######## tx_rd_commit_sched_flat ########
==> tx_rd_commit_sched_flat/layers.png <==
Scale bar: 20 um. Two of the layers only.
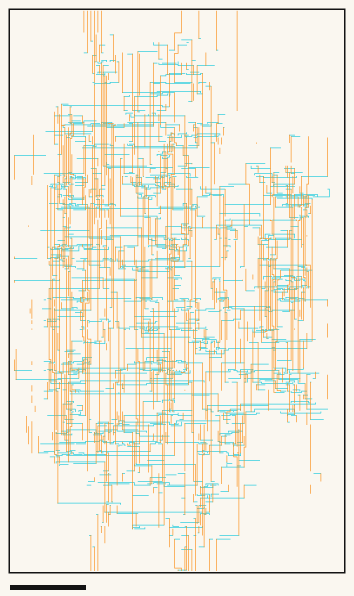

`src/rtl/tx_pkg.sv`:
```
// Shared constants for the TX buffer read-commit scheduler: address width,
// publish-FSM encodings and requester IDs.
package tx_pkg;

    localparam int TX_ADDR_W = 10;

    typedef enum logic [1:0] {
        ST_IDLE = 2'b01,
        ST_HOLD = 2'b10
    } pub_state_e;

    localparam logic REQ_FD   = 1'b0;
    localparam logic REQ_DROP = 1'b1;

endpackage

```
`src/rtl/tx_rd_commit_sched_if.sv`:
```
// Release-request handshakes, write pointer and published read pointer
// between the TX buffer clients and the commit scheduler.
interface tx_rd_commit_sched_if
    import tx_pkg::*;
#(
    parameter int ADDR_W = TX_ADDR_W
);

    logic              fd_req;
    logic [ADDR_W-1:0] fd_qw;
    logic              fd_ack;
    logic              drop_req;
    logic [ADDR_W-1:0] drop_qw;
    logic              drop_ack;
    logic [ADDR_W-1:0] wr_addr;
    logic [ADDR_W-1:0] commited_rd_addr;
    logic              commit_pending;
    logic              overrun_err;

    modport master (
        output fd_req, fd_qw, drop_req, drop_qw, wr_addr,
        input  fd_ack, drop_ack, commited_rd_addr, commit_pending, overrun_err
    );

    modport slave (
        input  fd_req, fd_qw, drop_req, drop_qw, wr_addr,
        output fd_ack, drop_ack, commited_rd_addr, commit_pending, overrun_err
    );

endinterface

```
`src/rtl/tx_rd_commit_sched_rr_arb2.sv`:
```
// Two-way round-robin arbiter; a requester whose ack is currently high is
// masked so a request still held during its ack cycle is not granted twice.
module tx_rr_arb2
    import tx_pkg::*;
(
    input  logic       clk,
    input  logic       reset_n,
    input  logic [1:0] req,
    input  logic [1:0] ack_mask,
    output logic [1:0] grant,
    output logic       grant_id
);

    logic [1:0] elig;
    logic       last_grant;

    assign elig = req & ~ack_mask;

    always_comb begin
        grant_id = REQ_FD;
        grant    = 2'b00;
        case (elig)
            2'b01:   grant_id = REQ_FD;
            2'b10:   grant_id = REQ_DROP;
            2'b11:   grant_id = ~last_grant;
            default: grant_id = REQ_FD;
        endcase
        if (elig != 2'b00) begin
            grant = (grant_id == REQ_DROP) ? 2'b10 : 2'b01;
        end
    end

    // Reset to DROP so the frame-done path wins the first tie.
    always_ff @(posedge clk or negedge reset_n) begin
        if (!reset_n) begin
            last_grant <= REQ_DROP;
        end else if (elig != 2'b00) begin
            last_grant <= grant_id;
        end
    end

endmodule

```
`src/rtl/tx_rd_commit_sched.sv`:
```
// Owns the TX buffer committed read pointer: accepts round-robin releases,
// accumulates them into rd_ptr and republishes it at a rate-limited pace.
module tx_rd_commit_sched
    import tx_pkg::*;
#(
    parameter int ADDR_W      = TX_ADDR_W,
    parameter int HOLD_CYCLES = 8
) (
    input  logic clk,
    input  logic reset_n,
    tx_rd_commit_sched_if.slave bus
);

    localparam logic [7:0] HOLD_LOAD = 8'(HOLD_CYCLES - 1);

    logic [1:0]        grant_p0;
    logic              grant_id_p0;
    logic [ADDR_W-1:0] sel_qw_p0;
    logic [ADDR_W-1:0] occ_p0;

    logic [ADDR_W-1:0] rd_ptr_p1;
    logic [ADDR_W-1:0] rd_ptr_nxt;
    logic              overrun_p1;
    logic              overrun_nxt;
    logic              fd_ack_p1;
    logic              drop_ack_p1;

    pub_state_e        state_q;
    pub_state_e        state_nxt;
    logic [7:0]        hold_cnt_q;
    logic [7:0]        hold_cnt_nxt;
    logic [ADDR_W-1:0] pub_addr_p2;
    logic [ADDR_W-1:0] pub_addr_nxt;

    tx_rr_arb2 u_arb (
        .clk      (clk),
        .reset_n  (reset_n),
        .req      ({bus.drop_req, bus.fd_req}),
        .ack_mask ({drop_ack_p1, fd_ack_p1}),
        .grant    (grant_p0),
        .grant_id (grant_id_p0)
    );

    // Stage p0 -> p1: apply the granted release to rd_ptr, clamping at wr_addr.
    always_comb begin
        sel_qw_p0   = (grant_id_p0 == REQ_DROP) ? bus.drop_qw : bus.fd_qw;
        occ_p0      = bus.wr_addr - rd_ptr_p1;
        rd_ptr_nxt  = rd_ptr_p1;
        overrun_nxt = overrun_p1;
        if (grant_p0 != 2'b00) begin
            if (sel_qw_p0 <= occ_p0) begin
                rd_ptr_nxt = rd_ptr_p1 + sel_qw_p0;
            end else begin
                rd_ptr_nxt  = bus.wr_addr;
                overrun_nxt = 1'b1;
            end
        end
    end

    always_ff @(posedge clk or negedge reset_n) begin
        if (!reset_n) begin
            rd_ptr_p1   <= '0;
            overrun_p1  <= 1'b0;
            fd_ack_p1   <= 1'b0;
            drop_ack_p1 <= 1'b0;
        end else begin
            rd_ptr_p1   <= rd_ptr_nxt;
            overrun_p1  <= overrun_nxt;
            fd_ack_p1   <= grant_p0[0];
            drop_ack_p1 <= grant_p0[1];
        end
    end

    // Stage p1 -> p2: publish rd_ptr, then hold off further changes so the
    // clock-crossing stage sees each value long enough; releases coalesce meanwhile.
    always_comb begin
        state_nxt    = state_q;
        hold_cnt_nxt = hold_cnt_q;
        pub_addr_nxt = pub_addr_p2;
        case (state_q)
            ST_IDLE: begin
                if (rd_ptr_p1 != pub_addr_p2) begin
                    pub_addr_nxt = rd_ptr_p1;
                    hold_cnt_nxt = HOLD_LOAD;
                    state_nxt    = ST_HOLD;
                end
            end
            ST_HOLD: begin
                hold_cnt_nxt = hold_cnt_q - 8'd1;
                if (hold_cnt_q <= 8'd1) begin
                    state_nxt = ST_IDLE;
                end
            end
            default: begin
                state_nxt    = ST_IDLE;
                hold_cnt_nxt = '0;
            end
        endcase
    end

    always_ff @(posedge clk or negedge reset_n) begin
        if (!reset_n) begin
            state_q     <= ST_IDLE;
            hold_cnt_q  <= '0;
            pub_addr_p2 <= '0;
        end else begin
            state_q     <= state_nxt;
            hold_cnt_q  <= hold_cnt_nxt;
            pub_addr_p2 <= pub_addr_nxt;
        end
    end

    assign bus.fd_ack           = fd_ack_p1;
    assign bus.drop_ack         = drop_ack_p1;
    assign bus.commited_rd_addr = pub_addr_p2;
    assign bus.commit_pending   = (rd_ptr_p1 != pub_addr_p2);
    assign bus.overrun_err      = overrun_p1;

endmodule

```
`src/flat_wrapper.sv`:
```
// flat-port wrapper written by rule: the top's interface ports become plain ports
module tx_rd_commit_sched_flat import tx_pkg::*;
#(
    parameter int ADDR_W      = TX_ADDR_W,
    parameter int HOLD_CYCLES = 8
)
  (clk, reset_n, bus_fd_req, bus_fd_qw, bus_drop_req, bus_drop_qw, bus_wr_addr, bus_fd_ack, bus_drop_ack, bus_commited_rd_addr, bus_commit_pending, bus_overrun_err);
  tx_rd_commit_sched_if #(.ADDR_W(ADDR_W)) bus_i ();
  input  logic clk;
  input  logic reset_n;
  input wire logic [$bits(bus_i.fd_req)-1:0] bus_fd_req;
  input wire logic [$bits(bus_i.fd_qw)-1:0] bus_fd_qw;
  input wire logic [$bits(bus_i.drop_req)-1:0] bus_drop_req;
  input wire logic [$bits(bus_i.drop_qw)-1:0] bus_drop_qw;
  input wire logic [$bits(bus_i.wr_addr)-1:0] bus_wr_addr;
  output wire logic [$bits(bus_i.fd_ack)-1:0] bus_fd_ack;
  output wire logic [$bits(bus_i.drop_ack)-1:0] bus_drop_ack;
  output wire logic [$bits(bus_i.commited_rd_addr)-1:0] bus_commited_rd_addr;
  output wire logic [$bits(bus_i.commit_pending)-1:0] bus_commit_pending;
  output wire logic [$bits(bus_i.overrun_err)-1:0] bus_overrun_err;
  assign bus_i.fd_req = bus_fd_req;
  assign bus_i.fd_qw = bus_fd_qw;
  assign bus_i.drop_req = bus_drop_req;
  assign bus_i.drop_qw = bus_drop_qw;
  assign bus_i.wr_addr = bus_wr_addr;
  assign bus_fd_ack = bus_i.fd_ack;
  assign bus_drop_ack = bus_i.drop_ack;
  assign bus_commited_rd_addr = bus_i.commited_rd_addr;
  assign bus_commit_pending = bus_i.commit_pending;
  assign bus_overrun_err = bus_i.overrun_err;
  tx_rd_commit_sched #(.ADDR_W(ADDR_W), .HOLD_CYCLES(HOLD_CYCLES)) u_core (.clk(clk), .reset_n(reset_n), .bus(bus_i));
endmodule
```
`config.mk`:
```
export PLATFORM = sky130hd
export DESIGN_NAME = tx_rd_commit_sched_flat
export DESIGN_NICKNAME = d
export VERILOG_FILES = /design/src/rtl/tx_pkg.sv /design/src/rtl/tx_rd_commit_sched_if.sv /design/src/rtl/tx_rd_commit_sched_rr_arb2.sv /design/src/rtl/tx_rd_commit_sched.sv /design/src/flat_wrapper.sv
export SDC_FILE = /design/constraint.sdc
export NUM_CORES = 1
export LEC_CHECK = 0
export ABC_AREA = 1
export CAP_MARGIN = 30
export CORE_ASPECT_RATIO = 1.75
export CORE_MARGIN = 4
export CORE_UTILIZATION = 28
export DETAILED_ROUTE_END_ITERATION = 16
export PLACE_DENSITY = 0.45
export RECOVER_POWER = 100
export SLEW_MARGIN = 10
export SYNTH_ARGS = -nofsm -noshare
export SYNTH_HDL_FRONTEND = slang
export SYNTH_SLANG_ARGS = --single-unit
export TNS_END_PERCENT = 50
```
`constraint.sdc`:
```
create_clock -name clk -period 3.9 [get_ports clk]
set_clock_uncertainty 0.2 [all_clocks]
set_input_delay 0.78 -clock clk [delete_from_list [all_inputs] [get_ports clk]]
set_output_delay 0.78 -clock clk [all_outputs]
set_load 0.02 [all_outputs]
```
######## iomem_gpio ########
==> src/rtl/iomem_gpio_pkg.sv <==
// Shared constants for the iomem GPIO peripheral: register indices (addr[4:2])
// and the default iomem window.
package iomem_gpio_pkg;
  localparam int REG_IDX_W = 3;

  localparam logic [REG_IDX_W-1:0] REG_OUT      = 3'd0;
  localparam logic [REG_IDX_W-1:0] REG_DIR      = 3'd1;
  localparam logic [REG_IDX_W-1:0] REG_IN       = 3'd2;
  localparam logic [REG_IDX_W-1:0] REG_OUT_SET  = 3'd3;
  localparam logic [REG_IDX_W-1:0] REG_OUT_CLR  = 3'd4;
  localparam logic [REG_IDX_W-1:0] REG_RISE_EN  = 3'd5;
  localparam logic [REG_IDX_W-1:0] REG_FALL_EN  = 3'd6;
  localparam logic [REG_IDX_W-1:0] REG_IRQ_STAT = 3'd7;

  localparam logic [7:0] GPIO_BASE_ADDR = 8'h03;
endpackage

==> src/rtl/iomem_gpio_sync.sv <==
// WIDTH-wide two-flop synchroniser for the asynchronous GPIO pin inputs.
module gpio_sync #(
  parameter int WIDTH = 8
) (
  input  logic             clk_16mhz,
  input  logic             resetn,
  input  logic [WIDTH-1:0] i_d,
  output logic [WIDTH-1:0] o_q
);
  logic [WIDTH-1:0] r_s1, r_s2;

  always_ff @(posedge clk_16mhz) begin
    if (!resetn) begin
      r_s1 <= '0;
      r_s2 <= '0;
    end else begin
      r_s1 <= i_d;
      r_s2 <= r_s1;
    end
  end

  assign o_q = r_s2;
endmodule

==> src/rtl/iomem_gpio.sv <==
// PicoSoC iomem GPIO: OUT/DIR/IN, atomic set/clear, optional edge interrupts.
// Define IOMEM_GPIO_IRQ_EN to build RISE_EN/FALL_EN/IRQ_STAT and the irq output.
module iomem_gpio
  import iomem_gpio_pkg::*;
#(
  parameter int         WIDTH     = 8,
  parameter logic [7:0] BASE_ADDR = GPIO_BASE_ADDR
) (
  input  logic             clk_16mhz,
  input  logic             resetn,
  input  logic             i_iomem_valid,
  output logic             o_iomem_ready,
  input  logic [3:0]       i_iomem_wstrb,
  input  logic [31:0]      i_iomem_addr,
  input  logic [31:0]      i_iomem_wdata,
  output logic [31:0]      o_iomem_rdata,
  input  logic [WIDTH-1:0] i_gpio_i,
  output logic [WIDTH-1:0] o_gpio_o,
  output logic [WIDTH-1:0] o_gpio_oe,
  output logic             o_irq
);
  logic                 r_ready;
  logic [31:0]          r_rdata;
  logic [WIDTH-1:0]     r_out, r_dir;
  logic [WIDTH-1:0]     w_in, w_wm, w_wd, w_rd;
  logic [WIDTH-1:0]     w_rise_en, w_fall_en, w_stat;
  logic [31:0]          w_bmask;
  logic [REG_IDX_W-1:0] w_idx;
  logic                 w_sel, w_wr, w_unused;

  // The !r_ready term guarantees exactly one ack per request even if valid is held.
  assign w_sel   = i_iomem_valid && !r_ready && (i_iomem_addr[31:24] == BASE_ADDR);
  assign w_wr    = w_sel && (i_iomem_wstrb != 4'b0000);
  assign w_idx   = i_iomem_addr[4:2];
  assign w_bmask = {{8{i_iomem_wstrb[3]}}, {8{i_iomem_wstrb[2]}},
                    {8{i_iomem_wstrb[1]}}, {8{i_iomem_wstrb[0]}}};
  assign w_wm    = w_bmask[WIDTH-1:0];
  assign w_wd    = i_iomem_wdata[WIDTH-1:0] & w_wm;
  assign w_unused = ^{i_iomem_addr[23:5], i_iomem_addr[1:0], i_iomem_wdata, w_bmask};

  gpio_sync #(.WIDTH(WIDTH)) u_sync (
    .clk_16mhz (clk_16mhz),
    .resetn    (resetn),
    .i_d       (i_gpio_i),
    .o_q       (w_in)
  );

  always_ff @(posedge clk_16mhz) begin
    if (!resetn) begin
      r_out <= '0;
      r_dir <= '0;
    end else if (w_wr) begin
      case (w_idx)
        REG_OUT:     r_out <= (r_out & ~w_wm) | w_wd;
        REG_DIR:     r_dir <= (r_dir & ~w_wm) | w_wd;
        REG_OUT_SET: r_out <= r_out | w_wd;
        REG_OUT_CLR: r_out <= r_out & ~w_wd;
        default:     ;
      endcase
    end
  end

`ifdef IOMEM_GPIO_IRQ_EN
  logic [WIDTH-1:0] r_rise_en, r_fall_en, r_stat, r_prev, w_ev, w_w1c;
  logic             r_irq;

  assign w_ev  = (w_in & ~r_prev & r_rise_en) | (~w_in & r_prev & r_fall_en);
  assign w_w1c = (w_wr && (w_idx == REG_IRQ_STAT)) ? w_wd : '0;

  // Clear is applied before set so a same-cycle edge keeps its STAT bit.
  always_ff @(posedge clk_16mhz) begin
    if (!resetn) begin
      r_rise_en <= '0;
      r_fall_en <= '0;
      r_stat    <= '0;
      r_prev    <= '0;
      r_irq     <= 1'b0;
    end else begin
      r_prev <= w_in;
      r_stat <= (r_stat & ~w_w1c) | w_ev;
      r_irq  <= |r_stat;
      if (w_wr && (w_idx == REG_RISE_EN)) r_rise_en <= (r_rise_en & ~w_wm) | w_wd;
      if (w_wr && (w_idx == REG_FALL_EN)) r_fall_en <= (r_fall_en & ~w_wm) | w_wd;
    end
  end

  assign w_rise_en = r_rise_en;
  assign w_fall_en = r_fall_en;
  assign w_stat    = r_stat;
  assign o_irq     = r_irq;
`else
  assign w_rise_en = '0;
  assign w_fall_en = '0;
  assign w_stat    = '0;
  assign o_irq     = 1'b0;
`endif

  always_comb begin
    w_rd = '0;
    case (w_idx)
      REG_OUT:      w_rd = r_out;
      REG_DIR:      w_rd = r_dir;
      REG_IN:       w_rd = w_in;
      REG_RISE_EN:  w_rd = w_rise_en;
      REG_FALL_EN:  w_rd = w_fall_en;
      REG_IRQ_STAT: w_rd = w_stat;
      default:      w_rd = '0;
    endcase
  end

  always_ff @(posedge clk_16mhz) begin
    if (!resetn) begin
      r_ready <= 1'b0;
      r_rdata <= 32'h0;
    end else begin
      r_ready <= w_sel;
      r_rdata <= w_sel ? 32'(w_rd) : 32'h0;
    end
  end

  assign o_iomem_ready = r_ready;
  assign o_iomem_rdata = r_rdata;
  assign o_gpio_o      = r_out;
  assign o_gpio_oe     = r_dir;
endmodule

==> config.mk <==
export PLATFORM = sky130hd
export DESIGN_NAME = iomem_gpio
export DESIGN_NICKNAME = d
export VERILOG_FILES = /design/src/rtl/iomem_gpio_pkg.sv /design/src/rtl/iomem_gpio_sync.sv /design/src/rtl/iomem_gpio.sv
export SDC_FILE = /design/constraint.sdc
export NUM_CORES = 1
export LEC_CHECK = 0
export CAP_MARGIN = 20
export CELL_PAD_IN_SITES_DETAIL_PLACEMENT = 0
export CELL_PAD_IN_SITES_GLOBAL_PLACEMENT = 1
export CORE_MARGIN = 4
export CORE_UTILIZATION = 25
export CTS_BUF_LIST = sky130_fd_sc_hd__clkbuf_8
export DETAILED_ROUTE_END_ITERATION = 6
export PLACE_DENSITY_LB_ADDON = 0.15
export REMOVE_ABC_BUFFERS = 1
export SYNTH_ARGS = -nofsm -noshare
export SYNTH_HDL_FRONTEND = slang
export SYNTH_SLANG_ARGS = --single-unit
==> constraint.sdc <==
create_clock -name clk_16mhz -period 2.1 [get_ports clk_16mhz]
set_input_delay 0.21 -clock clk_16mhz [delete_from_list [all_inputs] [get_ports clk_16mhz]]
set_output_delay 0.21 -clock clk_16mhz [all_outputs]
set_load 0.01 [all_outputs]
######## ng_rupt_ctl_flat ########
[config.mk]
export PLATFORM = sky130hd
export DESIGN_NAME = ng_rupt_ctl_flat
export DESIGN_NICKNAME = d
export VERILOG_FILES = /design/src/rtl/ng_rupt_ctl_if.sv /design/src/rtl/ng_rupt_ctl.sv /design/src/flat_wrapper.sv
export SDC_FILE = /design/constraint.sdc
export NUM_CORES = 1
export LEC_CHECK = 0
export CAP_MARGIN = 20
export CORE_UTILIZATION = 48
export CTS_BUF_LIST = sky130_fd_sc_hd__clkbuf_8
export DETAILED_ROUTE_END_ITERATION = 16
export GPL_TIMING_DRIVEN = 0
export PLACE_DENSITY_LB_ADDON = 0.12
export SLEW_MARGIN = 40
export SYNTH_ARGS = -nofsm -noshare
export SYNTH_HDL_FRONTEND = slang
export SYNTH_SLANG_ARGS = --single-unit
[constraint.sdc]
create_clock -name CLK2 -period 1.6 [get_ports CLK2]
set_input_delay 0.24 -clock CLK2 [delete_from_list [all_inputs] [get_ports CLK2]]
set_output_delay 0.24 -clock CLK2 [all_outputs]
set_load 0.02 [all_outputs]
[src/rtl/ng_rupt_ctl_if.sv]
// Interrupt-unit / sequencer side bundle for ng_rupt_ctl.
// master drives requests and data, slave is the entry/exit sequencer.
interface ng_rupt_ctl_if;
    localparam int unsigned DATA_W = 16;

    logic              RUPT_REQ;
    logic              INST_END;
    logic              INH_EXT;
    logic              RESUME;
    logic [DATA_W-1:0] INT_BUS;
    logic [DATA_W-1:0] Z_IN;

    logic              RPT_N;
    logic              KRPT_N;
    logic              CLRP_N;
    logic              SAVE_Z;
    logic              LOAD_Z;
    logic [DATA_W-1:0] Z_OUT;
    logic              IN_RUPT;
    logic              RUPT_LOCK;

    modport master (
        output RUPT_REQ, INST_END, INH_EXT, RESUME, INT_BUS, Z_IN,
        input  RPT_N, KRPT_N, CLRP_N, SAVE_Z, LOAD_Z, Z_OUT, IN_RUPT, RUPT_LOCK
    );

    modport slave (
        input  RUPT_REQ, INST_END, INH_EXT, RESUME, INT_BUS, Z_IN,
        output RPT_N, KRPT_N, CLRP_N, SAVE_Z, LOAD_Z, Z_OUT, IN_RUPT, RUPT_LOCK
    );
endinterface

[src/rtl/ng_rupt_ctl.sv]
// AGC interrupt entry/exit sequencer: RPT/KRPT/CLRP pulses, Z save/redirect/restore.
// Optional lock watchdog enabled by defining RUPT_LOCK_EN.
module ng_rupt_ctl #(
    parameter int unsigned      CNT_W      = 12,
    parameter logic [CNT_W-1:0] LOCK_LIMIT = 12'd3000
) (
    input logic          CLK2,
    input logic          GENRST,
    ng_rupt_ctl_if.slave rif
);
    localparam int unsigned DATA_W = 16;

    typedef enum logic [2:0] {
        ST_IDLE = 3'd0,
        ST_RPT  = 3'd1,
        ST_VEC  = 3'd2,
        ST_JMP  = 3'd3,
        ST_ACT  = 3'd4,
        ST_EXIT = 3'd5
    } state_t;

    state_t            state_q, state_d;
    logic              rpt_n_q, krpt_n_q, clrp_n_q, save_z_q, load_z_q, in_rupt_q;
    logic              rpt_n_d, krpt_n_d, clrp_n_d, save_z_d, load_z_d, in_rupt_d;
    logic [DATA_W-1:0] z_out_q, z_out_d;
    logic [DATA_W-1:0] zsave_q;
    logic              lock_hit_c;

    // State register plus registered Moore outputs; Z_OUT doubles as the vector register.
    always_ff @(posedge CLK2) begin
        if (GENRST) begin
            state_q   <= ST_IDLE;
            rpt_n_q   <= 1'b1;
            krpt_n_q  <= 1'b1;
            clrp_n_q  <= 1'b1;
            save_z_q  <= 1'b0;
            load_z_q  <= 1'b0;
            in_rupt_q <= 1'b0;
            z_out_q   <= '0;
            zsave_q   <= '0;
        end else begin
            state_q   <= state_d;
            rpt_n_q   <= rpt_n_d;
            krpt_n_q  <= krpt_n_d;
            clrp_n_q  <= clrp_n_d;
            save_z_q  <= save_z_d;
            load_z_q  <= load_z_d;
            in_rupt_q <= in_rupt_d;
            z_out_q   <= z_out_d;
            if (state_q == ST_VEC) zsave_q <= rif.Z_IN;
        end
    end

    // Next state, then outputs decoded from the next state so they register in step.
    always_comb begin
        state_d   = state_q;
        rpt_n_d   = 1'b1;
        krpt_n_d  = 1'b1;
        clrp_n_d  = 1'b1;
        save_z_d  = 1'b0;
        load_z_d  = 1'b0;
        in_rupt_d = 1'b0;
        z_out_d   = z_out_q;

        unique case (state_q)
            ST_IDLE: if (rif.INST_END && rif.RUPT_REQ && !rif.INH_EXT) state_d = ST_RPT;
            ST_RPT:  state_d = ST_VEC;
            ST_VEC: begin
                state_d = ST_JMP;
                z_out_d = rif.INT_BUS;
            end
            ST_JMP:  state_d = ST_ACT;
            ST_ACT: begin
                if (rif.RESUME || lock_hit_c) begin
                    state_d = ST_EXIT;
                    z_out_d = zsave_q;
                end
            end
            ST_EXIT: state_d = ST_IDLE;
            default: state_d = ST_IDLE;
        endcase

        unique case (state_d)
            ST_RPT:  rpt_n_d = 1'b0;
            ST_VEC: begin
                krpt_n_d = 1'b0;
                save_z_d = 1'b1;
            end
            ST_JMP:  load_z_d = 1'b1;
            ST_ACT:  in_rupt_d = 1'b1;
            ST_EXIT: begin
                clrp_n_d = 1'b0;
                load_z_d = 1'b1;
            end
            default: ;
        endcase
    end

`ifdef RUPT_LOCK_EN
    logic [CNT_W-1:0] cnt_q;
    logic             lock_q;

    assign lock_hit_c = (state_q == ST_ACT) && (cnt_q == CNT_W'(LOCK_LIMIT - 1'b1));

    // Saturating ACT-cycle counter; cleared on the way into ACT.
    always_ff @(posedge CLK2) begin
        if (GENRST) begin
            cnt_q <= '0;
        end else if (state_q == ST_JMP) begin
            cnt_q <= '0;
        end else if ((state_q == ST_ACT) && (cnt_q != {CNT_W{1'b1}})) begin
            cnt_q <= cnt_q + 1'b1;
        end
    end

    // Sticky lock flag; a coincident RESUME takes the normal exit instead.
    always_ff @(posedge CLK2) begin
        if (GENRST) begin
            lock_q <= 1'b0;
        end else if (lock_hit_c && !rif.RESUME) begin
            lock_q <= 1'b1;
        end
    end

    assign rif.RUPT_LOCK = lock_q;
`else
    logic unused_lock_cfg;

    assign lock_hit_c      = 1'b0;
    assign unused_lock_cfg = ^LOCK_LIMIT;
    assign rif.RUPT_LOCK   = 1'b0;
`endif

    assign rif.RPT_N   = rpt_n_q;
    assign rif.KRPT_N  = krpt_n_q;
    assign rif.CLRP_N  = clrp_n_q;
    assign rif.SAVE_Z  = save_z_q;
    assign rif.LOAD_Z  = load_z_q;
    assign rif.Z_OUT   = z_out_q;
    assign rif.IN_RUPT = in_rupt_q;
endmodule

[src/flat_wrapper.sv]
// flat-port wrapper written by rule: the top's interface ports become plain ports
module ng_rupt_ctl_flat 
#(
    parameter int unsigned      CNT_W      = 12,
    parameter logic [CNT_W-1:0] LOCK_LIMIT = 12'd3000
)
  (CLK2, GENRST, rif_RUPT_REQ, rif_INST_END, rif_INH_EXT, rif_RESUME, rif_INT_BUS, rif_Z_IN, rif_RPT_N, rif_KRPT_N, rif_CLRP_N, rif_SAVE_Z, rif_LOAD_Z, rif_Z_OUT, rif_IN_RUPT, rif_RUPT_LOCK);
  ng_rupt_ctl_if rif_i ();
  input logic CLK2;
  input logic GENRST;
  input wire logic [$bits(rif_i.RUPT_REQ)-1:0] rif_RUPT_REQ;
  input wire logic [$bits(rif_i.INST_END)-1:0] rif_INST_END;
  input wire logic [$bits(rif_i.INH_EXT)-1:0] rif_INH_EXT;
  input wire logic [$bits(rif_i.RESUME)-1:0] rif_RESUME;
  input wire logic [$bits(rif_i.INT_BUS)-1:0] rif_INT_BUS;
  input wire logic [$bits(rif_i.Z_IN)-1:0] rif_Z_IN;
  output wire logic [$bits(rif_i.RPT_N)-1:0] rif_RPT_N;
  output wire logic [$bits(rif_i.KRPT_N)-1:0] rif_KRPT_N;
  output wire logic [$bits(rif_i.CLRP_N)-1:0] rif_CLRP_N;
  output wire logic [$bits(rif_i.SAVE_Z)-1:0] rif_SAVE_Z;
  output wire logic [$bits(rif_i.LOAD_Z)-1:0] rif_LOAD_Z;
  output wire logic [$bits(rif_i.Z_OUT)-1:0] rif_Z_OUT;
  output wire logic [$bits(rif_i.IN_RUPT)-1:0] rif_IN_RUPT;
  output wire logic [$bits(rif_i.RUPT_LOCK)-1:0] rif_RUPT_LOCK;
  assign rif_i.RUPT_REQ = rif_RUPT_REQ;
  assign rif_i.INST_END = rif_INST_END;
  assign rif_i.INH_EXT = rif_INH_EXT;
  assign rif_i.RESUME = rif_RESUME;
  assign rif_i.INT_BUS = rif_INT_BUS;
  assign rif_i.Z_IN = rif_Z_IN;
  assign rif_RPT_N = rif_i.RPT_N;
  assign rif_KRPT_N = rif_i.KRPT_N;
  assign rif_CLRP_N = rif_i.CLRP_N;
  assign rif_SAVE_Z = rif_i.SAVE_Z;
  assign rif_LOAD_Z = rif_i.LOAD_Z;
  assign rif_Z_OUT = rif_i.Z_OUT;
  assign rif_IN_RUPT = rif_i.IN_RUPT;
  assign rif_RUPT_LOCK = rif_i.RUPT_LOCK;
  ng_rupt_ctl #(.CNT_W(CNT_W), .LOCK_LIMIT(LOCK_LIMIT)) u_core (.CLK2(CLK2), .GENRST(GENRST), .rif(rif_i));
endmodule
######## prio_arbiter_flat ########
<file path="config.mk">
export PLATFORM = sky130hd
export DESIGN_NAME = prio_arbiter_flat
export DESIGN_NICKNAME = d
export VERILOG_FILES = /design/src/rtl/prio_arb_pkg.sv /design/src/rtl/prio_arb_if.sv /design/src/rtl/prio_pick.sv /design/src/rtl/prio_arbiter.sv /design/src/flat_wrapper.sv
export SDC_FILE = /design/constraint.sdc
export NUM_CORES = 1
export LEC_CHECK = 0
export CAP_MARGIN = 20
export CORE_MARGIN = 8
export CORE_UTILIZATION = 42
export CTS_BUF_LIST = sky130_fd_sc_hd__clkbuf_4
export DETAILED_ROUTE_END_ITERATION = 6
export GPL_TIMING_DRIVEN = 0
export PLACE_DENSITY = 0.78
export SLEW_MARGIN = 0
export SYNTH_ARGS = -nofsm -noshare
export SYNTH_HDL_FRONTEND = slang
export SYNTH_SLANG_ARGS = --single-unit
</file>
<file path="constraint.sdc">
create_clock -name clk -period 1.3 [get_ports clk]
set_clock_uncertainty 0.1 [all_clocks]
set_input_delay 0.13 -clock clk [delete_from_list [all_inputs] [get_ports clk]]
set_output_delay 0.13 -clock clk [all_outputs]
set_load 0.02 [all_outputs]
</file>
<file path="src/rtl/prio_arb_pkg.sv">
// Shared constants and helpers for the priority arbiter slice.
package prio_arb_pkg;

   // Arbitration mode selectors for the RR parameter
   localparam int PRIO_FIXED = 0;
   localparam int PRIO_RR    = 1;

   // Index width for n requesters: ceil(log2 n), never narrower than one bit
   function automatic int idx_width(input int n);
      int w;
      w = 0;
      while ((1 << w) < n) begin
         w = w + 1;
      end
      if (w < 1) begin
         w = 1;
      end
      return w;
   endfunction

endpackage

</file>
<file path="src/rtl/prio_arb_if.sv">
// Request/grant bundle between requesters, consumer and the arbiter.
interface prio_arb_if
   import prio_arb_pkg::*;
#(
   parameter int N = 8
);
   localparam int W = idx_width(N);

   logic [N-1:0] req;
   logic         grant_ready;
   logic         grant_valid;
   logic [W-1:0] grant_idx;
   logic [N-1:0] grant_onehot;

   // Requester/consumer side drives requests and readiness
   modport master (
      output req,
      output grant_ready,
      input  grant_valid,
      input  grant_idx,
      input  grant_onehot
   );

   // Arbiter side presents the registered grant
   modport slave (
      input  req,
      input  grant_ready,
      output grant_valid,
      output grant_idx,
      output grant_onehot
   );

endinterface

</file>
<file path="src/rtl/prio_pick.sv">
// Combinational highest-set-bit finder: reports the top set index and
// whether any bit was set at all.
module prio_pick #(
   parameter int N = 8,
   parameter int W = 3
) (
   input  logic [N-1:0] vec,
   output logic [W-1:0] idx,
   output logic         found
);

   // Scan upward so the last (highest) set bit is the one that sticks
   always_comb begin
      idx   = '0;
      found = 1'b0;
      for (int i = 0; i < N; i++) begin
         if (vec[i]) begin
            idx   = W'(i);
            found = 1'b1;
         end
      end
   end

endmodule

</file>
<file path="src/rtl/prio_arbiter.sv">
// Registered priority arbiter with fixed or round-robin selection.
// A grant is held under backpressure and replaced whenever the slot is
// empty or the consumer takes it.
module prio_arbiter
   import prio_arb_pkg::*;
#(
   parameter int N  = 8,
   parameter int RR = PRIO_FIXED
) (
   input  logic     clk,
   input  logic     rst_n,
   prio_arb_if.slave bus
);

   localparam int W = idx_width(N);

   logic [W-1:0] win_idx;
   logic         win_found;
   logic         load;
   logic         handshake;

   assign load      = !bus.grant_valid || bus.grant_ready;
   assign handshake = bus.grant_valid && bus.grant_ready;

   if (RR == PRIO_RR) begin : g_rr
      logic [W-1:0] ptr;
      logic [W-1:0] eff_ptr;
      logic [N-1:0] below;
      logic [N-1:0] masked;
      logic [W-1:0] masked_idx;
      logic         masked_found;
      logic [W-1:0] full_idx;
      logic         full_found;

      // A grant being taken this cycle becomes the new pointer right away,
      // so back-to-back grants rotate without an idle slot
      assign eff_ptr = handshake ? bus.grant_idx : ptr;

      // Indices strictly below the pointer are searched first
      always_comb begin
         below = '0;
         for (int i = 0; i < N; i++) begin
            below[i] = (W'(i) < eff_ptr);
         end
      end

      assign masked = bus.req & below;

      prio_pick #(.N(N), .W(W)) u_pick_masked (
         .vec   (masked),
         .idx   (masked_idx),
         .found (masked_found)
      );

      prio_pick #(.N(N), .W(W)) u_pick_full (
         .vec   (bus.req),
         .idx   (full_idx),
         .found (full_found)
      );

      // Wrap-around: fall back to the top of the unmasked vector, which
      // leaves the pointer position itself as the last choice
      assign win_idx   = masked_found ? masked_idx : full_idx;
      assign win_found = full_found;

      // Pointer follows each accepted grant; it only ever holds a granted
      // index, so it stays below N
      always_ff @(posedge clk or negedge rst_n) begin
         if (!rst_n) begin
            ptr <= '0;
         end else if (handshake) begin
            ptr <= bus.grant_idx;
         end
      end
   end else begin : g_fixed
      // Fixed priority keeps no pointer state: the order never rotates
      prio_pick #(.N(N), .W(W)) u_pick (
         .vec   (bus.req),
         .idx   (win_idx),
         .found (win_found)
      );
   end

   // Output stage: load a new winner when the slot is free or being taken,
   // otherwise hold everything regardless of the request vector
   always_ff @(posedge clk or negedge rst_n) begin
      if (!rst_n) begin
         bus.grant_valid  <= 1'b0;
         bus.grant_idx    <= '0;
         bus.grant_onehot <= '0;
      end else if (load) begin
         if (win_found) begin
            bus.grant_valid  <= 1'b1;
            bus.grant_idx    <= win_idx;
            bus.grant_onehot <= N'(1) << win_idx;
         end else begin
            bus.grant_valid  <= 1'b0;
            bus.grant_onehot <= '0;
         end
      end
   end

endmodule

</file>
<file path="src/flat_wrapper.sv">
// flat-port wrapper written by rule: the top's interface ports become plain ports
module prio_arbiter_flat import prio_arb_pkg::*;
#(
   parameter int N  = 8,
   parameter int RR = PRIO_FIXED
)
  (clk, rst_n, bus_req, bus_grant_ready, bus_grant_valid, bus_grant_idx, bus_grant_onehot);
  prio_arb_if #(.N(N)) bus_i ();
  input  logic clk;
  input  logic rst_n;
  input wire logic [$bits(bus_i.req)-1:0] bus_req;
  input wire logic [$bits(bus_i.grant_ready)-1:0] bus_grant_ready;
  output wire logic [$bits(bus_i.grant_valid)-1:0] bus_grant_valid;
  output wire logic [$bits(bus_i.grant_idx)-1:0] bus_grant_idx;
  output wire logic [$bits(bus_i.grant_onehot)-1:0] bus_grant_onehot;
  assign bus_i.req = bus_req;
  assign bus_i.grant_ready = bus_grant_ready;
  assign bus_grant_valid = bus_i.grant_valid;
  assign bus_grant_idx = bus_i.grant_idx;
  assign bus_grant_onehot = bus_i.grant_onehot;
  prio_arbiter #(.N(N), .RR(RR)) u_core (.clk(clk), .rst_n(rst_n), .bus(bus_i));
endmodule
</file>

==> notes/layouts.md <==
Pictures saved along the way, in no particular order.

Supply network.
Scale bar: 20 um. Pins as bars on the die edge.
image #1
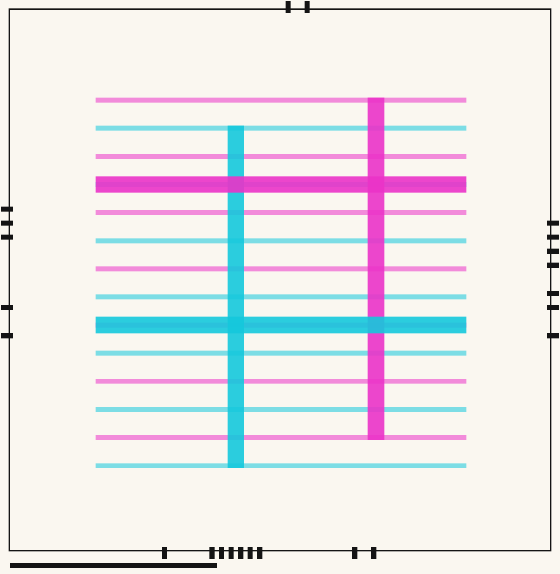
image #2
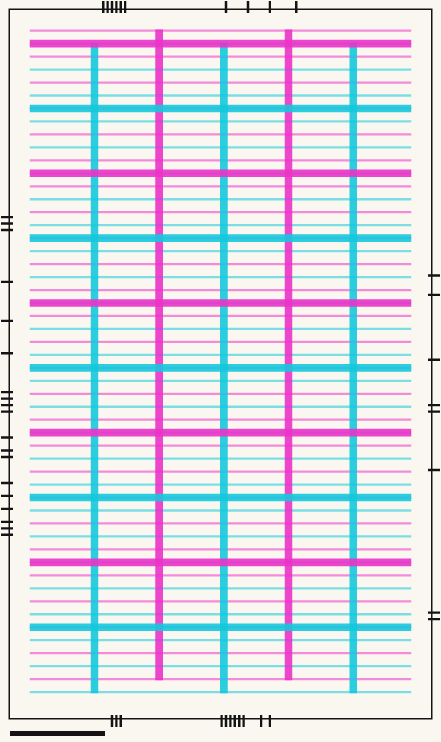
image #3
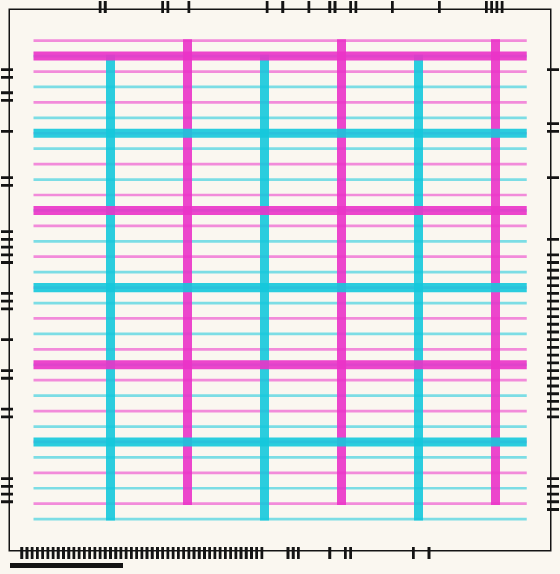
image #4
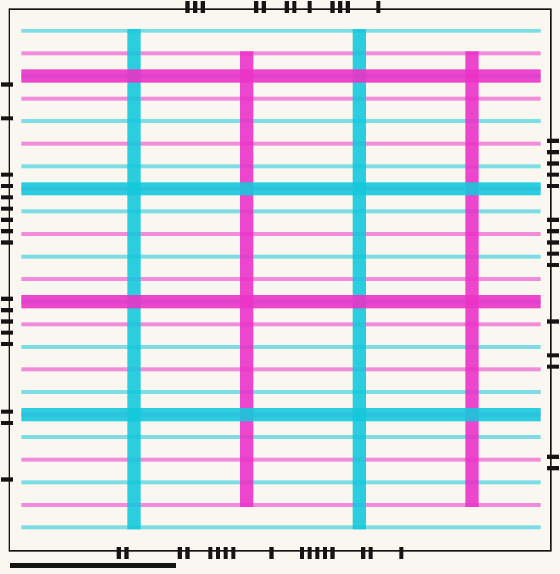
prio_arbiter_flat is image #1.
ng_rupt_ctl_flat is image #4.
tx_rd_commit_sched_flat is image #2.
iomem_gpio is image #3.

Key to image #3:
net	colour
VDD	magenta
VSS	cyan
signal pins	129
met1 rails	32
met4 straps	6

==> ng_rupt_ctl_flat/m3.png <==
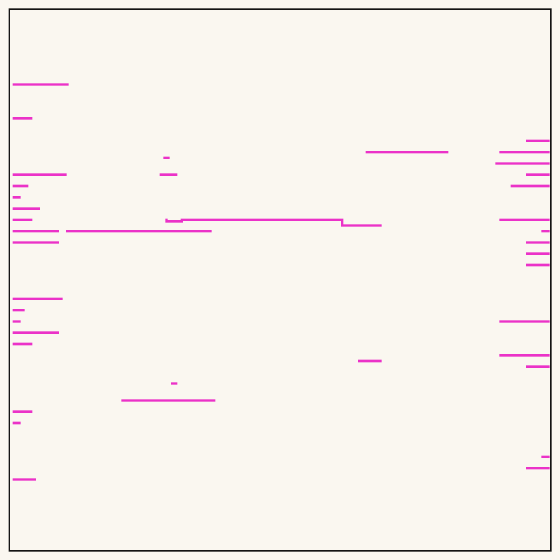
share of all routed wire	3.9%
longest straight run	19.3 um
nets with wire on the layer	36
main direction	horizontal

==> flow_summary.ini, ng_rupt_ctl_flat <==
; yosys + openroad results
[logic_synthesis]
compound_area_share_pct = 11.4
top_cells_by_count = dfxtp_1 (41), nand2_1 (34), a21oi_1 (18), nor2_1 (18), nand2b_1 (17)
yosys_warnings = 0
ys_ff = 41
top_area_cell = dfxtp_1
syn_inst = 214
synth_nets = 252
yosys.stat.seqShare_pct = 43.0
yosysTopAreaCellShare_pct = 43.0
most_common_cell = dfxtp_1

[job]
drv_cap = 0

[finish]
diodes = 0
lay_top_count = clkdlybuf4s50_1
area_growth_pct = 38.7
fillers = 343
lay_top_cells = clkdlybuf4s50_1 (59), dfxtp_1 (41), nand2_1 (34)

[drt]
route.detailed.drc = 0
ant_nets = 0
dr_wl_met3_um = 175
dr.pass1.iters = 4
avgRoutedWirePerCell_um = 13.6

[clock_tree]
htreeDepth = 2

[grt]
grt_max_degree = 12
antenna_found_initial = 0
gr-usage-met3_pct = 3.87
use_met2_pct = 39.7

[power_and_ir_drop]
p_seq_uw = 1130
power_top_consumer = registers
p_comb_share_pct = 23.2

[die]
die_w_um = 65.1
coreArea_mm2 = 0.00374

[final_timing]
setup_viol = 0
timing.fmax_ghz = 0.649
fin_skew_ns = 0.00398

[run_status]
status = finished, final reports clean

[setup_path]
critPathLaunch = u_core.rif.Z_OUT[14]
r2r-end = u_core.rif.Z_OUT[0]
reg2reg_from = u_core.state_q[2]
-- ng_rupt_ctl_flat: area by class of cell --
cell class / instances / area share [%]
clock buffers: 6 / 3.12
repair buffers: 59 / 22.3
clock inverters: 1 / 0.142
inverters: 1 / 0.142
well taps: 48 / 2.27
multi-input cells: 150 / 34.5
plain buffers: 22 / 6.47
flip-flops and latches: 41 / 31.0
-- ng_rupt_ctl_flat: flip-flops by register name, indices dropped and copies added, names as in the netlist --
signal,count
u_core.state_q,3
u_core.rif.LOAD_Z,1
u_core.rif.Z_OUT,16
u_core.rif.IN_RUPT,1
u_core.rif.KRPT_N,1
u_core.rif.SAVE_Z,1
u_core.zsave_q,16
u_core.rif.RPT_N,1
u_core.rif.CLRP_N,1
-- ng_rupt_ctl_flat: stage by stage --
step	utilization, %	instances	setup slack [ns]	setup TNS [ns]	instance area (um^2)
after floorplan	-	214	0.314	0	1910
after global placement	68.4	321	-0.231	-4.11	2560
after detailed placement	68.4	321	-0.222	-3.84	2560
after CTS	70.7	328	0.0549	0	2650
after global routing	70.7	328	0.00671	0	2650
final	70.7	328	0.0599	0	2650
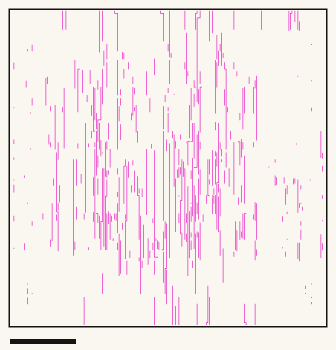
(iomem_gpio/m2.png)
Scale bar: 20 um.
longest straight run	34.3 um
nets with wire on the layer	253
main direction	vertical
wire length on this layer	2130 um

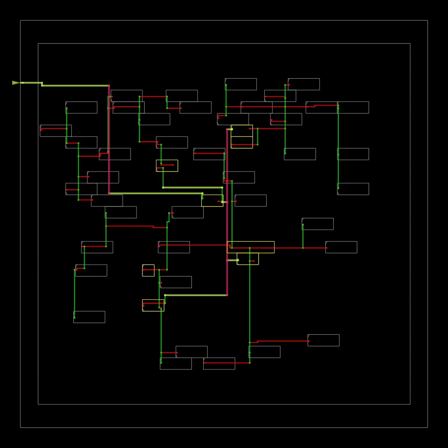
(iomem_gpio/clock_nets.png)
clk pwr: 671 uW
Late-Pin Clk Latency: 0.30 ns
CTS Sinks: 41

==> flow_summary.ini, iomem_gpio <==
; yosys + openroad results
[hold_path]
hold_path_depth = 1

[finish]
n_all_buffers = 70
ff_count = 41

[logic_synthesis]
ys_cells = 210
synth-edff-count = 0
syn-cell-area_mm2 = 0.00190
syn_inst = 210

[run_status]
status = finished, final reports clean

[power_and_ir_drop]
p_seq_share_pct = 48.1
max-vdd-ir-drop_v = 0.000292

[die]
fp_util_pct = 25.9

[setup_path]
critPathKind = in2reg
crit_family = simple AND/OR/NAND/NOR gates
reg2reg_from = o_iomem_ready

[final_timing]
hold_viol = 0

[grt]
grt_first_pass_wirelength_mm = 7.87

[drt]
first_iter_violations = 28
dr_wl_met3_um = 440
viasPerCell = 4.24
==> iomem_gpio: cell usage in the layout (no fill, tap or decap), types with 2 or more instances in the layout <==
master,n
and2_1,16
clkbuf_8,6
nor2_1,25
conb_1,25
nor2b_1,2
nand2_1,10
dfxtp_1,41
o2bb2ai_1,7
clkdlybuf4s50_1,58
o21ai_0,8
nor3b_1,7
mux2i_1,16
buf_4,11
a211oi_1,7
a21oi_1,17
==> iomem_gpio: logic make-up after synthesis <==
group                  share of synthesized area [%]
and+or+nand+nor                                 21.7
other                                          0.197
buffers and inverters                           12.2
muxes                                           8.43
DFF                                             43.2
AOI/OAI and AO/OA                               14.2
==> iomem_gpio: through the flow <==
step | utilization [%] | std cells
finish | 36.7 | 377
detailed placement | 35.1 | 369
floorplan | - | 200
global placement | 35.1 | 369
CTS | 36.7 | 377
global route | 36.7 | 377
==> iomem_gpio: power by group through the flow <==
stage                     logic [uW]  clock network [uW]  registers, uW
final                            184                 671            794
after global routing             204                 738            795
after CTS                        185                 699            794
after detailed placement         184                   0            812
after global placement           184                   0            812
after floorplan                 70.8                   0            811
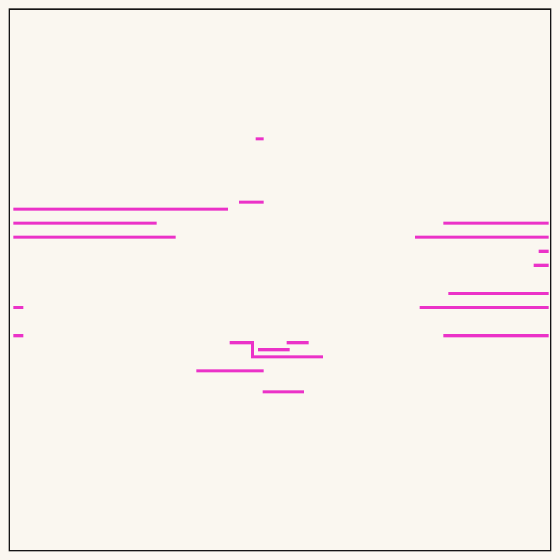
(prio_arbiter_flat/m3.png)
share of all routed wire	9.7%
nets with wire on the layer	17
longest straight run	20.5 um
main direction	horizontal

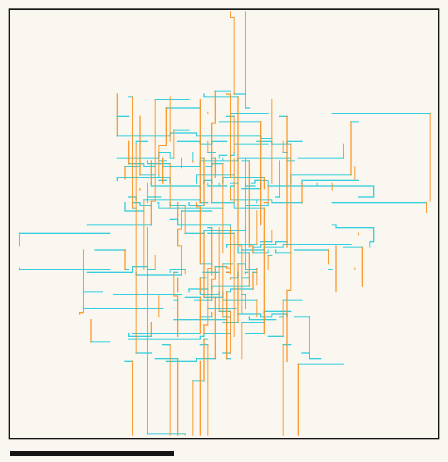
(prio_arbiter_flat/layers.png)
Scale bar: 20 um. Two of the layers only.
layer	colour	wire length
M1	cyan	550 um
M2	orange	674 um

==> flow_summary.ini, prio_arbiter_flat <==
; yosys + openroad results
[finish]
postLayoutCellArea_um2 = 853
lay_top_cells = dlygate4sd2_1 (15), dfrtp_1 (12), nand2_1 (9)
nets = 95
lay_top_count = dlygate4sd2_1
largest_reg_flops = 8

[setup_path]
path_buffers = 1
cp-start-kind = input port
r2r-end = u_core.bus.grant_onehot[5]
critPathLaunch = bus_req[1]
crit_family = buffers and inverters
worst_path_max_delay_cell = clkdlybuf4s50_1
cpPeakStageDelay_ns = 0.46
worstPathRequired_ns = 1.41
reg2reg_depth = 4
worst-path-stages = 5
crit_fanout = 4
critPathKind = in2reg

[die]
die_h_um = 52.2
coreArea_mm2 = 0.00127
die-area_mm2 = 0.00273

[grt]
grt_first_pass_wirelength_mm = 2.04
antenna_found_initial = 0
grt_pass1_vias = 467

[logic_synthesis]
adder_share_pct = 0
synthArstFlopShare_pct = 100
synth_nets = 65
top_area_cell = dfrtp_1
ys_cells = 54
yosys.area_share.simple_pct = 20.9
yosys_area_um2 = 552
yosys.stat.seqShare_pct = 54.4
syn_inst = 54
compound_area_share_pct = 18.4
mux_share_pct = 2.04

[final_timing]
slew_violations = 0
hold_viol = 0
finalWorstSetupSlack_ns = 0.0516
tightestPinTransition_ns = 0.522

[power_and_ir_drop]
pg_comb_uw = 159
p_comb_share_pct = 20.4
power_clock_uw = 221
max-vdd-ir-drop_v = 0.000712
leakagePower_uw = 0.000401
power_top_consumer = registers

[clock_tree]
clock_path_buffers = 2
cts_resized = 16
postCtsSetupBuffers = 3
clock-sinks = 12
cts_tree = built

[run_status]
status = finished, final reports clean

[drt]
num_vias = 496
avgRoutedWirePerCell_um = 14.2
first_iter_violations = 7

[place]
port_buffers = 22
[prio_arbiter_flat: synth_stat cells (all sizes together) (2+ instances only)]
cell type	number
nor2	4
inv	4
o21ai	6
nor4	2
nand2	9
dfrtp	12
a21oi	4
o31ai	3
nand3	2
[prio_arbiter_flat: final cells by class]
class | instances | area, um^2 | share of cell area, %
sequential | 12 | 300 | 35.2
tap | 15 | 18.8 | 2.20
clock buffer | 3 | 22.5 | 2.64
timing repair buffer | 26 | 234 | 27.4
multi-input combinational | 36 | 255 | 29.9
inverter | 4 | 15.0 | 1.76
buffer | 1 | 7.51 | 0.880
[prio_arbiter_flat: per-layer routing]
| layer | GRT usage (%) | up-vias | wire, um |
|---|---|---|---|
| met2 | 16.6 | 23 | 673 |
| li1 | - | 246 | - |
| met3 | 5.11 | 3 | 133 |
| met1 | 10.2 | 224 | 550 |
| met4 | 3.88 | 0 | 22 |
| met5 | 0 | - | 0 |
[prio_arbiter_flat: per-stage QoR]
step / hold slack, ns / power (uW)
2_1_floorplan: -0.266 / 475
3_3_place_gp: 0.365 / 572
3_5_place_dp: 0.369 / 574
4_1_cts: 0.124 / 783
5_1_grt: 0.158 / 814
6_report: 0.101 / 779
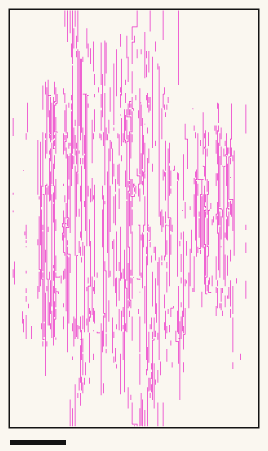
(tx_rd_commit_sched_flat/m2.png)
Scale bar: 20 um.
longest straight run	53.5 um
nets with wire on the layer	474
share of all routed wire	58%
main direction	vertical
wire length on this layer	5270 um

About tx_rd_commit_sched_flat/layers.png:
layer	colour	wire length
M1	cyan	3370 um
M2	orange	5270 um

==> flow_summary.ini, tx_rd_commit_sched_flat <==
; yosys + openroad results
[finish]
seq_area_share_pct = 21.3
lay_top_cells = nand2_1 (139), inv_1 (63), nand3_1 (49)
final_core_util_pct = 36.1
seq_area_um2 = 853

[hold_path]
hold_end = u_core.state_q[0]

[power_and_ir_drop]
p_sw_uw = 1670
powerDensity_mw_per_mm2 = 863
p_seq_share_pct = 19.0

[setup_path]
cpPeakStageDelay_ns = 0.45
crit_fanout = 11
worstSetupEndpointType = flop

[job]
drv_cap = 1

[logic_synthesis]
yosysTopAreaCellShare_pct = 25.4
top_area_cell = dfrtp_1
compound_area_share_pct = 12.0
ys_top_logic_family = simple AND/OR/NAND/NOR gates
mux_share_pct = 0

[drt]
dr.pass1.iters = 4
first_iter_violations = 97
avgRoutedWirePerCell_um = 13.7

[die]
coreArea_mm2 = 0.0111

[run_status]
violations = capacitance limit, slew limit
status = finished with violations

[final_timing]
slew_violations = 35
timing.fmax_ghz = 0.272

[clock_tree]
cts_tree = built
postCtsSetupBuffers = 0
clock-sinks = 34
clk_latency_ns = 0.28
numCtsBuffers = 5
clock_path_buffers = 2

[grt]
overflow = 0
grt_max_degree = 35
grt-busiest-layer = met2
tx_rd_commit_sched_flat: timing repair:
action	4_1_cts	5_1_grt
hold buffers	0	0
endpoints found under the setup margin	0	10
resized	0	2
tx_rd_commit_sched_flat: critical path, delay by kind of cell:
kind	cells	cell delay [ns]
adders and majority gates	3	0.87
and+or+nand+nor	10	1.07
buffers and inverters	3	0.64
AOI/OAI and AO/OA	2	0.14
xor gates and xnor gates	1	0.12
tx_rd_commit_sched_flat: synth_stat cells:
cell,instances
inv_2,3
o22ai_1,2
a211oi_1,1
nor2_4,1
clkbuf_1,3
o2111ai_1,1
nand2_1,139
o211ai_1,1
nand2_2,2
o21ai_1,1
nor3_2,1
o21ai_2,17
xnor2_1,9
clkinv_1,1
nand3b_1,5
buf_6,3
dfstp_2,2
a21o_1,3
nand4_1,5
fa_1,2
o21bai_1,3
nor2_2,1
buf_1,1
dfrtp_1,32
or2_2,5
ha_1,32
buf_2,2
inv_1,63
nand3_1,48
o21ai_0,13
o31ai_1,1
nor2_1,26
nand3_4,1
nor3_1,2
xor2_1,8
a21oi_1,14

######## uart_flow_transceiver ########
==> uart_flow_transceiver/m3.png <==
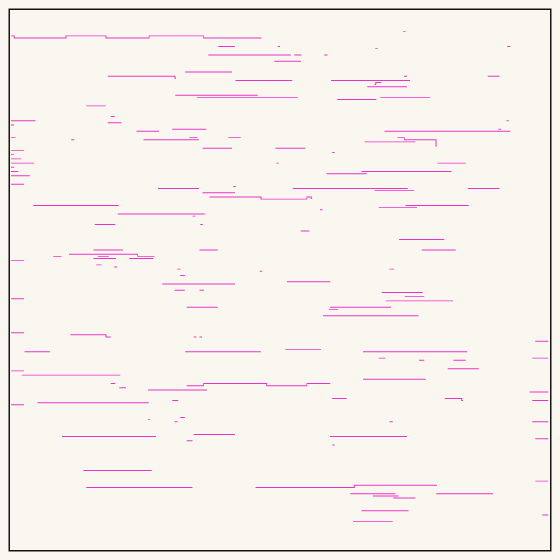

$ cat config.mk
export PLATFORM = sky130hd
export DESIGN_NAME = uart_flow_transceiver
export DESIGN_NICKNAME = d
export VERILOG_FILES = /design/src/rtl/uart_flow_transceiver.sv
export SDC_FILE = /design/constraint.sdc
export NUM_CORES = 1
export LEC_CHECK = 0
export CAP_MARGIN = 20
export CORE_MARGIN = 2
export CORE_UTILIZATION = 61
export DETAILED_ROUTE_END_ITERATION = 6
export PLACE_DENSITY_LB_ADDON = 0.08
export SYNTH_ARGS = -nofsm -noshare
export SYNTH_HDL_FRONTEND = slang
export SYNTH_SLANG_ARGS = --single-unit
export TNS_END_PERCENT = 20
$ cat constraint.sdc
create_clock -name i_clk -period 4.38 [get_ports i_clk]
set_clock_uncertainty 0.05 [all_clocks]
set_input_delay 0.876 -clock i_clk [delete_from_list [all_inputs] [get_ports i_clk]]
set_output_delay 0.876 -clock i_clk [all_outputs]
set_load 0.05 [all_outputs]
$ cat src/rtl/uart_flow_transceiver.sv
// Full-duplex UART with runtime baud divisor, RTS/CTS flow control and
// first-word-fall-through TX/RX FIFOs. Each RX entry carries its own
// parity/frame error tags.
//
// state    | meaning
// ---------+-------------------------------------------------
// S_IDLE   | line idle, waiting for data (TX) or start edge (RX)
// S_START  | start bit (RX: half-bit glitch re-check)
// S_DATA   | data bits, LSB first
// S_PARITY | parity bit (skipped when parity is disabled)
// S_STOP   | stop bit(s); RX pushes the byte at the mid-sample

`ifndef PARITY_NONE
`define PARITY_NONE 0
`endif
`ifndef PARITY_EVEN
`define PARITY_EVEN 1
`endif
`ifndef PARITY_ODD
`define PARITY_ODD 2
`endif
`ifndef STOP_BITS_ONE
`define STOP_BITS_ONE 1
`endif
`ifndef STOP_BITS_TWO
`define STOP_BITS_TWO 2
`endif

module uart_flow_transceiver #(
  parameter int DATA_WIDTH    = 8,
  parameter int PARITY        = `PARITY_NONE,
  parameter int STOP_BITS     = `STOP_BITS_ONE,
  parameter int OVERSAMPLE    = 16,
  parameter int DIV_WIDTH     = 16,
  parameter int TX_ADDR_WIDTH = 4,
  parameter int RX_ADDR_WIDTH = 4,
  parameter int RTS_MARGIN    = 2
) (
  input  logic                     i_clk,
  input  logic                     i_arst_n,
  input  logic [DIV_WIDTH-1:0]     i_baud_div,
  input  logic                     i_flow_en,
  input  logic                     i_cts_n,
  output logic                     o_rts_n,
  input  logic                     i_rx,
  output logic                     o_tx,
  input  logic                     i_tx_valid,
  input  logic [DATA_WIDTH-1:0]    i_tx_data,
  output logic                     o_tx_ready,
  output logic                     o_rx_valid,
  output logic [DATA_WIDTH-1:0]    o_rx_data,
  output logic                     o_rx_perr,
  output logic                     o_rx_ferr,
  input  logic                     i_rx_ready,
  output logic [TX_ADDR_WIDTH:0]   o_tx_level,
  output logic [RX_ADDR_WIDTH:0]   o_rx_level,
  output logic                     o_overrun,
  input  logic                     i_clr_err,
  output logic                     o_tx_idle
);

  localparam logic [2:0] S_IDLE   = 3'd0;
  localparam logic [2:0] S_START  = 3'd1;
  localparam logic [2:0] S_DATA   = 3'd2;
  localparam logic [2:0] S_PARITY = 3'd3;
  localparam logic [2:0] S_STOP   = 3'd4;

  localparam int OS_W     = $clog2(OVERSAMPLE);
  localparam int BIT_W    = $clog2(DATA_WIDTH);
  localparam int TX_DEPTH = 2 ** TX_ADDR_WIDTH;
  localparam int RX_DEPTH = 2 ** RX_ADDR_WIDTH;
  localparam int RX_W     = DATA_WIDTH + 2;

  localparam logic [OS_W-1:0]        OS_LAST   = OS_W'(OVERSAMPLE - 1);
  localparam logic [OS_W-1:0]        OS_HALF   = OS_W'(OVERSAMPLE / 2 - 1);
  localparam logic [OS_W-1:0]        OS_ONE    = OS_W'(1);
  localparam logic [DIV_WIDTH-1:0]   DIV_ONE   = DIV_WIDTH'(1);
  localparam logic [BIT_W-1:0]       BIT_LAST  = BIT_W'(DATA_WIDTH - 1);
  localparam logic [BIT_W-1:0]       STOP_LAST = BIT_W'(STOP_BITS - 1);
  localparam logic [BIT_W-1:0]       BIT_ONE   = BIT_W'(1);
  localparam logic [TX_ADDR_WIDTH:0] TX_FULL   = (TX_ADDR_WIDTH+1)'(TX_DEPTH);
  localparam logic [TX_ADDR_WIDTH:0] TX_LONE   = (TX_ADDR_WIDTH+1)'(1);
  localparam logic [TX_ADDR_WIDTH-1:0] TX_PONE = TX_ADDR_WIDTH'(1);
  localparam logic [RX_ADDR_WIDTH:0] RX_FULL   = (RX_ADDR_WIDTH+1)'(RX_DEPTH);
  localparam logic [RX_ADDR_WIDTH:0] RX_LONE   = (RX_ADDR_WIDTH+1)'(1);
  localparam logic [RX_ADDR_WIDTH-1:0] RX_PONE = RX_ADDR_WIDTH'(1);
  localparam logic [RX_ADDR_WIDTH:0] RTS_LVL   = (RX_ADDR_WIDTH+1)'(RX_DEPTH - RTS_MARGIN);
  localparam logic                   PAR_ODD   = (PARITY == `PARITY_ODD);
  localparam logic                   PAR_ON    = (PARITY != `PARITY_NONE);

  // ---------------- synchronizers ----------------
  logic rx_meta, rx_sync, rx_prev, cts_meta, cts_sync;

  // 2-FF synchronizers for the asynchronous pins, plus one extra RX stage for edge detect
  always_ff @(posedge i_clk) begin
    if (!i_arst_n) begin
      rx_meta  <= 1'b1;
      rx_sync  <= 1'b1;
      rx_prev  <= 1'b1;
      cts_meta <= 1'b1;
      cts_sync <= 1'b1;
    end else begin
      rx_meta  <= i_rx;
      rx_sync  <= rx_meta;
      rx_prev  <= rx_sync;
      cts_meta <= i_cts_n;
      cts_sync <= cts_meta;
    end
  end

  // ---------------- TX FIFO ----------------
  logic [DATA_WIDTH-1:0]    tx_mem [TX_DEPTH];
  logic [TX_ADDR_WIDTH-1:0] tx_wr_ptr, tx_rd_ptr;
  logic [TX_ADDR_WIDTH:0]   tx_level;
  logic [DATA_WIDTH-1:0]    tx_head;
  logic                     tx_push, tx_pop, tx_empty, tx_full;

  assign tx_full    = (tx_level == TX_FULL);
  assign tx_empty   = (tx_level == '0);
  assign tx_push    = i_tx_valid & ~tx_full;
  assign tx_head    = tx_mem[tx_rd_ptr];
  assign o_tx_ready = ~tx_full;
  assign o_tx_level = tx_level;

  // TX storage, written on accepted host writes
  always_ff @(posedge i_clk) begin
    if (tx_push) tx_mem[tx_wr_ptr] <= i_tx_data;
  end

  // TX pointers and occupancy
  always_ff @(posedge i_clk) begin
    if (!i_arst_n) begin
      tx_wr_ptr <= '0;
      tx_rd_ptr <= '0;
      tx_level  <= '0;
    end else begin
      if (tx_push) tx_wr_ptr <= tx_wr_ptr + TX_PONE;
      if (tx_pop)  tx_rd_ptr <= tx_rd_ptr + TX_PONE;
      if (tx_push && !tx_pop)      tx_level <= tx_level + TX_LONE;
      else if (!tx_push && tx_pop) tx_level <= tx_level - TX_LONE;
    end
  end

  // ---------------- TX engine ----------------
  logic [2:0]            tx_state;
  logic [DIV_WIDTH-1:0]  tx_div_q, tx_pre;
  logic [OS_W-1:0]       tx_os;
  logic [BIT_W-1:0]      tx_bit;
  logic [DATA_WIDTH-1:0] tx_shift;
  logic                  tx_par;
  logic                  tx_tick, tx_bit_end, tx_start_ok, tx_line;

  assign tx_tick     = (tx_pre == '0);
  assign tx_bit_end  = tx_tick && (tx_os == '0);
  assign tx_start_ok = !tx_empty && (!i_flow_en || !cts_sync);
  // CTS gates only frame starts: from idle, or straight after the last stop bit
  assign tx_pop = tx_start_ok &&
                  ((tx_state == S_IDLE) ||
                   (tx_state == S_STOP && tx_bit_end && tx_bit == STOP_LAST));
  assign o_tx_idle = tx_empty && (tx_state == S_IDLE);

  always_comb begin
    tx_line = 1'b1;
    case (tx_state)
      S_START:  tx_line = 1'b0;
      S_DATA:   tx_line = tx_shift[0];
      S_PARITY: tx_line = tx_par;
      default:  tx_line = 1'b1;
    endcase
  end

  // TX frame sequencer; a pop reloads the prescaler and the shift register
  always_ff @(posedge i_clk) begin
    if (!i_arst_n) begin
      tx_state <= S_IDLE;
      tx_div_q <= '0;
      tx_pre   <= '0;
      tx_os    <= '0;
      tx_bit   <= '0;
      tx_shift <= '0;
      tx_par   <= 1'b0;
      o_tx     <= 1'b1;
    end else begin
      o_tx <= tx_line;
      if (tx_state != S_IDLE) begin
        tx_pre <= tx_tick ? tx_div_q : tx_pre - DIV_ONE;
        if (tx_tick) tx_os <= (tx_os == '0) ? OS_LAST : tx_os - OS_ONE;
      end
      case (tx_state)
        S_START: if (tx_bit_end) begin
          tx_state <= S_DATA;
          tx_bit   <= '0;
        end
        S_DATA: if (tx_bit_end) begin
          tx_shift <= tx_shift >> 1;
          if (tx_bit == BIT_LAST) begin
            tx_state <= PAR_ON ? S_PARITY : S_STOP;
            tx_bit   <= '0;
          end else begin
            tx_bit <= tx_bit + BIT_ONE;
          end
        end
        S_PARITY: if (tx_bit_end) begin
          tx_state <= S_STOP;
          tx_bit   <= '0;
        end
        S_STOP: if (tx_bit_end) begin
          if (tx_bit == STOP_LAST) tx_state <= S_IDLE;
          else                     tx_bit   <= tx_bit + BIT_ONE;
        end
        default: tx_state <= S_IDLE;
      endcase
      if (tx_pop) begin
        tx_state <= S_START;
        tx_div_q <= i_baud_div;
        tx_pre   <= i_baud_div;
        tx_os    <= OS_LAST;
        tx_bit   <= '0;
        tx_shift <= tx_head;
        tx_par   <= (^tx_head) ^ PAR_ODD;
      end
    end
  end

  // ---------------- RX engine ----------------
  logic [2:0]            rx_state;
  logic [DIV_WIDTH-1:0]  rx_div_q, rx_pre;
  logic [OS_W-1:0]       rx_os;
  logic [BIT_W-1:0]      rx_bit;
  logic [DATA_WIDTH-1:0] rx_shift;
  logic                  rx_par_q;
  logic                  rx_tick, rx_sample, rx_push, rx_perr;
  logic [RX_W-1:0]       rx_word;

  assign rx_tick   = (rx_pre == '0);
  assign rx_sample = rx_tick && (rx_os == '0);
  assign rx_push   = (rx_state == S_STOP) && rx_sample;
  assign rx_perr   = PAR_ON && (((^rx_shift) ^ PAR_ODD) != rx_par_q);
  assign rx_word   = {~rx_sync, rx_perr, rx_shift};

  // RX frame sequencer; first sample point is half a bit after the start edge
  always_ff @(posedge i_clk) begin
    if (!i_arst_n) begin
      rx_state <= S_IDLE;
      rx_div_q <= '0;
      rx_pre   <= '0;
      rx_os    <= '0;
      rx_bit   <= '0;
      rx_shift <= '0;
      rx_par_q <= 1'b0;
    end else begin
      if (rx_state != S_IDLE) begin
        rx_pre <= rx_tick ? rx_div_q : rx_pre - DIV_ONE;
        if (rx_tick) rx_os <= (rx_os == '0) ? OS_LAST : rx_os - OS_ONE;
      end
      case (rx_state)
        S_IDLE: if (rx_prev && !rx_sync) begin
          rx_state <= S_START;
          rx_div_q <= i_baud_div;
          rx_pre   <= i_baud_div;
          rx_os    <= OS_HALF;
        end
        S_START: if (rx_sample) begin
          rx_state <= rx_sync ? S_IDLE : S_DATA;
          rx_bit   <= '0;
        end
        S_DATA: if (rx_sample) begin
          rx_shift <= {rx_sync, rx_shift[DATA_WIDTH-1:1]};
          if (rx_bit == BIT_LAST) begin
            rx_state <= PAR_ON ? S_PARITY : S_STOP;
            rx_bit   <= '0;
          end else begin
            rx_bit <= rx_bit + BIT_ONE;
          end
        end
        S_PARITY: if (rx_sample) begin
          rx_par_q <= rx_sync;
          rx_state <= S_STOP;
        end
        S_STOP: if (rx_sample) rx_state <= S_IDLE;
        default: rx_state <= S_IDLE;
      endcase
    end
  end

  // ---------------- RX FIFO ----------------
  logic [RX_W-1:0]          rx_mem [RX_DEPTH];
  logic [RX_ADDR_WIDTH-1:0] rx_wr_ptr, rx_rd_ptr;
  logic [RX_ADDR_WIDTH:0]   rx_level;
  logic [RX_W-1:0]          rx_head;
  logic                     rx_full, rx_wr, rx_rd;

  assign rx_full    = (rx_level == RX_FULL);
  assign rx_wr      = rx_push & ~rx_full;
  assign rx_rd      = o_rx_valid & i_rx_ready;
  assign rx_head    = rx_mem[rx_rd_ptr];
  assign o_rx_valid = (rx_level != '0);
  assign o_rx_data  = rx_head[DATA_WIDTH-1:0];
  assign o_rx_perr  = rx_head[DATA_WIDTH];
  assign o_rx_ferr  = rx_head[DATA_WIDTH+1];
  assign o_rx_level = rx_level;

  // RX storage, written when a completed byte finds room
  always_ff @(posedge i_clk) begin
    if (rx_wr) rx_mem[rx_wr_ptr] <= rx_word;
  end

  // RX pointers, occupancy, sticky overrun and registered RTS
  always_ff @(posedge i_clk) begin
    if (!i_arst_n) begin
      rx_wr_ptr <= '0;
      rx_rd_ptr <= '0;
      rx_level  <= '0;
      o_overrun <= 1'b0;
      o_rts_n   <= 1'b1;
    end else begin
      if (rx_wr) rx_wr_ptr <= rx_wr_ptr + RX_PONE;
      if (rx_rd) rx_rd_ptr <= rx_rd_ptr + RX_PONE;
      if (rx_wr && !rx_rd)      rx_level <= rx_level + RX_LONE;
      else if (!rx_wr && rx_rd) rx_level <= rx_level - RX_LONE;
      if (rx_push && rx_full) o_overrun <= 1'b1;
      else if (i_clr_err)     o_overrun <= 1'b0;
      o_rts_n <= i_flow_en && (rx_level >= RTS_LVL);
    end
  end

endmodule

######## s4_result_collector ########
<file path="config.mk">
export PLATFORM = sky130hd
export DESIGN_NAME = s4_result_collector
export DESIGN_NICKNAME = d
export VERILOG_FILES = /design/src/rtl/s4_result_collector.sv
export SDC_FILE = /design/constraint.sdc
export NUM_CORES = 1
export LEC_CHECK = 0
export CAP_MARGIN = 15
export CORE_MARGIN = 8
export CORE_UTILIZATION = 35
export DETAILED_ROUTE_END_ITERATION = 10
export GPL_TIMING_DRIVEN = 0
export PLACE_DENSITY = 0.6
export SKIP_CTS_REPAIR_TIMING = 1
export SYNTH_ARGS = -nofsm -noshare
export SYNTH_HDL_FRONTEND = slang
export SYNTH_SLANG_ARGS = --single-unit
</file>
<file path="constraint.sdc">
create_clock -name clk -period 15.3 [get_ports clk]
set_input_delay 3.825 -clock clk [delete_from_list [all_inputs] [get_ports clk]]
set_output_delay 3.825 -clock clk [all_outputs]
set_load 0.03 [all_outputs]
</file>
<file path="src/rtl/s4_result_collector.sv">
// Result collector for the s4 datapath: tracks in-flight issues, buffers {z,x}
// results in a small FIFO and throttles upstream with occupancy-based credits.
module s4_result_collector #(
  parameter int DATAWIDTH = 32,
  parameter int LATENCY   = 2,
  parameter int DEPTH     = 4
) (
  input  logic                 clk,
  input  logic                 rst,
  input  logic                 issue_valid,
  output logic                 issue_ready,
  input  logic [DATAWIDTH-1:0] z,
  input  logic [DATAWIDTH-1:0] x,
  output logic                 out_valid,
  input  logic                 out_ready,
  output logic [DATAWIDTH-1:0] out_z,
  output logic [DATAWIDTH-1:0] out_x,
  output logic [15:0]          result_count,
  output logic                 err_drop
);

  localparam int AW = $clog2(DEPTH);
  localparam int OW = $clog2(DEPTH + 1);
  localparam int CW = $clog2(DEPTH + LATENCY + 1);

  logic [LATENCY-1:0]   vpipe;
  logic [AW-1:0]        wr_ptr;
  logic [AW-1:0]        rd_ptr;
  logic [OW-1:0]        occupancy;
  logic [DATAWIDTH-1:0] mem_z [DEPTH];
  logic [DATAWIDTH-1:0] mem_x [DEPTH];
  logic [CW-1:0]        credit_used;
  logic                 issue_fire;
  logic                 push;
  logic                 pop;

  // Credits count stored plus in-flight results, so the FIFO always has room
  // for everything s4 will deliver; no path from out_ready reaches issue_ready.
  always_comb begin
    credit_used = CW'(occupancy) + CW'($countones(vpipe));
    issue_ready = (credit_used < CW'(DEPTH));
    issue_fire  = issue_valid & issue_ready;
    out_valid   = (occupancy != '0);
    pop         = out_valid & out_ready;
    push        = vpipe[LATENCY-1] & ((occupancy != OW'(DEPTH)) | pop);
    out_z       = out_valid ? mem_z[rd_ptr] : '0;
    out_x       = out_valid ? mem_x[rd_ptr] : '0;
  end

  always_ff @(posedge clk or posedge rst) begin
    if (rst) begin
      vpipe        <= '0;
      wr_ptr       <= '0;
      rd_ptr       <= '0;
      occupancy    <= '0;
      result_count <= '0;
      err_drop     <= 1'b0;
      for (int unsigned i = 0; i < DEPTH; i++) begin
        mem_z[i] <= '0;
        mem_x[i] <= '0;
      end
    end else begin
      vpipe[0] <= issue_fire;
      for (int unsigned i = 1; i < LATENCY; i++) begin
        vpipe[i] <= vpipe[i-1];
      end
      if (issue_valid && !issue_ready) begin
        err_drop <= 1'b1;
      end
      if (push) begin
        mem_z[wr_ptr] <= z;
        mem_x[wr_ptr] <= x;
        wr_ptr        <= wr_ptr + 1'b1;
      end
      if (pop) begin
        rd_ptr       <= rd_ptr + 1'b1;
        result_count <= result_count + 16'd1;
      end
      if (push && !pop) begin
        occupancy <= occupancy + 1'b1;
      end else if (pop && !push) begin
        occupancy <= occupancy - 1'b1;
      end
    end
  end

endmodule

</file>
######## pin_entry_controller_flat ########
$ cat src/rtl/pin_entry_controller_if.sv
// Keypad strobe and status bundle between the keypad front end (master) and
// pin_entry_controller (slave).
interface pin_entry_controller_if;
    logic       key_valid;
    logic [3:0] key_code;
    logic       toggle_lock;
    logic       fail_pulse;
    logic       override;
    logic [2:0] digit_count;
    logic [2:0] fail_count;

    modport master (
        output key_valid, key_code,
        input  toggle_lock, fail_pulse, override, digit_count, fail_count
    );

    modport slave (
        input  key_valid, key_code,
        output toggle_lock, fail_pulse, override, digit_count, fail_count
    );
endinterface

$ cat src/rtl/pin_entry_controller.sv
// PIN collection, compare and lockout sequencer in front of the door lock FSM.
// Define INTER_KEY_TIMEOUT_EN to abandon a partial entry after KEY_TIMEOUT idle cycles.
module pin_entry_controller #(
    parameter int                      PIN_DIGITS   = 4,
    parameter logic [PIN_DIGITS*4-1:0] PIN_VALUE    = 16'h1234,
    parameter int                      MAX_FAILS    = 3,
    parameter int                      BLOCK_CYCLES = 150,
    parameter int                      KEY_TIMEOUT  = 25
) (
    input logic                   clk5,
    input logic                   reset,
    pin_entry_controller_if.slave bus
);
    localparam int ENTRY_W = PIN_DIGITS * 4;
    localparam int BLK_W   = (BLOCK_CYCLES > 1) ? $clog2(BLOCK_CYCLES) : 1;

    localparam logic [2:0]       DIGITS_LAST = 3'(PIN_DIGITS);
    localparam logic [2:0]       FAILS_LIMIT = 3'(MAX_FAILS);
    localparam logic [BLK_W-1:0] BLOCK_LOAD  = BLK_W'(BLOCK_CYCLES - 1);

    typedef enum logic [1:0] {
        IDLE,
        ENTRY,
        CHECK,
        BLOCKED
    } state_t;

    state_t             state, state_next;
    logic [ENTRY_W-1:0] entry, entry_next;
    logic [2:0]         digits, digits_next;
    logic [2:0]         fails, fails_next;
    logic [BLK_W-1:0]   block_cnt, block_next;
    logic               toggle_q, toggle_next;
    logic               fail_q, fail_next;
    logic               override_q, override_next;

    logic               digit_key;
    logic               clear_key;
    logic [ENTRY_W-1:0] entry_shifted;

`ifdef INTER_KEY_TIMEOUT_EN
    localparam int                TMO_W    = $clog2(KEY_TIMEOUT + 1);
    localparam logic [TMO_W-1:0]  TMO_LOAD = TMO_W'(KEY_TIMEOUT);
    localparam logic [TMO_W-1:0]  TMO_LAST = TMO_W'(1);

    logic [TMO_W-1:0] idle_cnt, idle_next;
`endif

    assign digit_key     = bus.key_valid && (bus.key_code <= 4'h9);
    assign clear_key     = bus.key_valid && (bus.key_code == 4'hA);
    assign entry_shifted = (entry << 4) | ENTRY_W'(bus.key_code);

    always_comb begin
        state_next    = state;
        entry_next    = entry;
        digits_next   = digits;
        fails_next    = fails;
        block_next    = block_cnt;
        toggle_next   = 1'b0;
        fail_next     = 1'b0;
        override_next = 1'b0;
`ifdef INTER_KEY_TIMEOUT_EN
        idle_next     = idle_cnt;
`endif

        case (state)
            IDLE: begin
                digits_next = 3'd0;
                if (digit_key) begin
                    entry_next  = entry_shifted;
                    digits_next = 3'd1;
                    state_next  = (PIN_DIGITS == 1) ? CHECK : ENTRY;
`ifdef INTER_KEY_TIMEOUT_EN
                    idle_next   = TMO_LOAD;
`endif
                end
            end

            ENTRY: begin
                if (digit_key) begin
                    entry_next  = entry_shifted;
                    digits_next = digits + 3'd1;
                    if (digits + 3'd1 == DIGITS_LAST) begin
                        state_next = CHECK;
                    end
`ifdef INTER_KEY_TIMEOUT_EN
                    idle_next = TMO_LOAD;
`endif
                end else if (clear_key) begin
                    digits_next = 3'd0;
                    state_next  = IDLE;
`ifdef INTER_KEY_TIMEOUT_EN
                end else if (idle_cnt <= TMO_LAST) begin
                    // Abandoned entry: silently discard, no failure is recorded.
                    idle_next   = '0;
                    digits_next = 3'd0;
                    state_next  = IDLE;
                end else begin
                    idle_next = idle_cnt - TMO_LAST;
`endif
                end
            end

            CHECK: begin
                digits_next = 3'd0;
                if (entry == PIN_VALUE) begin
                    toggle_next = 1'b1;
                    fails_next  = 3'd0;
                    state_next  = IDLE;
                end else begin
                    fail_next  = 1'b1;
                    fails_next = fails + 3'd1;
                    if (fails + 3'd1 == FAILS_LIMIT) begin
                        block_next    = BLOCK_LOAD;
                        override_next = 1'b1;
                        state_next    = BLOCKED;
                    end else begin
                        state_next = IDLE;
                    end
                end
            end

            BLOCKED: begin
                // Counter was loaded with BLOCK_CYCLES-1, so the exit edge lands
                // after exactly BLOCK_CYCLES cycles of override.
                if (block_cnt == '0) begin
                    fails_next = 3'd0;
                    state_next = IDLE;
                end else begin
                    block_next    = block_cnt - 1'b1;
                    override_next = 1'b1;
                end
            end

            default: begin
                state_next  = IDLE;
                digits_next = 3'd0;
            end
        endcase
    end

    always_ff @(posedge clk5) begin
        if (reset) begin
            state      <= IDLE;
            entry      <= '0;
            digits     <= 3'd0;
            fails      <= 3'd0;
            block_cnt  <= '0;
            toggle_q   <= 1'b0;
            fail_q     <= 1'b0;
            override_q <= 1'b0;
`ifdef INTER_KEY_TIMEOUT_EN
            idle_cnt   <= '0;
`endif
        end else begin
            state      <= state_next;
            entry      <= entry_next;
            digits     <= digits_next;
            fails      <= fails_next;
            block_cnt  <= block_next;
            toggle_q   <= toggle_next;
            fail_q     <= fail_next;
            override_q <= override_next;
`ifdef INTER_KEY_TIMEOUT_EN
            idle_cnt   <= idle_next;
`endif
        end
    end

    assign bus.toggle_lock = toggle_q;
    assign bus.fail_pulse  = fail_q;
    assign bus.override    = override_q;
    assign bus.digit_count = digits;
    assign bus.fail_count  = fails;
endmodule

$ cat src/flat_wrapper.sv
// flat-port wrapper written by rule: the top's interface ports become plain ports
module pin_entry_controller_flat 
#(
    parameter int                      PIN_DIGITS   = 4,
    parameter logic [PIN_DIGITS*4-1:0] PIN_VALUE    = 16'h1234,
    parameter int                      MAX_FAILS    = 3,
    parameter int                      BLOCK_CYCLES = 150,
    parameter int                      KEY_TIMEOUT  = 25
)
  (clk5, reset, bus_key_valid, bus_key_code, bus_toggle_lock, bus_fail_pulse, bus_override, bus_digit_count, bus_fail_count);
  pin_entry_controller_if bus_i ();
  input logic clk5;
  input logic reset;
  input wire logic [$bits(bus_i.key_valid)-1:0] bus_key_valid;
  input wire logic [$bits(bus_i.key_code)-1:0] bus_key_code;
  output wire logic [$bits(bus_i.toggle_lock)-1:0] bus_toggle_lock;
  output wire logic [$bits(bus_i.fail_pulse)-1:0] bus_fail_pulse;
  output wire logic [$bits(bus_i.override)-1:0] bus_override;
  output wire logic [$bits(bus_i.digit_count)-1:0] bus_digit_count;
  output wire logic [$bits(bus_i.fail_count)-1:0] bus_fail_count;
  assign bus_i.key_valid = bus_key_valid;
  assign bus_i.key_code = bus_key_code;
  assign bus_toggle_lock = bus_i.toggle_lock;
  assign bus_fail_pulse = bus_i.fail_pulse;
  assign bus_override = bus_i.override;
  assign bus_digit_count = bus_i.digit_count;
  assign bus_fail_count = bus_i.fail_count;
  pin_entry_controller #(.PIN_DIGITS(PIN_DIGITS), .PIN_VALUE(PIN_VALUE), .MAX_FAILS(MAX_FAILS), .BLOCK_CYCLES(BLOCK_CYCLES), .KEY_TIMEOUT(KEY_TIMEOUT)) u_core (.clk5(clk5), .reset(reset), .bus(bus_i));
endmodule
$ cat config.mk
export PLATFORM = sky130hd
export DESIGN_NAME = pin_entry_controller_flat
export DESIGN_NICKNAME = d
export VERILOG_FILES = /design/src/rtl/pin_entry_controller_if.sv /design/src/rtl/pin_entry_controller.sv /design/src/flat_wrapper.sv
export SDC_FILE = /design/constraint.sdc
export NUM_CORES = 1
export LEC_CHECK = 0
export ABC_CLOCK_PERIOD_IN_PS = 2480
export CORE_ASPECT_RATIO = 0.5
export CORE_MARGIN = 5
export CORE_UTILIZATION = 55
export DETAILED_ROUTE_END_ITERATION = 8
export PLACE_DENSITY = 0.75
export SLEW_MARGIN = 20
export SYNTH_ARGS = -nofsm -noshare
export SYNTH_HDL_FRONTEND = slang
export SYNTH_SLANG_ARGS = --single-unit
$ cat constraint.sdc
create_clock -name clk5 -period 2.48 [get_ports clk5]
set_clock_uncertainty 0.05 [all_clocks]
set_input_delay 0.62 -clock clk5 [delete_from_list [all_inputs] [get_ports clk5]]
set_output_delay 0.62 -clock clk5 [all_outputs]
set_load 0.01 [all_outputs]
######## dreg_readback ########
### src/rtl/dreg_readback.sv
// Read-side companion to the data register: snapshots a W-bit value on request
// and streams it MSB-first in B-bit chunks over a valid/ready handshake.
module dreg_readback #(
  parameter int W = 16,
  parameter int B = 4
) (
  input  logic         clk50m,
  input  logic         rst_n,
  input  logic         en,
  input  logic         rd_req,
  input  logic [W-1:0] rd_data,
  input  logic         out_ready,
  output logic         out_valid,
  output logic [B-1:0] out_data,
  output logic         out_last,
  output logic         busy,
  output logic         done
);

  localparam int N  = W / B;
  localparam int CW = (N > 1) ? $clog2(N) : 1;
  localparam logic [CW-1:0] LAST_IDX = CW'(N - 1);

  localparam logic [1:0] S_IDLE = 2'd0;
  localparam logic [1:0] S_SEND = 2'd1;
  localparam logic [1:0] S_DONE = 2'd2;

  logic [1:0]    state;
  logic [W-1:0]  shadow;
  logic [CW-1:0] cnt;

  // The shadow is shifted left after each accepted chunk, so the current
  // chunk is always its top B bits.
  always_ff @(posedge clk50m or negedge rst_n) begin
    if (!rst_n) begin
      state  <= S_IDLE;
      shadow <= '0;
      cnt    <= '0;
    end else if (en) begin
      case (state)
        S_IDLE: begin
          if (rd_req) begin
            shadow <= rd_data;
            cnt    <= '0;
            state  <= S_SEND;
          end
        end
        S_SEND: begin
          if (out_ready) begin
            if (cnt == LAST_IDX) begin
              state <= S_DONE;
            end else begin
              shadow <= shadow << B;
              cnt    <= cnt + 1'b1;
            end
          end
        end
        S_DONE:  state <= S_IDLE;
        default: state <= S_IDLE;
      endcase
    end
  end

  // Outputs decode from state so reset clears them immediately; out_data is
  // forced to zero outside SEND so stale shadow bits never leak out.
  always_comb begin
    out_valid = (state == S_SEND);
    busy      = (state != S_IDLE);
    done      = (state == S_DONE);
    out_data  = out_valid ? shadow[W-1 -: B] : '0;
    out_last  = out_valid && (cnt == LAST_IDX);
  end

endmodule

### config.mk
export PLATFORM = sky130hd
export DESIGN_NAME = dreg_readback
export DESIGN_NICKNAME = d
export VERILOG_FILES = /design/src/rtl/dreg_readback.sv
export SDC_FILE = /design/constraint.sdc
export NUM_CORES = 1
export LEC_CHECK = 0
export ABC_AREA = 1
export CAP_MARGIN = 40
export CORE_ASPECT_RATIO = 1.4
export CORE_MARGIN = 2
export CORE_UTILIZATION = 48
export DETAILED_ROUTE_END_ITERATION = 8
export GPL_ROUTABILITY_DRIVEN = 1
export PLACE_DENSITY_LB_ADDON = 0.12
export SYNTH_ARGS = -nofsm -noshare
export SYNTH_HDL_FRONTEND = slang
export SYNTH_SLANG_ARGS = --single-unit
### constraint.sdc
create_clock -name clk50m -period 1.38 [get_ports clk50m]
set_input_delay 0.276 -clock clk50m [delete_from_list [all_inputs] [get_ports clk50m]]
set_output_delay 0.276 -clock clk50m [all_outputs]
set_load 0.01 [all_outputs]

==> layout pictures side by side <==
The clock network.
(a)
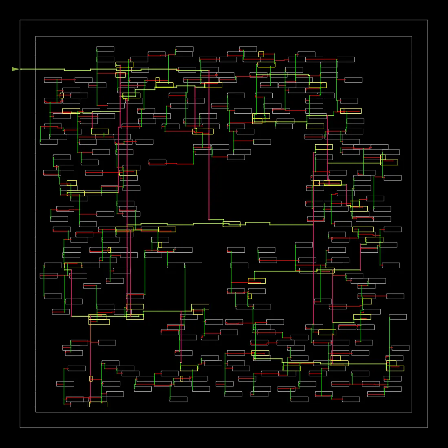
(b)
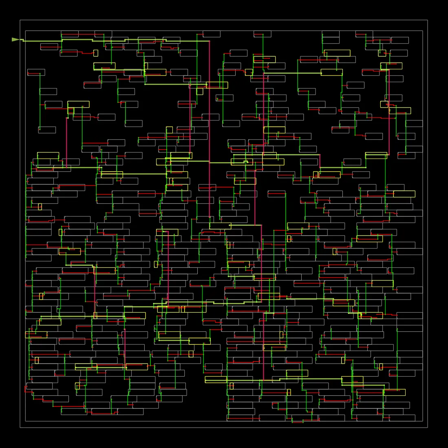
(c)
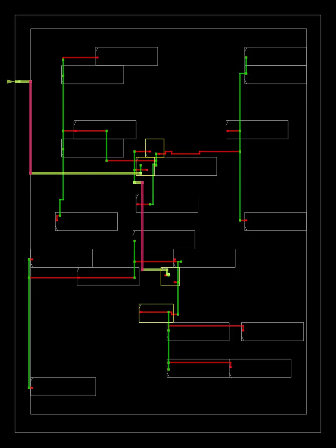
- most clock buffers: (b)
| from | picture |
|---|---|
| dreg_readback | (c) |
| uart_flow_transceiver | (b) |
| s4_result_collector | (a) |

==> uart_flow_transceiver/floorplan.png <==
Scale bar: 50 um. Pins as bars on the die edge.
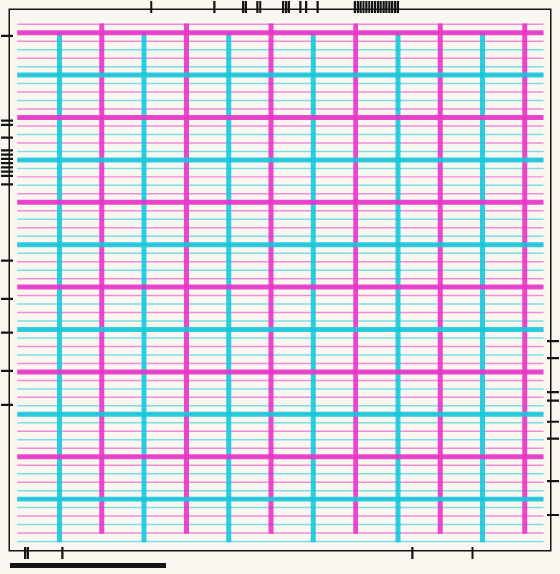
net	colour
VSS	cyan
VDD	magenta
met5 straps	12
rows	61
signal pins	58
met4 straps	12
met1 rails	62

Notes on uart_flow_transceiver/m3.png above:
share of all routed wire	4.4%
wire length on this layer	1580 um
longest straight run	40.0 um
main direction	horizontal
nets with wire on the layer	96

==> flow_summary.ini, uart_flow_transceiver <==
; yosys + openroad results
[run_status]
status = finished, final reports clean

[drt]
viasPerCell = 5.94
ant_nets = 0
dr_wl_met3_mm = 1.58

[power_and_ir_drop]
p_int_uw = 7690
fin_total_pwr_uw = 11100

[finish]
postLayoutCellArea_mm2 = 0.0198

[setup_path]
cp-start-kind = flop
cp_data_arrival_time_ns = 3.21

[grt]
grt_pass1_vias = 10200
grt_max_degree = 47

[logic_synthesis]
ys_ff = 415

[die]
fp_util_pct = 62.3
die-area_mm2 = 0.0300

[final_timing]
hold_viol = 0

[clock_tree]
htreeDepth = 2
uart_flow_transceiver: area by class of cell:
class / instances / area [um^2]
Fill cell: 1906 / 8200
Multi-Input combinational cell: 794 / 6040
Tap cell: 378 / 473
Timing Repair Buffer: 80 / 778
Sequential cell: 415 / 11000
Inverter: 34 / 130
Clock buffer: 59 / 1180
Clock inverter: 18 / 176
uart_flow_transceiver: worst max-delay path, stage by stage, from the launching register on:
cell	delay, ns
dfxtp_2	0.58
buf_12	0.29
mux4_2	0.57
mux4_2	0.51
clkdlybuf4s50_1	0.72
uart_flow_transceiver: power groups by stage:
stage               clock network, uW  registers, uW  logic (uW)
floorplan                           0           4760        2210
global placement                    0           4780        2810
detailed placement                  0           4790        2860
CTS                              3530           4710        2880
global route                     3690           4750        3160
finish                           3470           4710        2870
uart_flow_transceiver: cells by family after synthesis:
logic type | count (synthesis) | synth area share (%)
flip-flops | 415 | 63.2
XOR/XNOR | 44 | 2.21
other | 1 | 0.0215
AND-OR/OR-AND | 227 | 8.20
adder cells (fa/ha/maj) | 33 | 2.45
AND/OR/NAND/NOR | 402 | 10.8
buffers and inverters | 109 | 2.61
multiplexers | 87 | 10.5
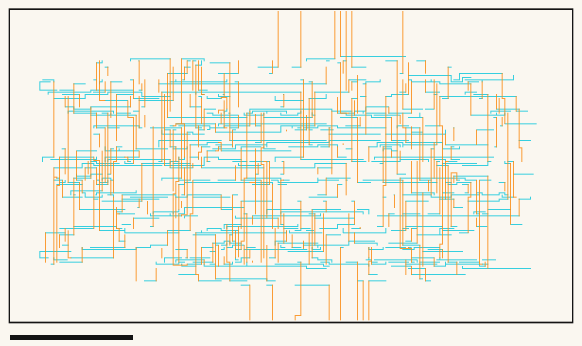
(pin_entry_controller_flat/layers.png)
Scale bar: 20 um. Two of the layers only.
layer	colour	wire length
M2	orange	1540 um
M1	cyan	1800 um

==> flow_summary.ini, pin_entry_controller_flat <==
; yosys + openroad results
[die]
die_h_um = 50.6

[power_and_ir_drop]
power_clock_uw = 408
p_seq_uw = 590
power_top_consumer = registers
swShare_pct = 26.9
p_seq_share_pct = 51.2

[setup_path]
crit_fanout = 4
critPathLaunch = bus_key_code[1]
cp-endpoint = u_core.state[0]
worstPathRequired_ns = 2.64
crit_chain = clkdlybuf4s50_1 > o21ai_1 > nand2_2 > a2111oi_4 > nor2_1 > a211oi_2
reg2reg_from = u_core.state[0]

[logic_synthesis]
top_cells_by_count = dfxtp_1 (35), nor2_1 (28), mux2i_1 (17)
top_cells_by_area = dfxtp_1 (39%), mux2i_1 (9.4%), ha_1 (6.9%)
synthArstFlopShare_pct = 0

[clock_tree]
cts_tree = built
htreeDepth = 2
ctsHoldBuffers = 0

[place]
port_buffers = 15

[drt]
top_layer_used = met4

[final_timing]
tightestPinTransition_ns = 0.537
setup_viol = 0
timing.fmax_ghz = 0.473

[finish]
drive_gt1_share_pct = 13.1
lay_top_cells = dfxtp_1 (35), nor2_1 (28), mux2i_1 (17)
postLayoutCellArea_mm2 = 0.00212

[hold_path]
hold_class = reg2reg
hold_start = u_core.block_cnt[1]

[grt]
grt_max_degree = 19
antenna_found_initial = 0
overflow = 0
gr-usage-met3_pct = 4.93

[run_status]
status = finished, final reports clean
-- pin_entry_controller_flat: worst max-delay path, delay by kind of cell --
kind	cells	cell delay [ns]
AND/OR/NAND/NOR	2	0.23
AND-OR/OR-AND	3	0.97
buffers and inverters	1	0.43
-- pin_entry_controller_flat: cell type report --
class | instances | area, um^2 | share of cell area (%)
Clock buffer | 5 | 68.8 | 3.25
Clock inverter | 3 | 20.0 | 0.946
Inverter | 10 | 37.5 | 1.77
Multi-Input combinational cell | 139 | 1040 | 49.0
Sequential cell | 35 | 701 | 33.1
Tap cell | 40 | 50.0 | 2.37
Timing Repair Buffer | 22 | 203 | 9.58
-- pin_entry_controller_flat: stage by stage --
stage	setup slack [ns]	total power, uW	instances	hold slack [ns]	util, %
floorplan	0.609	715	192	0.391	-
global placement	0.137	755	246	0.408	65.7
detailed placement	0.0786	757	246	0.415	65.7
CTS	0.375	1160	254	0.425	68.6
global route	0.278	1210	254	0.454	68.6
finish	0.367	1150	254	0.421	68.6
-- pin_entry_controller_flat: logic make-up after synthesis --
logic type,count (synthesis)
xor gates and xnor gates,1
AOI/OAI and AO/OA,42
adders and majority gates,10
DFF,35
muxes,17
and+or+nand+nor,69
buffers and inverters,18
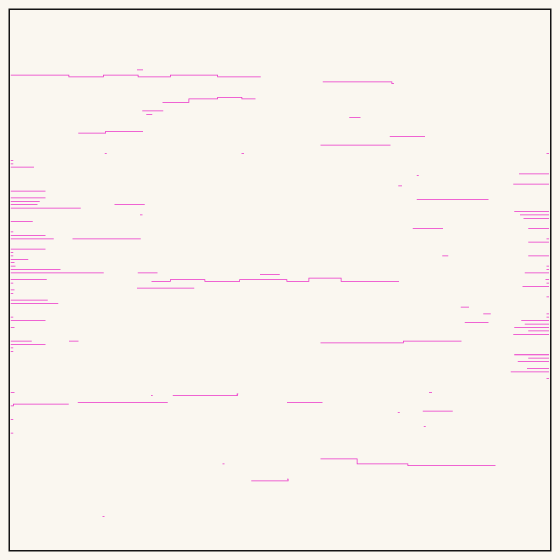
(s4_result_collector/m3.png)
nets with wire on the layer	79
main direction	horizontal
longest straight run	36.8 um
share of all routed wire	4.1%
wire length on this layer	1280 um

==> flow_summary.ini, s4_result_collector <==
; yosys + openroad results
[run_status]
status = finished, final reports clean

[die]
pin_count = 151
taps = 525
fp_util_pct = 35.2

[finish]
seq_area_share_pct = 40.8
final_cell_count_no_fill = 1528
dominant_cells = sequential cells
ff_count = 282
lay_top_cells = dfrtp_1 (282), mux2_4 (240), clkdlybuf4s50_1 (150)
lay_top_count = dfrtp_1
comb_share_pct = 36.0
buf_share_pct = 12.4

[grt]
grtUsageTotal_pct = 13.9
overflow = 0
grt-busiest-layer = met2
grt_use_met1_pct = 19.4
antenna_found_initial = 3
grt_pass1_vias = 8385

[final_timing]
slew_violations = 0
setup_viol = 0
fin_crit_sh_pct = 46.4

[setup_path]
r2r_slack_ns = 12.94
path_buffers = 3
worstSetupEndpointType = primary output
worst_path_max_delay_cell = clkbuf_1
reg2reg_depth = 9
worstPathRequired_ns = 11.48
cp-start-kind = flop
critPathKind = reg2out
cpPeakStageDelay_ns = 0.70

[drt]
avgRoutedWirePerCell_um = 20.6
num_vias = 7250

[clock_tree]
clk_latency_ns = 0.52
cts_root_buf = clkbuf_16
cts_tree = built

[power_and_ir_drop]
max-vdd-ir-drop_v = 0.000150

[logic_synthesis]
syn_inst = 792
synth_nets = 868

[place]
dpl.cell_count = 1469
pre_cts_ws_ns = 8.65
## s4_result_collector: metrics by stage
stage | instance area (um^2) | hold slack [ns] | util [%] | setup TNS [ns] | power [uW]
floorplan | 13900 | 0.360 | - | 0 | 2940
global placement | 16100 | 0.366 | 40.7 | -67.21 | 3610
detailed placement | 16100 | 0.393 | 40.9 | 0 | 3640
CTS | 17300 | 0.403 | 43.8 | 0 | 4510
global route | 17300 | 0.413 | 43.8 | 0 | 4690
finish | 17300 | 0.400 | 43.8 | 0 | 4430
## s4_result_collector: worst min path at each step
stage / end / slack [ns] / cells after the start / startpoint
6_report: vpipe[1] / 0.40 / 0 / vpipe[0]
5_1_grt: vpipe[1] / 0.41 / 0 / vpipe[0]
4_1_cts: vpipe[1] / 0.40 / 0 / vpipe[0]
3_5_place_dp: vpipe[1] / 0.39 / 0 / vpipe[0]
3_3_place_gp: vpipe[1] / 0.37 / 0 / vpipe[0]
2_1_floorplan: vpipe[1] / 0.36 / 0 / vpipe[0]
## s4_result_collector: where the power goes
group / internal, uW / switching, uW
registers: 1110 / 203
clock network: 511 / 322
logic: 1300 / 988
total: 2920 / 1510
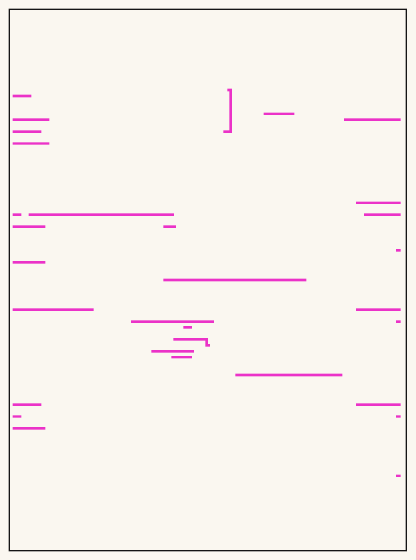
(dreg_readback/m3.png)
wire length on this layer	138 um
share of all routed wire	4.2%

==> flow_summary.ini, dreg_readback <==
; yosys + openroad results
[grt]
grtUsageTotal_pct = 22.6
antenna_found_initial = 0
grt_pass1_vias = 1050

[finish]
area_growth_pct = 53.5
drive_gt1_share_pct = 26.9
final_cell_count_no_fill = 239

[die]
die_h_um = 61.9
die_w_um = 45.3
fp_util_pct = 49.1
die-area_mm2 = 0.00281
pin_count = 29

[place]
pre_cts_ws_ns = -0.272
dpl.cell_count = 222
port_buffers = 28
gp_congestion = 0.747

[logic_synthesis]
compound_area_share_pct = 8.71
ys_cells = 162
synth_area_per_cell_um2 = 7.09
top_cells_by_count = nand2_1 (77), dfrtp_1 (20), o21ai_0 (18)
yosys.stat.seqShare_pct = 43.6
adder_share_pct = 1.09
yosys_area_mm2 = 0.00115
synthFlopType = dfrtp_1
yosys_warnings = 0
synth-edff-count = 0
syn-cell-area_mm2 = 0.00115
synth_nets = 184
yosys.area_share.simple_pct = 37.5

[final_timing]
setup_viol = 13
finalWorstSetupSlack_ns = -0.0757
hold_viol = 0
fin_skew_ns = 0.00214

[clock_tree]
clock_path_buffers = 2
path_clk_slew_ns = 0.12
numCtsBuffers = 3
clock-sinks = 20
clk_latency_ns = 0.30

[setup_path]
path_buffers = 2
critPathLaunch = cnt[0]
r2r_slack_ns = -0.02
reg2reg_from = state[0]
crit_family = flip-flops

[run_status]
violations = setup timing
status = finished with violations

[drt]
avgRoutedWirePerCell_um = 13.9
route.detailed.drc = 0

[power_and_ir_drop]
max-vdd-ir-drop_v = 0.00140

[job]
drv_cap = 0
[dreg_readback: per-layer routing]
| metal | GRT usage [%] | vias up | part of all wire [%] |
|---|---|---|---|
| met1 | 29.8 | 562 | 41 |
| met5 | 0 | - | 0 |
| met2 | 38.6 | 36 | 54 |
| met4 | 6.30 | 0 | 0.88 |
| met3 | 2.89 | 6 | 4.1 |
| li1 | - | 610 | - |
[dreg_readback: what timing repair did]
action,in CTS,in global routing
resized,43,25
hold buffers,0,0
cloned,3,4
endpoints found under the setup margin,28,28
pin swaps,6,7
setup buffers,6,0
[dreg_readback: power by group]
group          total [uW]  switching (uW)  internal [uW]
logic                2130            1220            911
registers            1010             163            849
clock network         350             189            161
[dreg_readback: sequential cells by signal (all words and copies together), names as in the netlist]
signal  flops
shadow     16
cnt         2
state       2
[dreg_readback: cells by family after synthesis]
family	count (synthesis)
flops	20
compound gates	20
fa+ha+maj	1
buf+inv	22
simple gates	99
[dreg_readback: layout make-up]
type                    instances  area, um^2
multi-input cells             127         707
clock buffers                   4        36.3
well taps                      23        28.8
fillers                       173         576
flip-flops and latches         20         502
repair buffers                 48         425
inverters                      17        63.8

######## seq_detect_param ########
==> seq_detect_param/m2.png <==
Scale bar: 20 um.
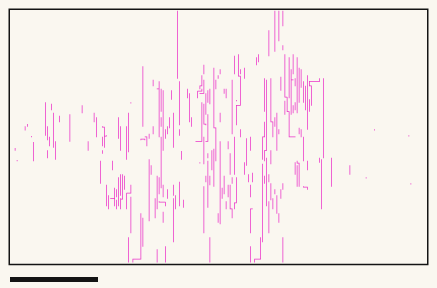

`src/rtl/seq_detect_param.sv`:
```
// Serial pattern detector with a loadable pattern, full prefix-suffix fallback,
// overlap/non-overlap modes and a saturating match counter.
module seq_detect_param #(
   parameter int                 PAT_LEN   = 4,
   parameter logic [PAT_LEN-1:0] RESET_PAT = 4'b1011,
   parameter int                 CNT_W     = 8,
   localparam int                PW        = $clog2(PAT_LEN + 1)
) (
   input  logic               clk,
   input  logic               reset,
   input  logic               in,
   input  logic               in_valid,
   input  logic               overlap,
   input  logic               pat_load,
   input  logic [PAT_LEN-1:0] pat_in,
   input  logic               cnt_clear,
   output logic [PW-1:0]      out,
   output logic               match,
   output logic [CNT_W-1:0]   match_cnt
);

   localparam logic [PW-1:0]    FULL_P   = PW'(PAT_LEN);
   localparam logic [PW-1:0]    HIST_MAX = PW'(PAT_LEN - 1);
   localparam logic [CNT_W-1:0] CNT_MAX  = {CNT_W{1'b1}};

   logic [PAT_LEN-1:0] pat_r;
   logic [PAT_LEN-2:0] hist_r;
   logic [PW-1:0]      hlen_r;
   logic [PW-1:0]      prog_r;
   logic               match_r;
   logic [CNT_W-1:0]   cnt_r;

   logic [PAT_LEN-1:0] cand_s;
   logic [PW-1:0]      eff_len_s;
   logic [PW-1:0]      next_p_s;
   logic               take_s;
   logic               hit_s;

   // Largest k such that the last k bits of cand equal the first k pattern bits,
   // limited to k <= len+1 (only len history bits are genuine).
   function automatic logic [PW-1:0] best_prefix(input logic [PAT_LEN-1:0] pat,
                                                 input logic [PAT_LEN-1:0] cand,
                                                 input logic [PW-1:0]      len);
      logic [PW-1:0]      best;
      logic [PAT_LEN-1:0] mask;
      best = '0;
      for (int k = 1; k <= PAT_LEN; k++) begin
         mask = {PAT_LEN{1'b1}} >> (PAT_LEN - k);
         if ((k <= int'(len) + 1) && ((cand & mask) == ((pat >> (PAT_LEN - k)) & mask)))
            best = PW'(k);
         else
            best = best;
      end
      return best;
   endfunction

   // Next-progress evaluation for the candidate bit.
   always_comb begin
      cand_s    = {hist_r, in};
      take_s    = in_valid && !pat_load;
      if ((prog_r == FULL_P) && !overlap)
         eff_len_s = '0;
      else
         eff_len_s = hlen_r;
      next_p_s  = best_prefix(pat_r, cand_s, eff_len_s);
      hit_s     = take_s && (next_p_s == FULL_P);
   end

   // Pattern, history, progress, match pulse and counter registers.
   always_ff @(posedge clk) begin
      if (reset) begin
         pat_r   <= RESET_PAT;
         hist_r  <= '0;
         hlen_r  <= '0;
         prog_r  <= '0;
         match_r <= 1'b0;
         cnt_r   <= '0;
      end else begin
         match_r <= hit_s;
         if (pat_load) begin
            pat_r  <= pat_in;
            hist_r <= '0;
            hlen_r <= '0;
            prog_r <= '0;
         end else if (in_valid) begin
            hist_r <= cand_s[PAT_LEN-2:0];
            hlen_r <= (eff_len_s >= HIST_MAX) ? HIST_MAX : eff_len_s + PW'(1);
            prog_r <= next_p_s;
         end
         if (cnt_clear)
            cnt_r <= '0;
         else if (hit_s && (cnt_r != CNT_MAX))
            cnt_r <= cnt_r + CNT_W'(1);
      end
   end

   assign out       = prog_r;
   assign match     = match_r;
   assign match_cnt = cnt_r;

endmodule

```
`config.mk`:
```
export PLATFORM = sky130hd
export DESIGN_NAME = seq_detect_param
export DESIGN_NICKNAME = d
export VERILOG_FILES = /design/src/rtl/seq_detect_param.sv
export SDC_FILE = /design/constraint.sdc
export NUM_CORES = 1
export LEC_CHECK = 0
export CORE_ASPECT_RATIO = 0.6
export CORE_UTILIZATION = 23
export CTS_CLUSTER_SIZE = 24
export DETAILED_ROUTE_END_ITERATION = 8
export GPL_ROUTABILITY_DRIVEN = 0
export SYNTH_ARGS = -nofsm -noshare
export SYNTH_HDL_FRONTEND = slang
export SYNTH_SLANG_ARGS = --single-unit
```
`constraint.sdc`:
```
create_clock -name clk -period 7.25 [get_ports clk]
set_input_delay 0.725 -clock clk [delete_from_list [all_inputs] [get_ports clk]]
set_output_delay 0.725 -clock clk [all_outputs]
set_load 0.02 [all_outputs]
```
######## gray_seq_counter ########
File: config.mk
export PLATFORM = sky130hd
export DESIGN_NAME = gray_seq_counter
export DESIGN_NICKNAME = d
export VERILOG_FILES = /design/src/rtl/gray_seq_counter.sv
export SDC_FILE = /design/constraint.sdc
export NUM_CORES = 1
export LEC_CHECK = 0
export ABC_AREA = 1
export CAP_MARGIN = 10
export CORE_AREA = 2 2 39 41
export DETAILED_ROUTE_END_ITERATION = 7
export DIE_AREA = 0 0 41 43
export GPL_TIMING_DRIVEN = 0
export PLACE_DENSITY = 0.61
export SLEW_MARGIN = 20
export SYNTH_ARGS = -nofsm -noshare
export SYNTH_HDL_FRONTEND = slang
export SYNTH_SLANG_ARGS = --single-unit
File: constraint.sdc
create_clock -name clk -period 3.6 [get_ports clk]
set_input_delay 0.9 -clock clk [delete_from_list [all_inputs] [get_ports clk]]
set_output_delay 0.9 -clock clk [all_outputs]
set_load 0.03 [all_outputs]
File: src/rtl/gray_seq_counter.sv
`default_nettype none
// ============================================================================
//  Module   : gray_seq_counter
//  Brief    : Up/down binary counter with registered Gray-code output,
//             synchronous load, terminal-count, wrap pulse and optional
//             halt-at-terminal mode.
//  Revision : 1.0  initial release
// ============================================================================
module gray_seq_counter #(
    parameter int WIDTH       = 3,
    parameter int STOP_AT_END = 0
) (
    input  logic             clk,
    input  logic             rst_n,
    input  logic             en,
    input  logic             up_dn,
    input  logic             load,
    input  logic [WIDTH-1:0] load_bin,
    output logic [WIDTH-1:0] bin_out,
    output logic [WIDTH-1:0] gray_out,
    output logic             tc,
    output logic             wrap,
    output logic             halted
);

    localparam logic [WIDTH-1:0] c_ALL_ONES = {WIDTH{1'b1}};
    localparam logic [WIDTH-1:0] c_ZERO     = {WIDTH{1'b0}};
    localparam logic [WIDTH-1:0] c_ONE      = {{(WIDTH-1){1'b0}}, 1'b1};

    localparam logic [0:0] S_RUN  = 1'b0;
    localparam logic [0:0] S_HALT = 1'b1;

    logic [WIDTH-1:0] r_bin;
    logic [WIDTH-1:0] r_gray;
    logic             r_wrap;
    logic [0:0]       r_state;

    logic [WIDTH-1:0] w_bin_next;
    logic [WIDTH-1:0] w_bin_step;
    logic             w_wrap_next;
    logic [0:0]       w_state_next;
    logic             w_tc;

    // Terminal count depends on the direction currently requested.
    always_comb begin
        w_tc = up_dn ? (r_bin == c_ALL_ONES) : (r_bin == c_ZERO);
    end

    // Next-state selection: load beats enable, enable beats hold.
    always_comb begin
        w_bin_step   = up_dn ? (r_bin + c_ONE) : (r_bin - c_ONE);
        w_bin_next   = r_bin;
        w_wrap_next  = 1'b0;
        w_state_next = r_state;
        if (load) begin
            w_bin_next   = load_bin;
            w_state_next = S_RUN;
        end else if (en && (r_state == S_RUN)) begin
            if (w_tc && (STOP_AT_END != 0)) begin
                // Hold the terminal value and park until the next load.
                w_state_next = S_HALT;
            end else begin
                // Modulo arithmetic makes the wrap step fall out naturally.
                w_bin_next  = w_bin_step;
                w_wrap_next = w_tc;
            end
        end
    end

    // Binary and Gray registers share one edge so they can never skew.
    always_ff @(posedge clk or negedge rst_n) begin
        if (!rst_n) begin
            r_bin   <= c_ZERO;
            r_gray  <= c_ZERO;
            r_wrap  <= 1'b0;
            r_state <= S_RUN;
        end else begin
            r_bin   <= w_bin_next;
            r_gray  <= w_bin_next ^ (w_bin_next >> 1);
            r_wrap  <= w_wrap_next;
            r_state <= w_state_next;
        end
    end

    assign bin_out  = r_bin;
    assign gray_out = r_gray;
    assign tc       = w_tc;
    assign wrap     = r_wrap;
    assign halted   = (r_state == S_HALT);

endmodule
`default_nettype wire

######## mux_rr_arbiter ########
### src/rtl/mux_arb_pkg.sv
// Shared types and source encodings for the two-input round-robin packet arbiter.
package mux_arb_pkg;

    typedef enum logic [1:0] {IDLE, LOCK_A, LOCK_B} arb_state_t;

    localparam logic SRC_A = 1'b0;
    localparam logic SRC_B = 1'b1;

endpackage

### src/rtl/mux_2to1_w.sv
// 2:1 selector for a payload bundled with its last flag ({last, data}).
module mux_2to1_w
    import mux_arb_pkg::*;
#(
    parameter int WIDTH = 8
) (
    input  logic             sel,
    input  logic [WIDTH:0]   in0,
    input  logic [WIDTH:0]   in1,
    output logic [WIDTH:0]   out
);

    assign out = (sel == SRC_B) ? in1 : in0;

endmodule

### src/rtl/mux_rr_arbiter.sv
// Round-robin arbiter granting one of two packet streams to a single registered output;
// the grant is held from the first beat of a packet until its last beat is accepted.
module mux_rr_arbiter
    import mux_arb_pkg::*;
#(
    parameter int WIDTH = 8
) (
    input  logic             clk,
    input  logic             rst_n,
    input  logic             a_valid,
    output logic             a_ready,
    input  logic [WIDTH-1:0] a_data,
    input  logic             a_last,
    input  logic             b_valid,
    output logic             b_ready,
    input  logic [WIDTH-1:0] b_data,
    input  logic             b_last,
    output logic             y_valid,
    input  logic             y_ready,
    output logic [WIDTH-1:0] y_data,
    output logic             y_last,
    output logic             y_src
);

    arb_state_t       state;
    arb_state_t       state_next;
    logic             prio;
    logic             prio_next;
    logic             sel;
    logic             sel_prev;
    logic             space;
    logic             accept;
    logic             sel_last;
    logic [WIDTH-1:0] sel_data;
    logic [WIDTH:0]   mux_out;

    assign space = !y_valid || y_ready;

    mux_2to1_w #(.WIDTH(WIDTH)) u_mux (
        .sel (sel),
        .in0 ({a_last, a_data}),
        .in1 ({b_last, b_data}),
        .out (mux_out)
    );

    assign sel_last = mux_out[WIDTH];
    assign sel_data = mux_out[WIDTH-1:0];
    assign accept   = (sel == SRC_A) ? (a_valid && a_ready) : (b_valid && b_ready);

    // State register; sel_prev lets an idle arbiter keep pointing at the last source.
    always_ff @(posedge clk or negedge rst_n) begin
        if (!rst_n) begin
            state    <= IDLE;
            prio     <= SRC_A;
            sel_prev <= SRC_A;
        end else begin
            state    <= state_next;
            prio     <= prio_next;
            sel_prev <= sel;
        end
    end

    always_comb begin
        state_next = state;
        prio_next  = prio;
        if (accept) begin
            if (sel_last) begin
                state_next = IDLE;
                prio_next  = ~sel;
            end else begin
                state_next = (sel == SRC_A) ? LOCK_A : LOCK_B;
            end
        end
    end

    // Grant and ready generation: an idle arbiter only readies a source that is requesting.
    always_comb begin
        sel     = sel_prev;
        a_ready = 1'b0;
        b_ready = 1'b0;
        case (state)
            LOCK_A:  sel = SRC_A;
            LOCK_B:  sel = SRC_B;
            default: begin
                if (a_valid && b_valid) sel = prio;
                else if (a_valid)       sel = SRC_A;
                else if (b_valid)       sel = SRC_B;
            end
        endcase
        if (sel == SRC_A) a_ready = space && ((state != IDLE) || a_valid);
        else              b_ready = space && ((state != IDLE) || b_valid);
    end

    always_ff @(posedge clk or negedge rst_n) begin
        if (!rst_n) begin
            y_valid <= 1'b0;
            y_data  <= '0;
            y_last  <= 1'b0;
            y_src   <= SRC_A;
        end else if (accept) begin
            y_valid <= 1'b1;
            y_data  <= sel_data;
            y_last  <= sel_last;
            y_src   <= sel;
        end else if (y_ready) begin
            y_valid <= 1'b0;
        end
    end

endmodule
### config.mk
export PLATFORM = sky130hd
export DESIGN_NAME = mux_rr_arbiter
export DESIGN_NICKNAME = d
export VERILOG_FILES = /design/src/rtl/mux_arb_pkg.sv /design/src/rtl/mux_2to1_w.sv /design/src/rtl/mux_rr_arbiter.sv
export SDC_FILE = /design/constraint.sdc
export NUM_CORES = 1
export LEC_CHECK = 0
export CAP_MARGIN = 30
export CORE_UTILIZATION = 45
export DETAILED_ROUTE_END_ITERATION = 10
export PLACE_DENSITY = 0.87
export SYNTH_ARGS = -nofsm -noshare
export SYNTH_HDL_FRONTEND = slang
export SYNTH_SLANG_ARGS = --single-unit
### constraint.sdc
create_clock -name clk -period 2 [get_ports clk]
set_clock_uncertainty 0.15 [all_clocks]
set_input_delay 0.4 -clock clk [delete_from_list [all_inputs] [get_ports clk]]
set_output_delay 0.4 -clock clk [all_outputs]
set_load 0.05 [all_outputs]
==> gray_seq_counter/floorplan.png <==
Scale bar: 10 um. Pins as bars on the die edge.
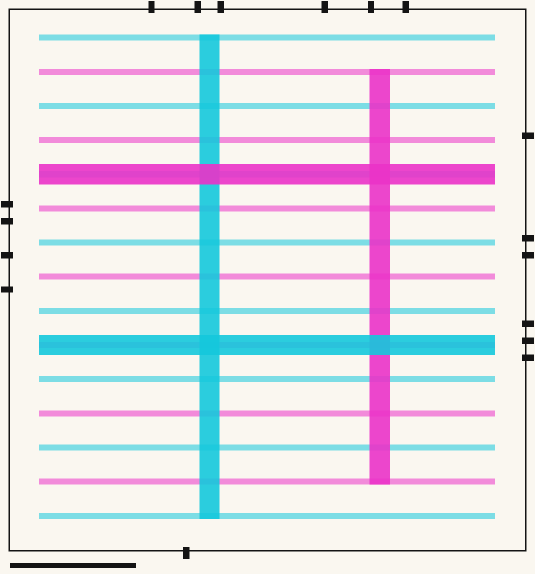
net	colour
VDD	magenta
VSS	cyan
met5 straps	2
met1 rails	15
signal pins	17
met4 straps	2
rows	14

==> flow_summary.ini, gray_seq_counter <==
; yosys + openroad results
[setup_path]
r2r_slack_ns = 2.10
crit_fanout = 4
worstSetupEndpointType = primary output

[logic_synthesis]
yosys_area_um2 = 389
synth_area_per_cell_um2 = 7.94
compound_area_share_pct = 8.04
yosys.area_share.simple_pct = 29.3
syn_inst = 49

[finish]
fillers = 144
final_core_util_pct = 42.0
nClkBuffers = 3

[grt]
grt_use_met1_pct = 14.5
grt_max_degree = 8

[final_timing]
min_period_ns = 3.28
fin_crit_sh_pct = 91.0
setup_viol = 0

[drt]
num_vias = 351
avgRoutedWirePerCell_um = 8.61

[die]
die_w_um = 41
coreArea_mm2 = 0.00138
die-area_mm2 = 0.00176

[run_status]
status = finished, final reports clean

[clock_tree]
cts_root_buf = clkbuf_4
cts_resized = 0
ctsHoldBuffers = 0
postCtsSetupBuffers = 0

[power_and_ir_drop]
powerDensity_mw_per_mm2 = 431

[place]
port_buffers = 15

[job]
drv_cap = 0
gray_seq_counter: flip-flops by register name, summed over array words and instances, names as in the netlist:
| signal | cells |
|---|---|
| bin_out | 3 |
| gray_out | 2 |
| wrap | 1 |
gray_seq_counter: power groups by stage:
stage,Combinational [uW],Clock [uW],Sequential (uW)
floorplan,44.9,0,106
CTS,107,61.6,86.6
finish,106,58.5,86.4
global placement,106,0,87.4
global route,116,66.3,87.8
detailed placement,106,0,87.5
gray_seq_counter: cell usage after synthesis:
library cell	count	area [um^2]
nand2_1	11	41.3
dfrtp_1	6	150
inv_1	6	22.5
nand3_1	5	25.0
inv_2	4	15.0
buf_4	2	15.0
nand4_1	2	12.5
nor2_1	2	7.51
conb_1	1	3.75
fa_1	1	20.0
nand2_2	1	6.26
nand3_2	1	10.0
nor3_1	1	5.00
o21ai_2	1	8.76
o21ai_4	1	16.3
o22ai_1	1	6.26
or2_2	1	6.26
xnor2_1	1	8.76
xor2_1	1	8.76
gray_seq_counter: per-stage QoR:
step                setup WS (ns)  hold WS, ns  instances
floorplan                    1.41        0.604         49
global placement            0.334        0.731         80
detailed placement          0.330        0.743         80
CTS                         0.328        0.753         83
global route                0.230        0.799         83
finish                      0.324        0.739         83
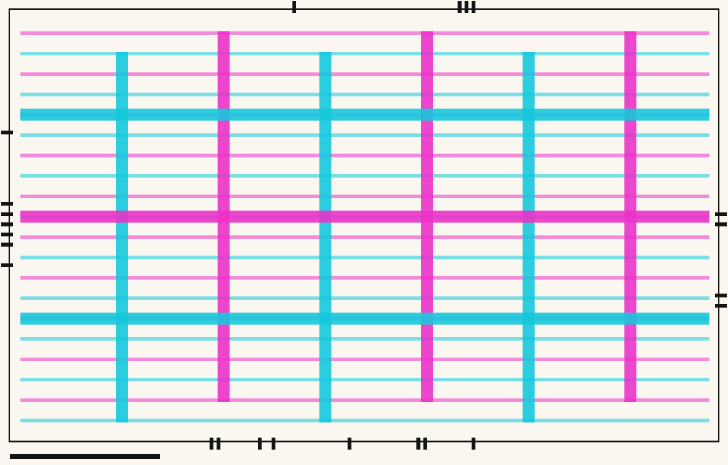
(seq_detect_param/floorplan.png)
Scale bar: 20 um. Pins as bars on the die edge.
net	colour
VSS	cyan
VDD	magenta
signal pins	23
met1 rails	20
rows	19

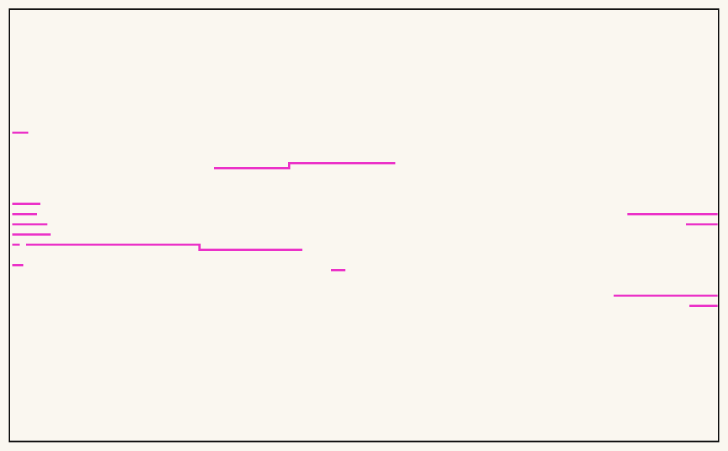
(seq_detect_param/m3.png)
share of all routed wire	4.7%
nets with wire on the layer	12
wire length on this layer	115 um
longest straight run	23.0 um
main direction	horizontal

About seq_detect_param/m2.png:
wire length on this layer	963 um
share of all routed wire	39%
main direction	vertical
longest straight run	18.7 um
nets with wire on the layer	129

==> flow_summary.ini, seq_detect_param <==
; yosys + openroad results
[setup_path]
cp-endpoint = match_cnt[2]
r2r_slack_ns = 4.67
worst-path-stages = 10
cp_data_arrival_time_ns = 3.21
crit_top_cell = ha_1

[logic_synthesis]
synthArstFlopShare_pct = 0
synthFlopType = dfxtp_1
synth_area_per_cell_um2 = 8.88
syn-cell-area_mm2 = 0.00118
syn_inst = 133
adder_share_pct = 4.24
yosysTopAreaCellShare_pct = 37.3
top_cells_by_count = dfxtp_1 (22), nor2_1 (12), a21oi_1 (9)
synth.cellmix.xorXnorShare_pct = 7.42
synth_nets = 148
ys_cells = 133

[clock_tree]
path_clk_slew_ns = 0.08
ctsHoldBuffers = 0
cts_tree = built
clock-sinks = 22
htreeDepth = 1

[finish]
lay_top_cells = dfxtp_1 (22), clkdlybuf4s50_1 (22), nor2_1 (12)
fillers = 507
area_growth_pct = 26.2
final_cell_count_no_fill = 214

[hold_path]
hold_path_depth = 2
hold_end = out[1]

[power_and_ir_drop]
power_top_consumer = registers
p_seq_uw = 127
leakagePower_uw = 0.000540
swShare_pct = 23.1
power_clock_uw = 89.2
powerDensity_mw_per_mm2 = 161
p_sw_uw = 55.6

[place]
pre_cts_ws_ns = 3.93
dpl.cell_count = 210

[final_timing]
slew_violations = 0
timing.fmax_ghz = 0.328
tns_ns = 0
finalWorstSetupSlack_ns = 4.21
timing.slew.headroom_pct = 63.3
fin_crit_sh_pct = 42.0

[drt]
num_vias = 976
route.detailed.drc = 0

[die]
die-area_mm2 = 0.00544

[grt]
use_met2_pct = 13.9
grt_pass1_vias = 891

[run_status]
status = finished, final reports clean
## seq_detect_param: worst reg2reg max path, stage by stage (launching register included)
cell and delay, ns:
dfxtp_1 0.33, or4b_4 0.57, and2_2 0.23, ha_1 0.18, inv_1 0.05, ha_1 0.16
a41oi_2 0.06, nor3_2 0.52, a31oi_1 0.16, a41o_1 0.21
## seq_detect_param: final cells by class
cell class	instances	area (um^2)	area share [%]
sequential	22	440	29.6
clock buffer	4	55.1	3.69
tap	63	78.8	5.29
inverter	5	18.8	1.26
multi-input combinational	98	677	45.4
timing repair buffer	22	220	14.8
## seq_detect_param: per-layer routing
metal,part of all wire (%),routed length [um]
met1,55,1380
met5,0,0
met3,4.6,115
met2,39,962
met4,1.2,29
## seq_detect_param: through the flow
| step | utilization (%) | hold WS, ns | instance area [um^2] |
|---|---|---|---|
| 4_1_cts | 31.3 | 0.508 | 1490 |
| 3_3_place_gp | 30.2 | 0.493 | 1440 |
| 6_report | 31.3 | 0.499 | 1490 |
| 5_1_grt | 31.3 | 0.525 | 1490 |
| 3_5_place_dp | 30.2 | 0.495 | 1440 |
| 2_1_floorplan | - | 0.473 | 1180 |
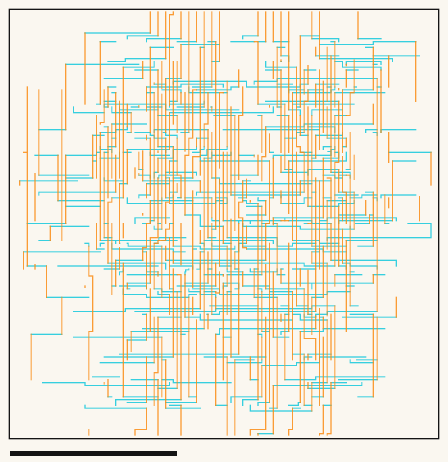
(mux_rr_arbiter/layers.png)
Scale bar: 20 um. Two of the layers only.
layer	colour	wire length
M2	orange	1830 um
M1	cyan	1440 um

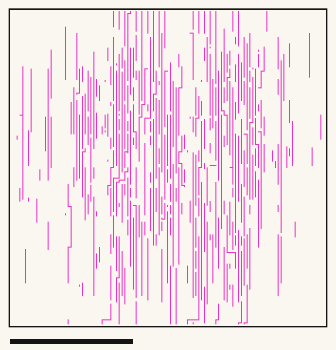
(mux_rr_arbiter/m2.png)
Scale bar: 20 um.
longest straight run	27.9 um
main direction	vertical

==> flow_summary.ini, mux_rr_arbiter <==
; yosys + openroad results
[setup_path]
worstSetupEndpointType = primary output
reg2reg_depth = 7
worst_path_max_delay_cell = dfrtp_1
reg2reg_from = state[0]
r2r-end = y_data[5]
cpPeakStageDelay_ns = 0.39
cp_data_arrival_time_ns = 1.64

[drt]
wirelength_mm = 3.63
dr_wl_met3_um = 233
dr.pass1.iters = 4
ant_nets = 0

[logic_synthesis]
synth-edff-count = 0
top_cells_by_count = nand2_1 (21), dfrtp_1 (15), a21oi_1 (11)
yosysTopAreaCellShare_pct = 34.4
top_cells_by_area = dfrtp_1 (34%), a41oi_2 (12%), mux2_1 (9.3%)
ys_ff = 15
compound_area_share_pct = 33.1
synth_area_per_cell_um2 = 9.82

[finish]
final_core_util_pct = 77.4
lay_top_count = buf_4
drive_gt1_share_pct = 41.0

[clock_tree]
cts_tree = built
clock-sinks = 15
clock_path_buffers = 2
ctsHoldBuffers = 0

[final_timing]
tns_ns = -0.373
slew_violations = 0
setup_viol = 2
rsz0062_at_grt = true
finalWorstSetupSlack_ns = -0.188
timing.slew.headroom_pct = 73.0

[run_status]
violations = setup timing
status = finished with violations

[die]
die-area_mm2 = 0.00262
rows = 17
coreArea_mm2 = 0.00225
pin_count = 36
die_h_um = 51.2
die_w_um = 51.2

[hold_path]
hold_class = in2async

[power_and_ir_drop]
fin_total_pwr_uw = 2950
swShare_pct = 49.7
p_sw_uw = 1470
leakagePower_uw = 0.000732

[place]
dpl.cell_count = 189

[grt]
antenna_found_initial = 0
use_met2_pct = 51.5
grt-busiest-layer = met2
-- mux_rr_arbiter: critical path: cells and delay by family (launching register included) --
kind | cells | cell delay (ns)
adder cells (fa/ha/maj) | 1 | 0.22
AND-OR/OR-AND | 2 | 0.53
buffers and inverters | 2 | 0.21
flip-flops | 1 | 0.39
-- mux_rr_arbiter: layout make-up --
| type | count | area [um^2] |
|---|---|---|
| flip-flops and latches | 15 | 375 |
| repair buffers | 64 | 566 |
| multi-input cells | 85 | 722 |
| clock buffers | 3 | 22.5 |
| clock inverters | 1 | 5.00 |
| fillers | 145 | 510 |
| inverters | 5 | 18.8 |
| well taps | 28 | 35.0 |
-- mux_rr_arbiter: flip-flops by register name, indices dropped and copies added, names as in the netlist --
name      cells
y_src         1
sel_prev      1
y_last        1
state         2
y_valid       1
prio          1
y_data        8
-- mux_rr_arbiter: power by group through the flow --
stage / sequential (uW) / clock (uW) / combinational [uW]
4_1_cts: 532 / 180 / 2150
3_3_place_gp: 522 / 0 / 1980
3_5_place_dp: 533 / 0 / 2030
6_report: 536 / 172 / 2250
2_1_floorplan: 899 / 0 / 972
5_1_grt: 553 / 193 / 2350

==> notes/layouts.md <==
Pictures saved along the way, in no particular order.

The clock network.
Plate I
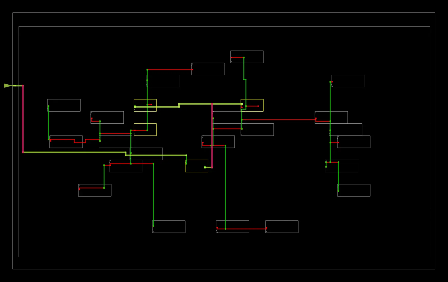
Plate II
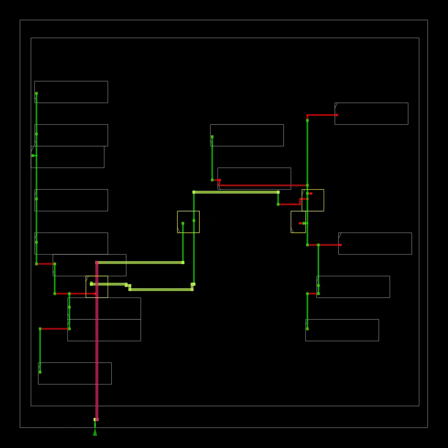
Plate III
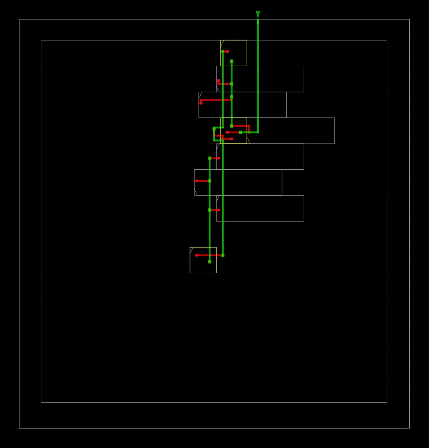
Plate I comes from seq_detect_param.
Plate II comes from mux_rr_arbiter.
Plate III comes from gray_seq_counter.



==> layout pictures side by side <==
Signal wires on met2.
shot_01.png
Scale bar: 50 um.
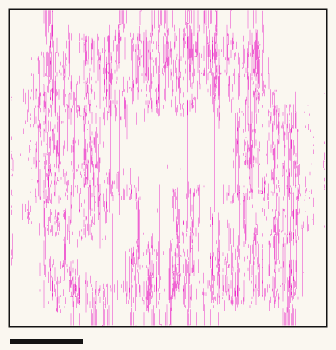
shot_02.png
Scale bar: 20 um.
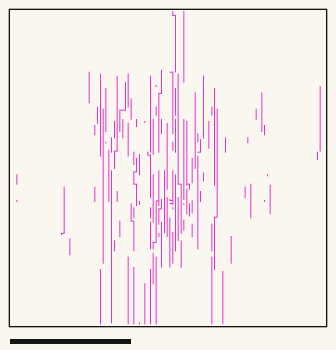
shot_03.png
Scale bar: 50 um.
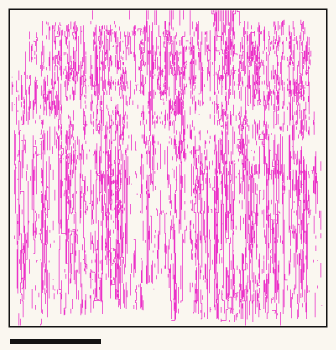
shot_04.png
Scale bar: 10 um.
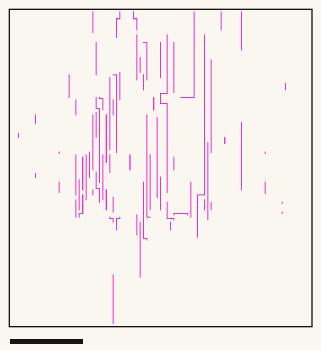
shot_05.png
Scale bar: 20 um.
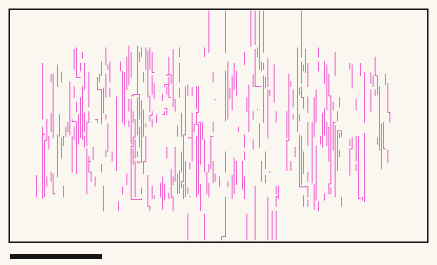
shot_06.png
Scale bar: 20 um.
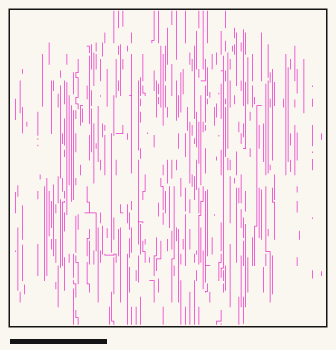
For ng_rupt_ctl_flat, see shot_06.png.
For pin_entry_controller_flat, see shot_05.png.
For gray_seq_counter, see shot_04.png.
For s4_result_collector, see shot_01.png.
For uart_flow_transceiver, see shot_03.png.
For prio_arbiter_flat, see shot_02.png.


==> layout pictures side by side <==
The clock network.
picture 1
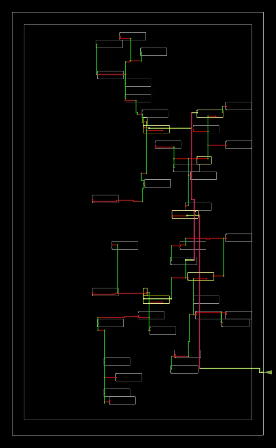
picture 2
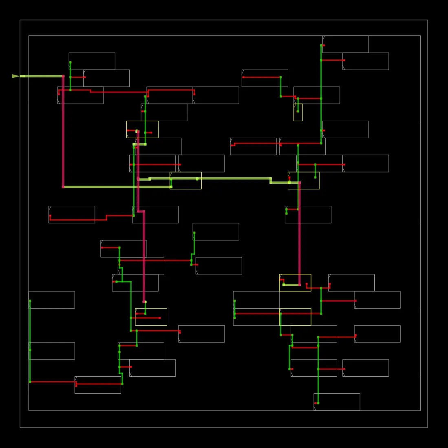
picture 3
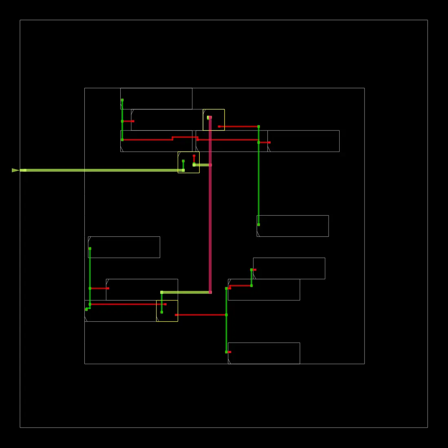
picture 3 -> prio_arbiter_flat
picture 2 -> ng_rupt_ctl_flat
picture 1 -> tx_rd_commit_sched_flat
The one with the fewest sequential cells is picture 3.

Power and IR drop assume default switching activity.
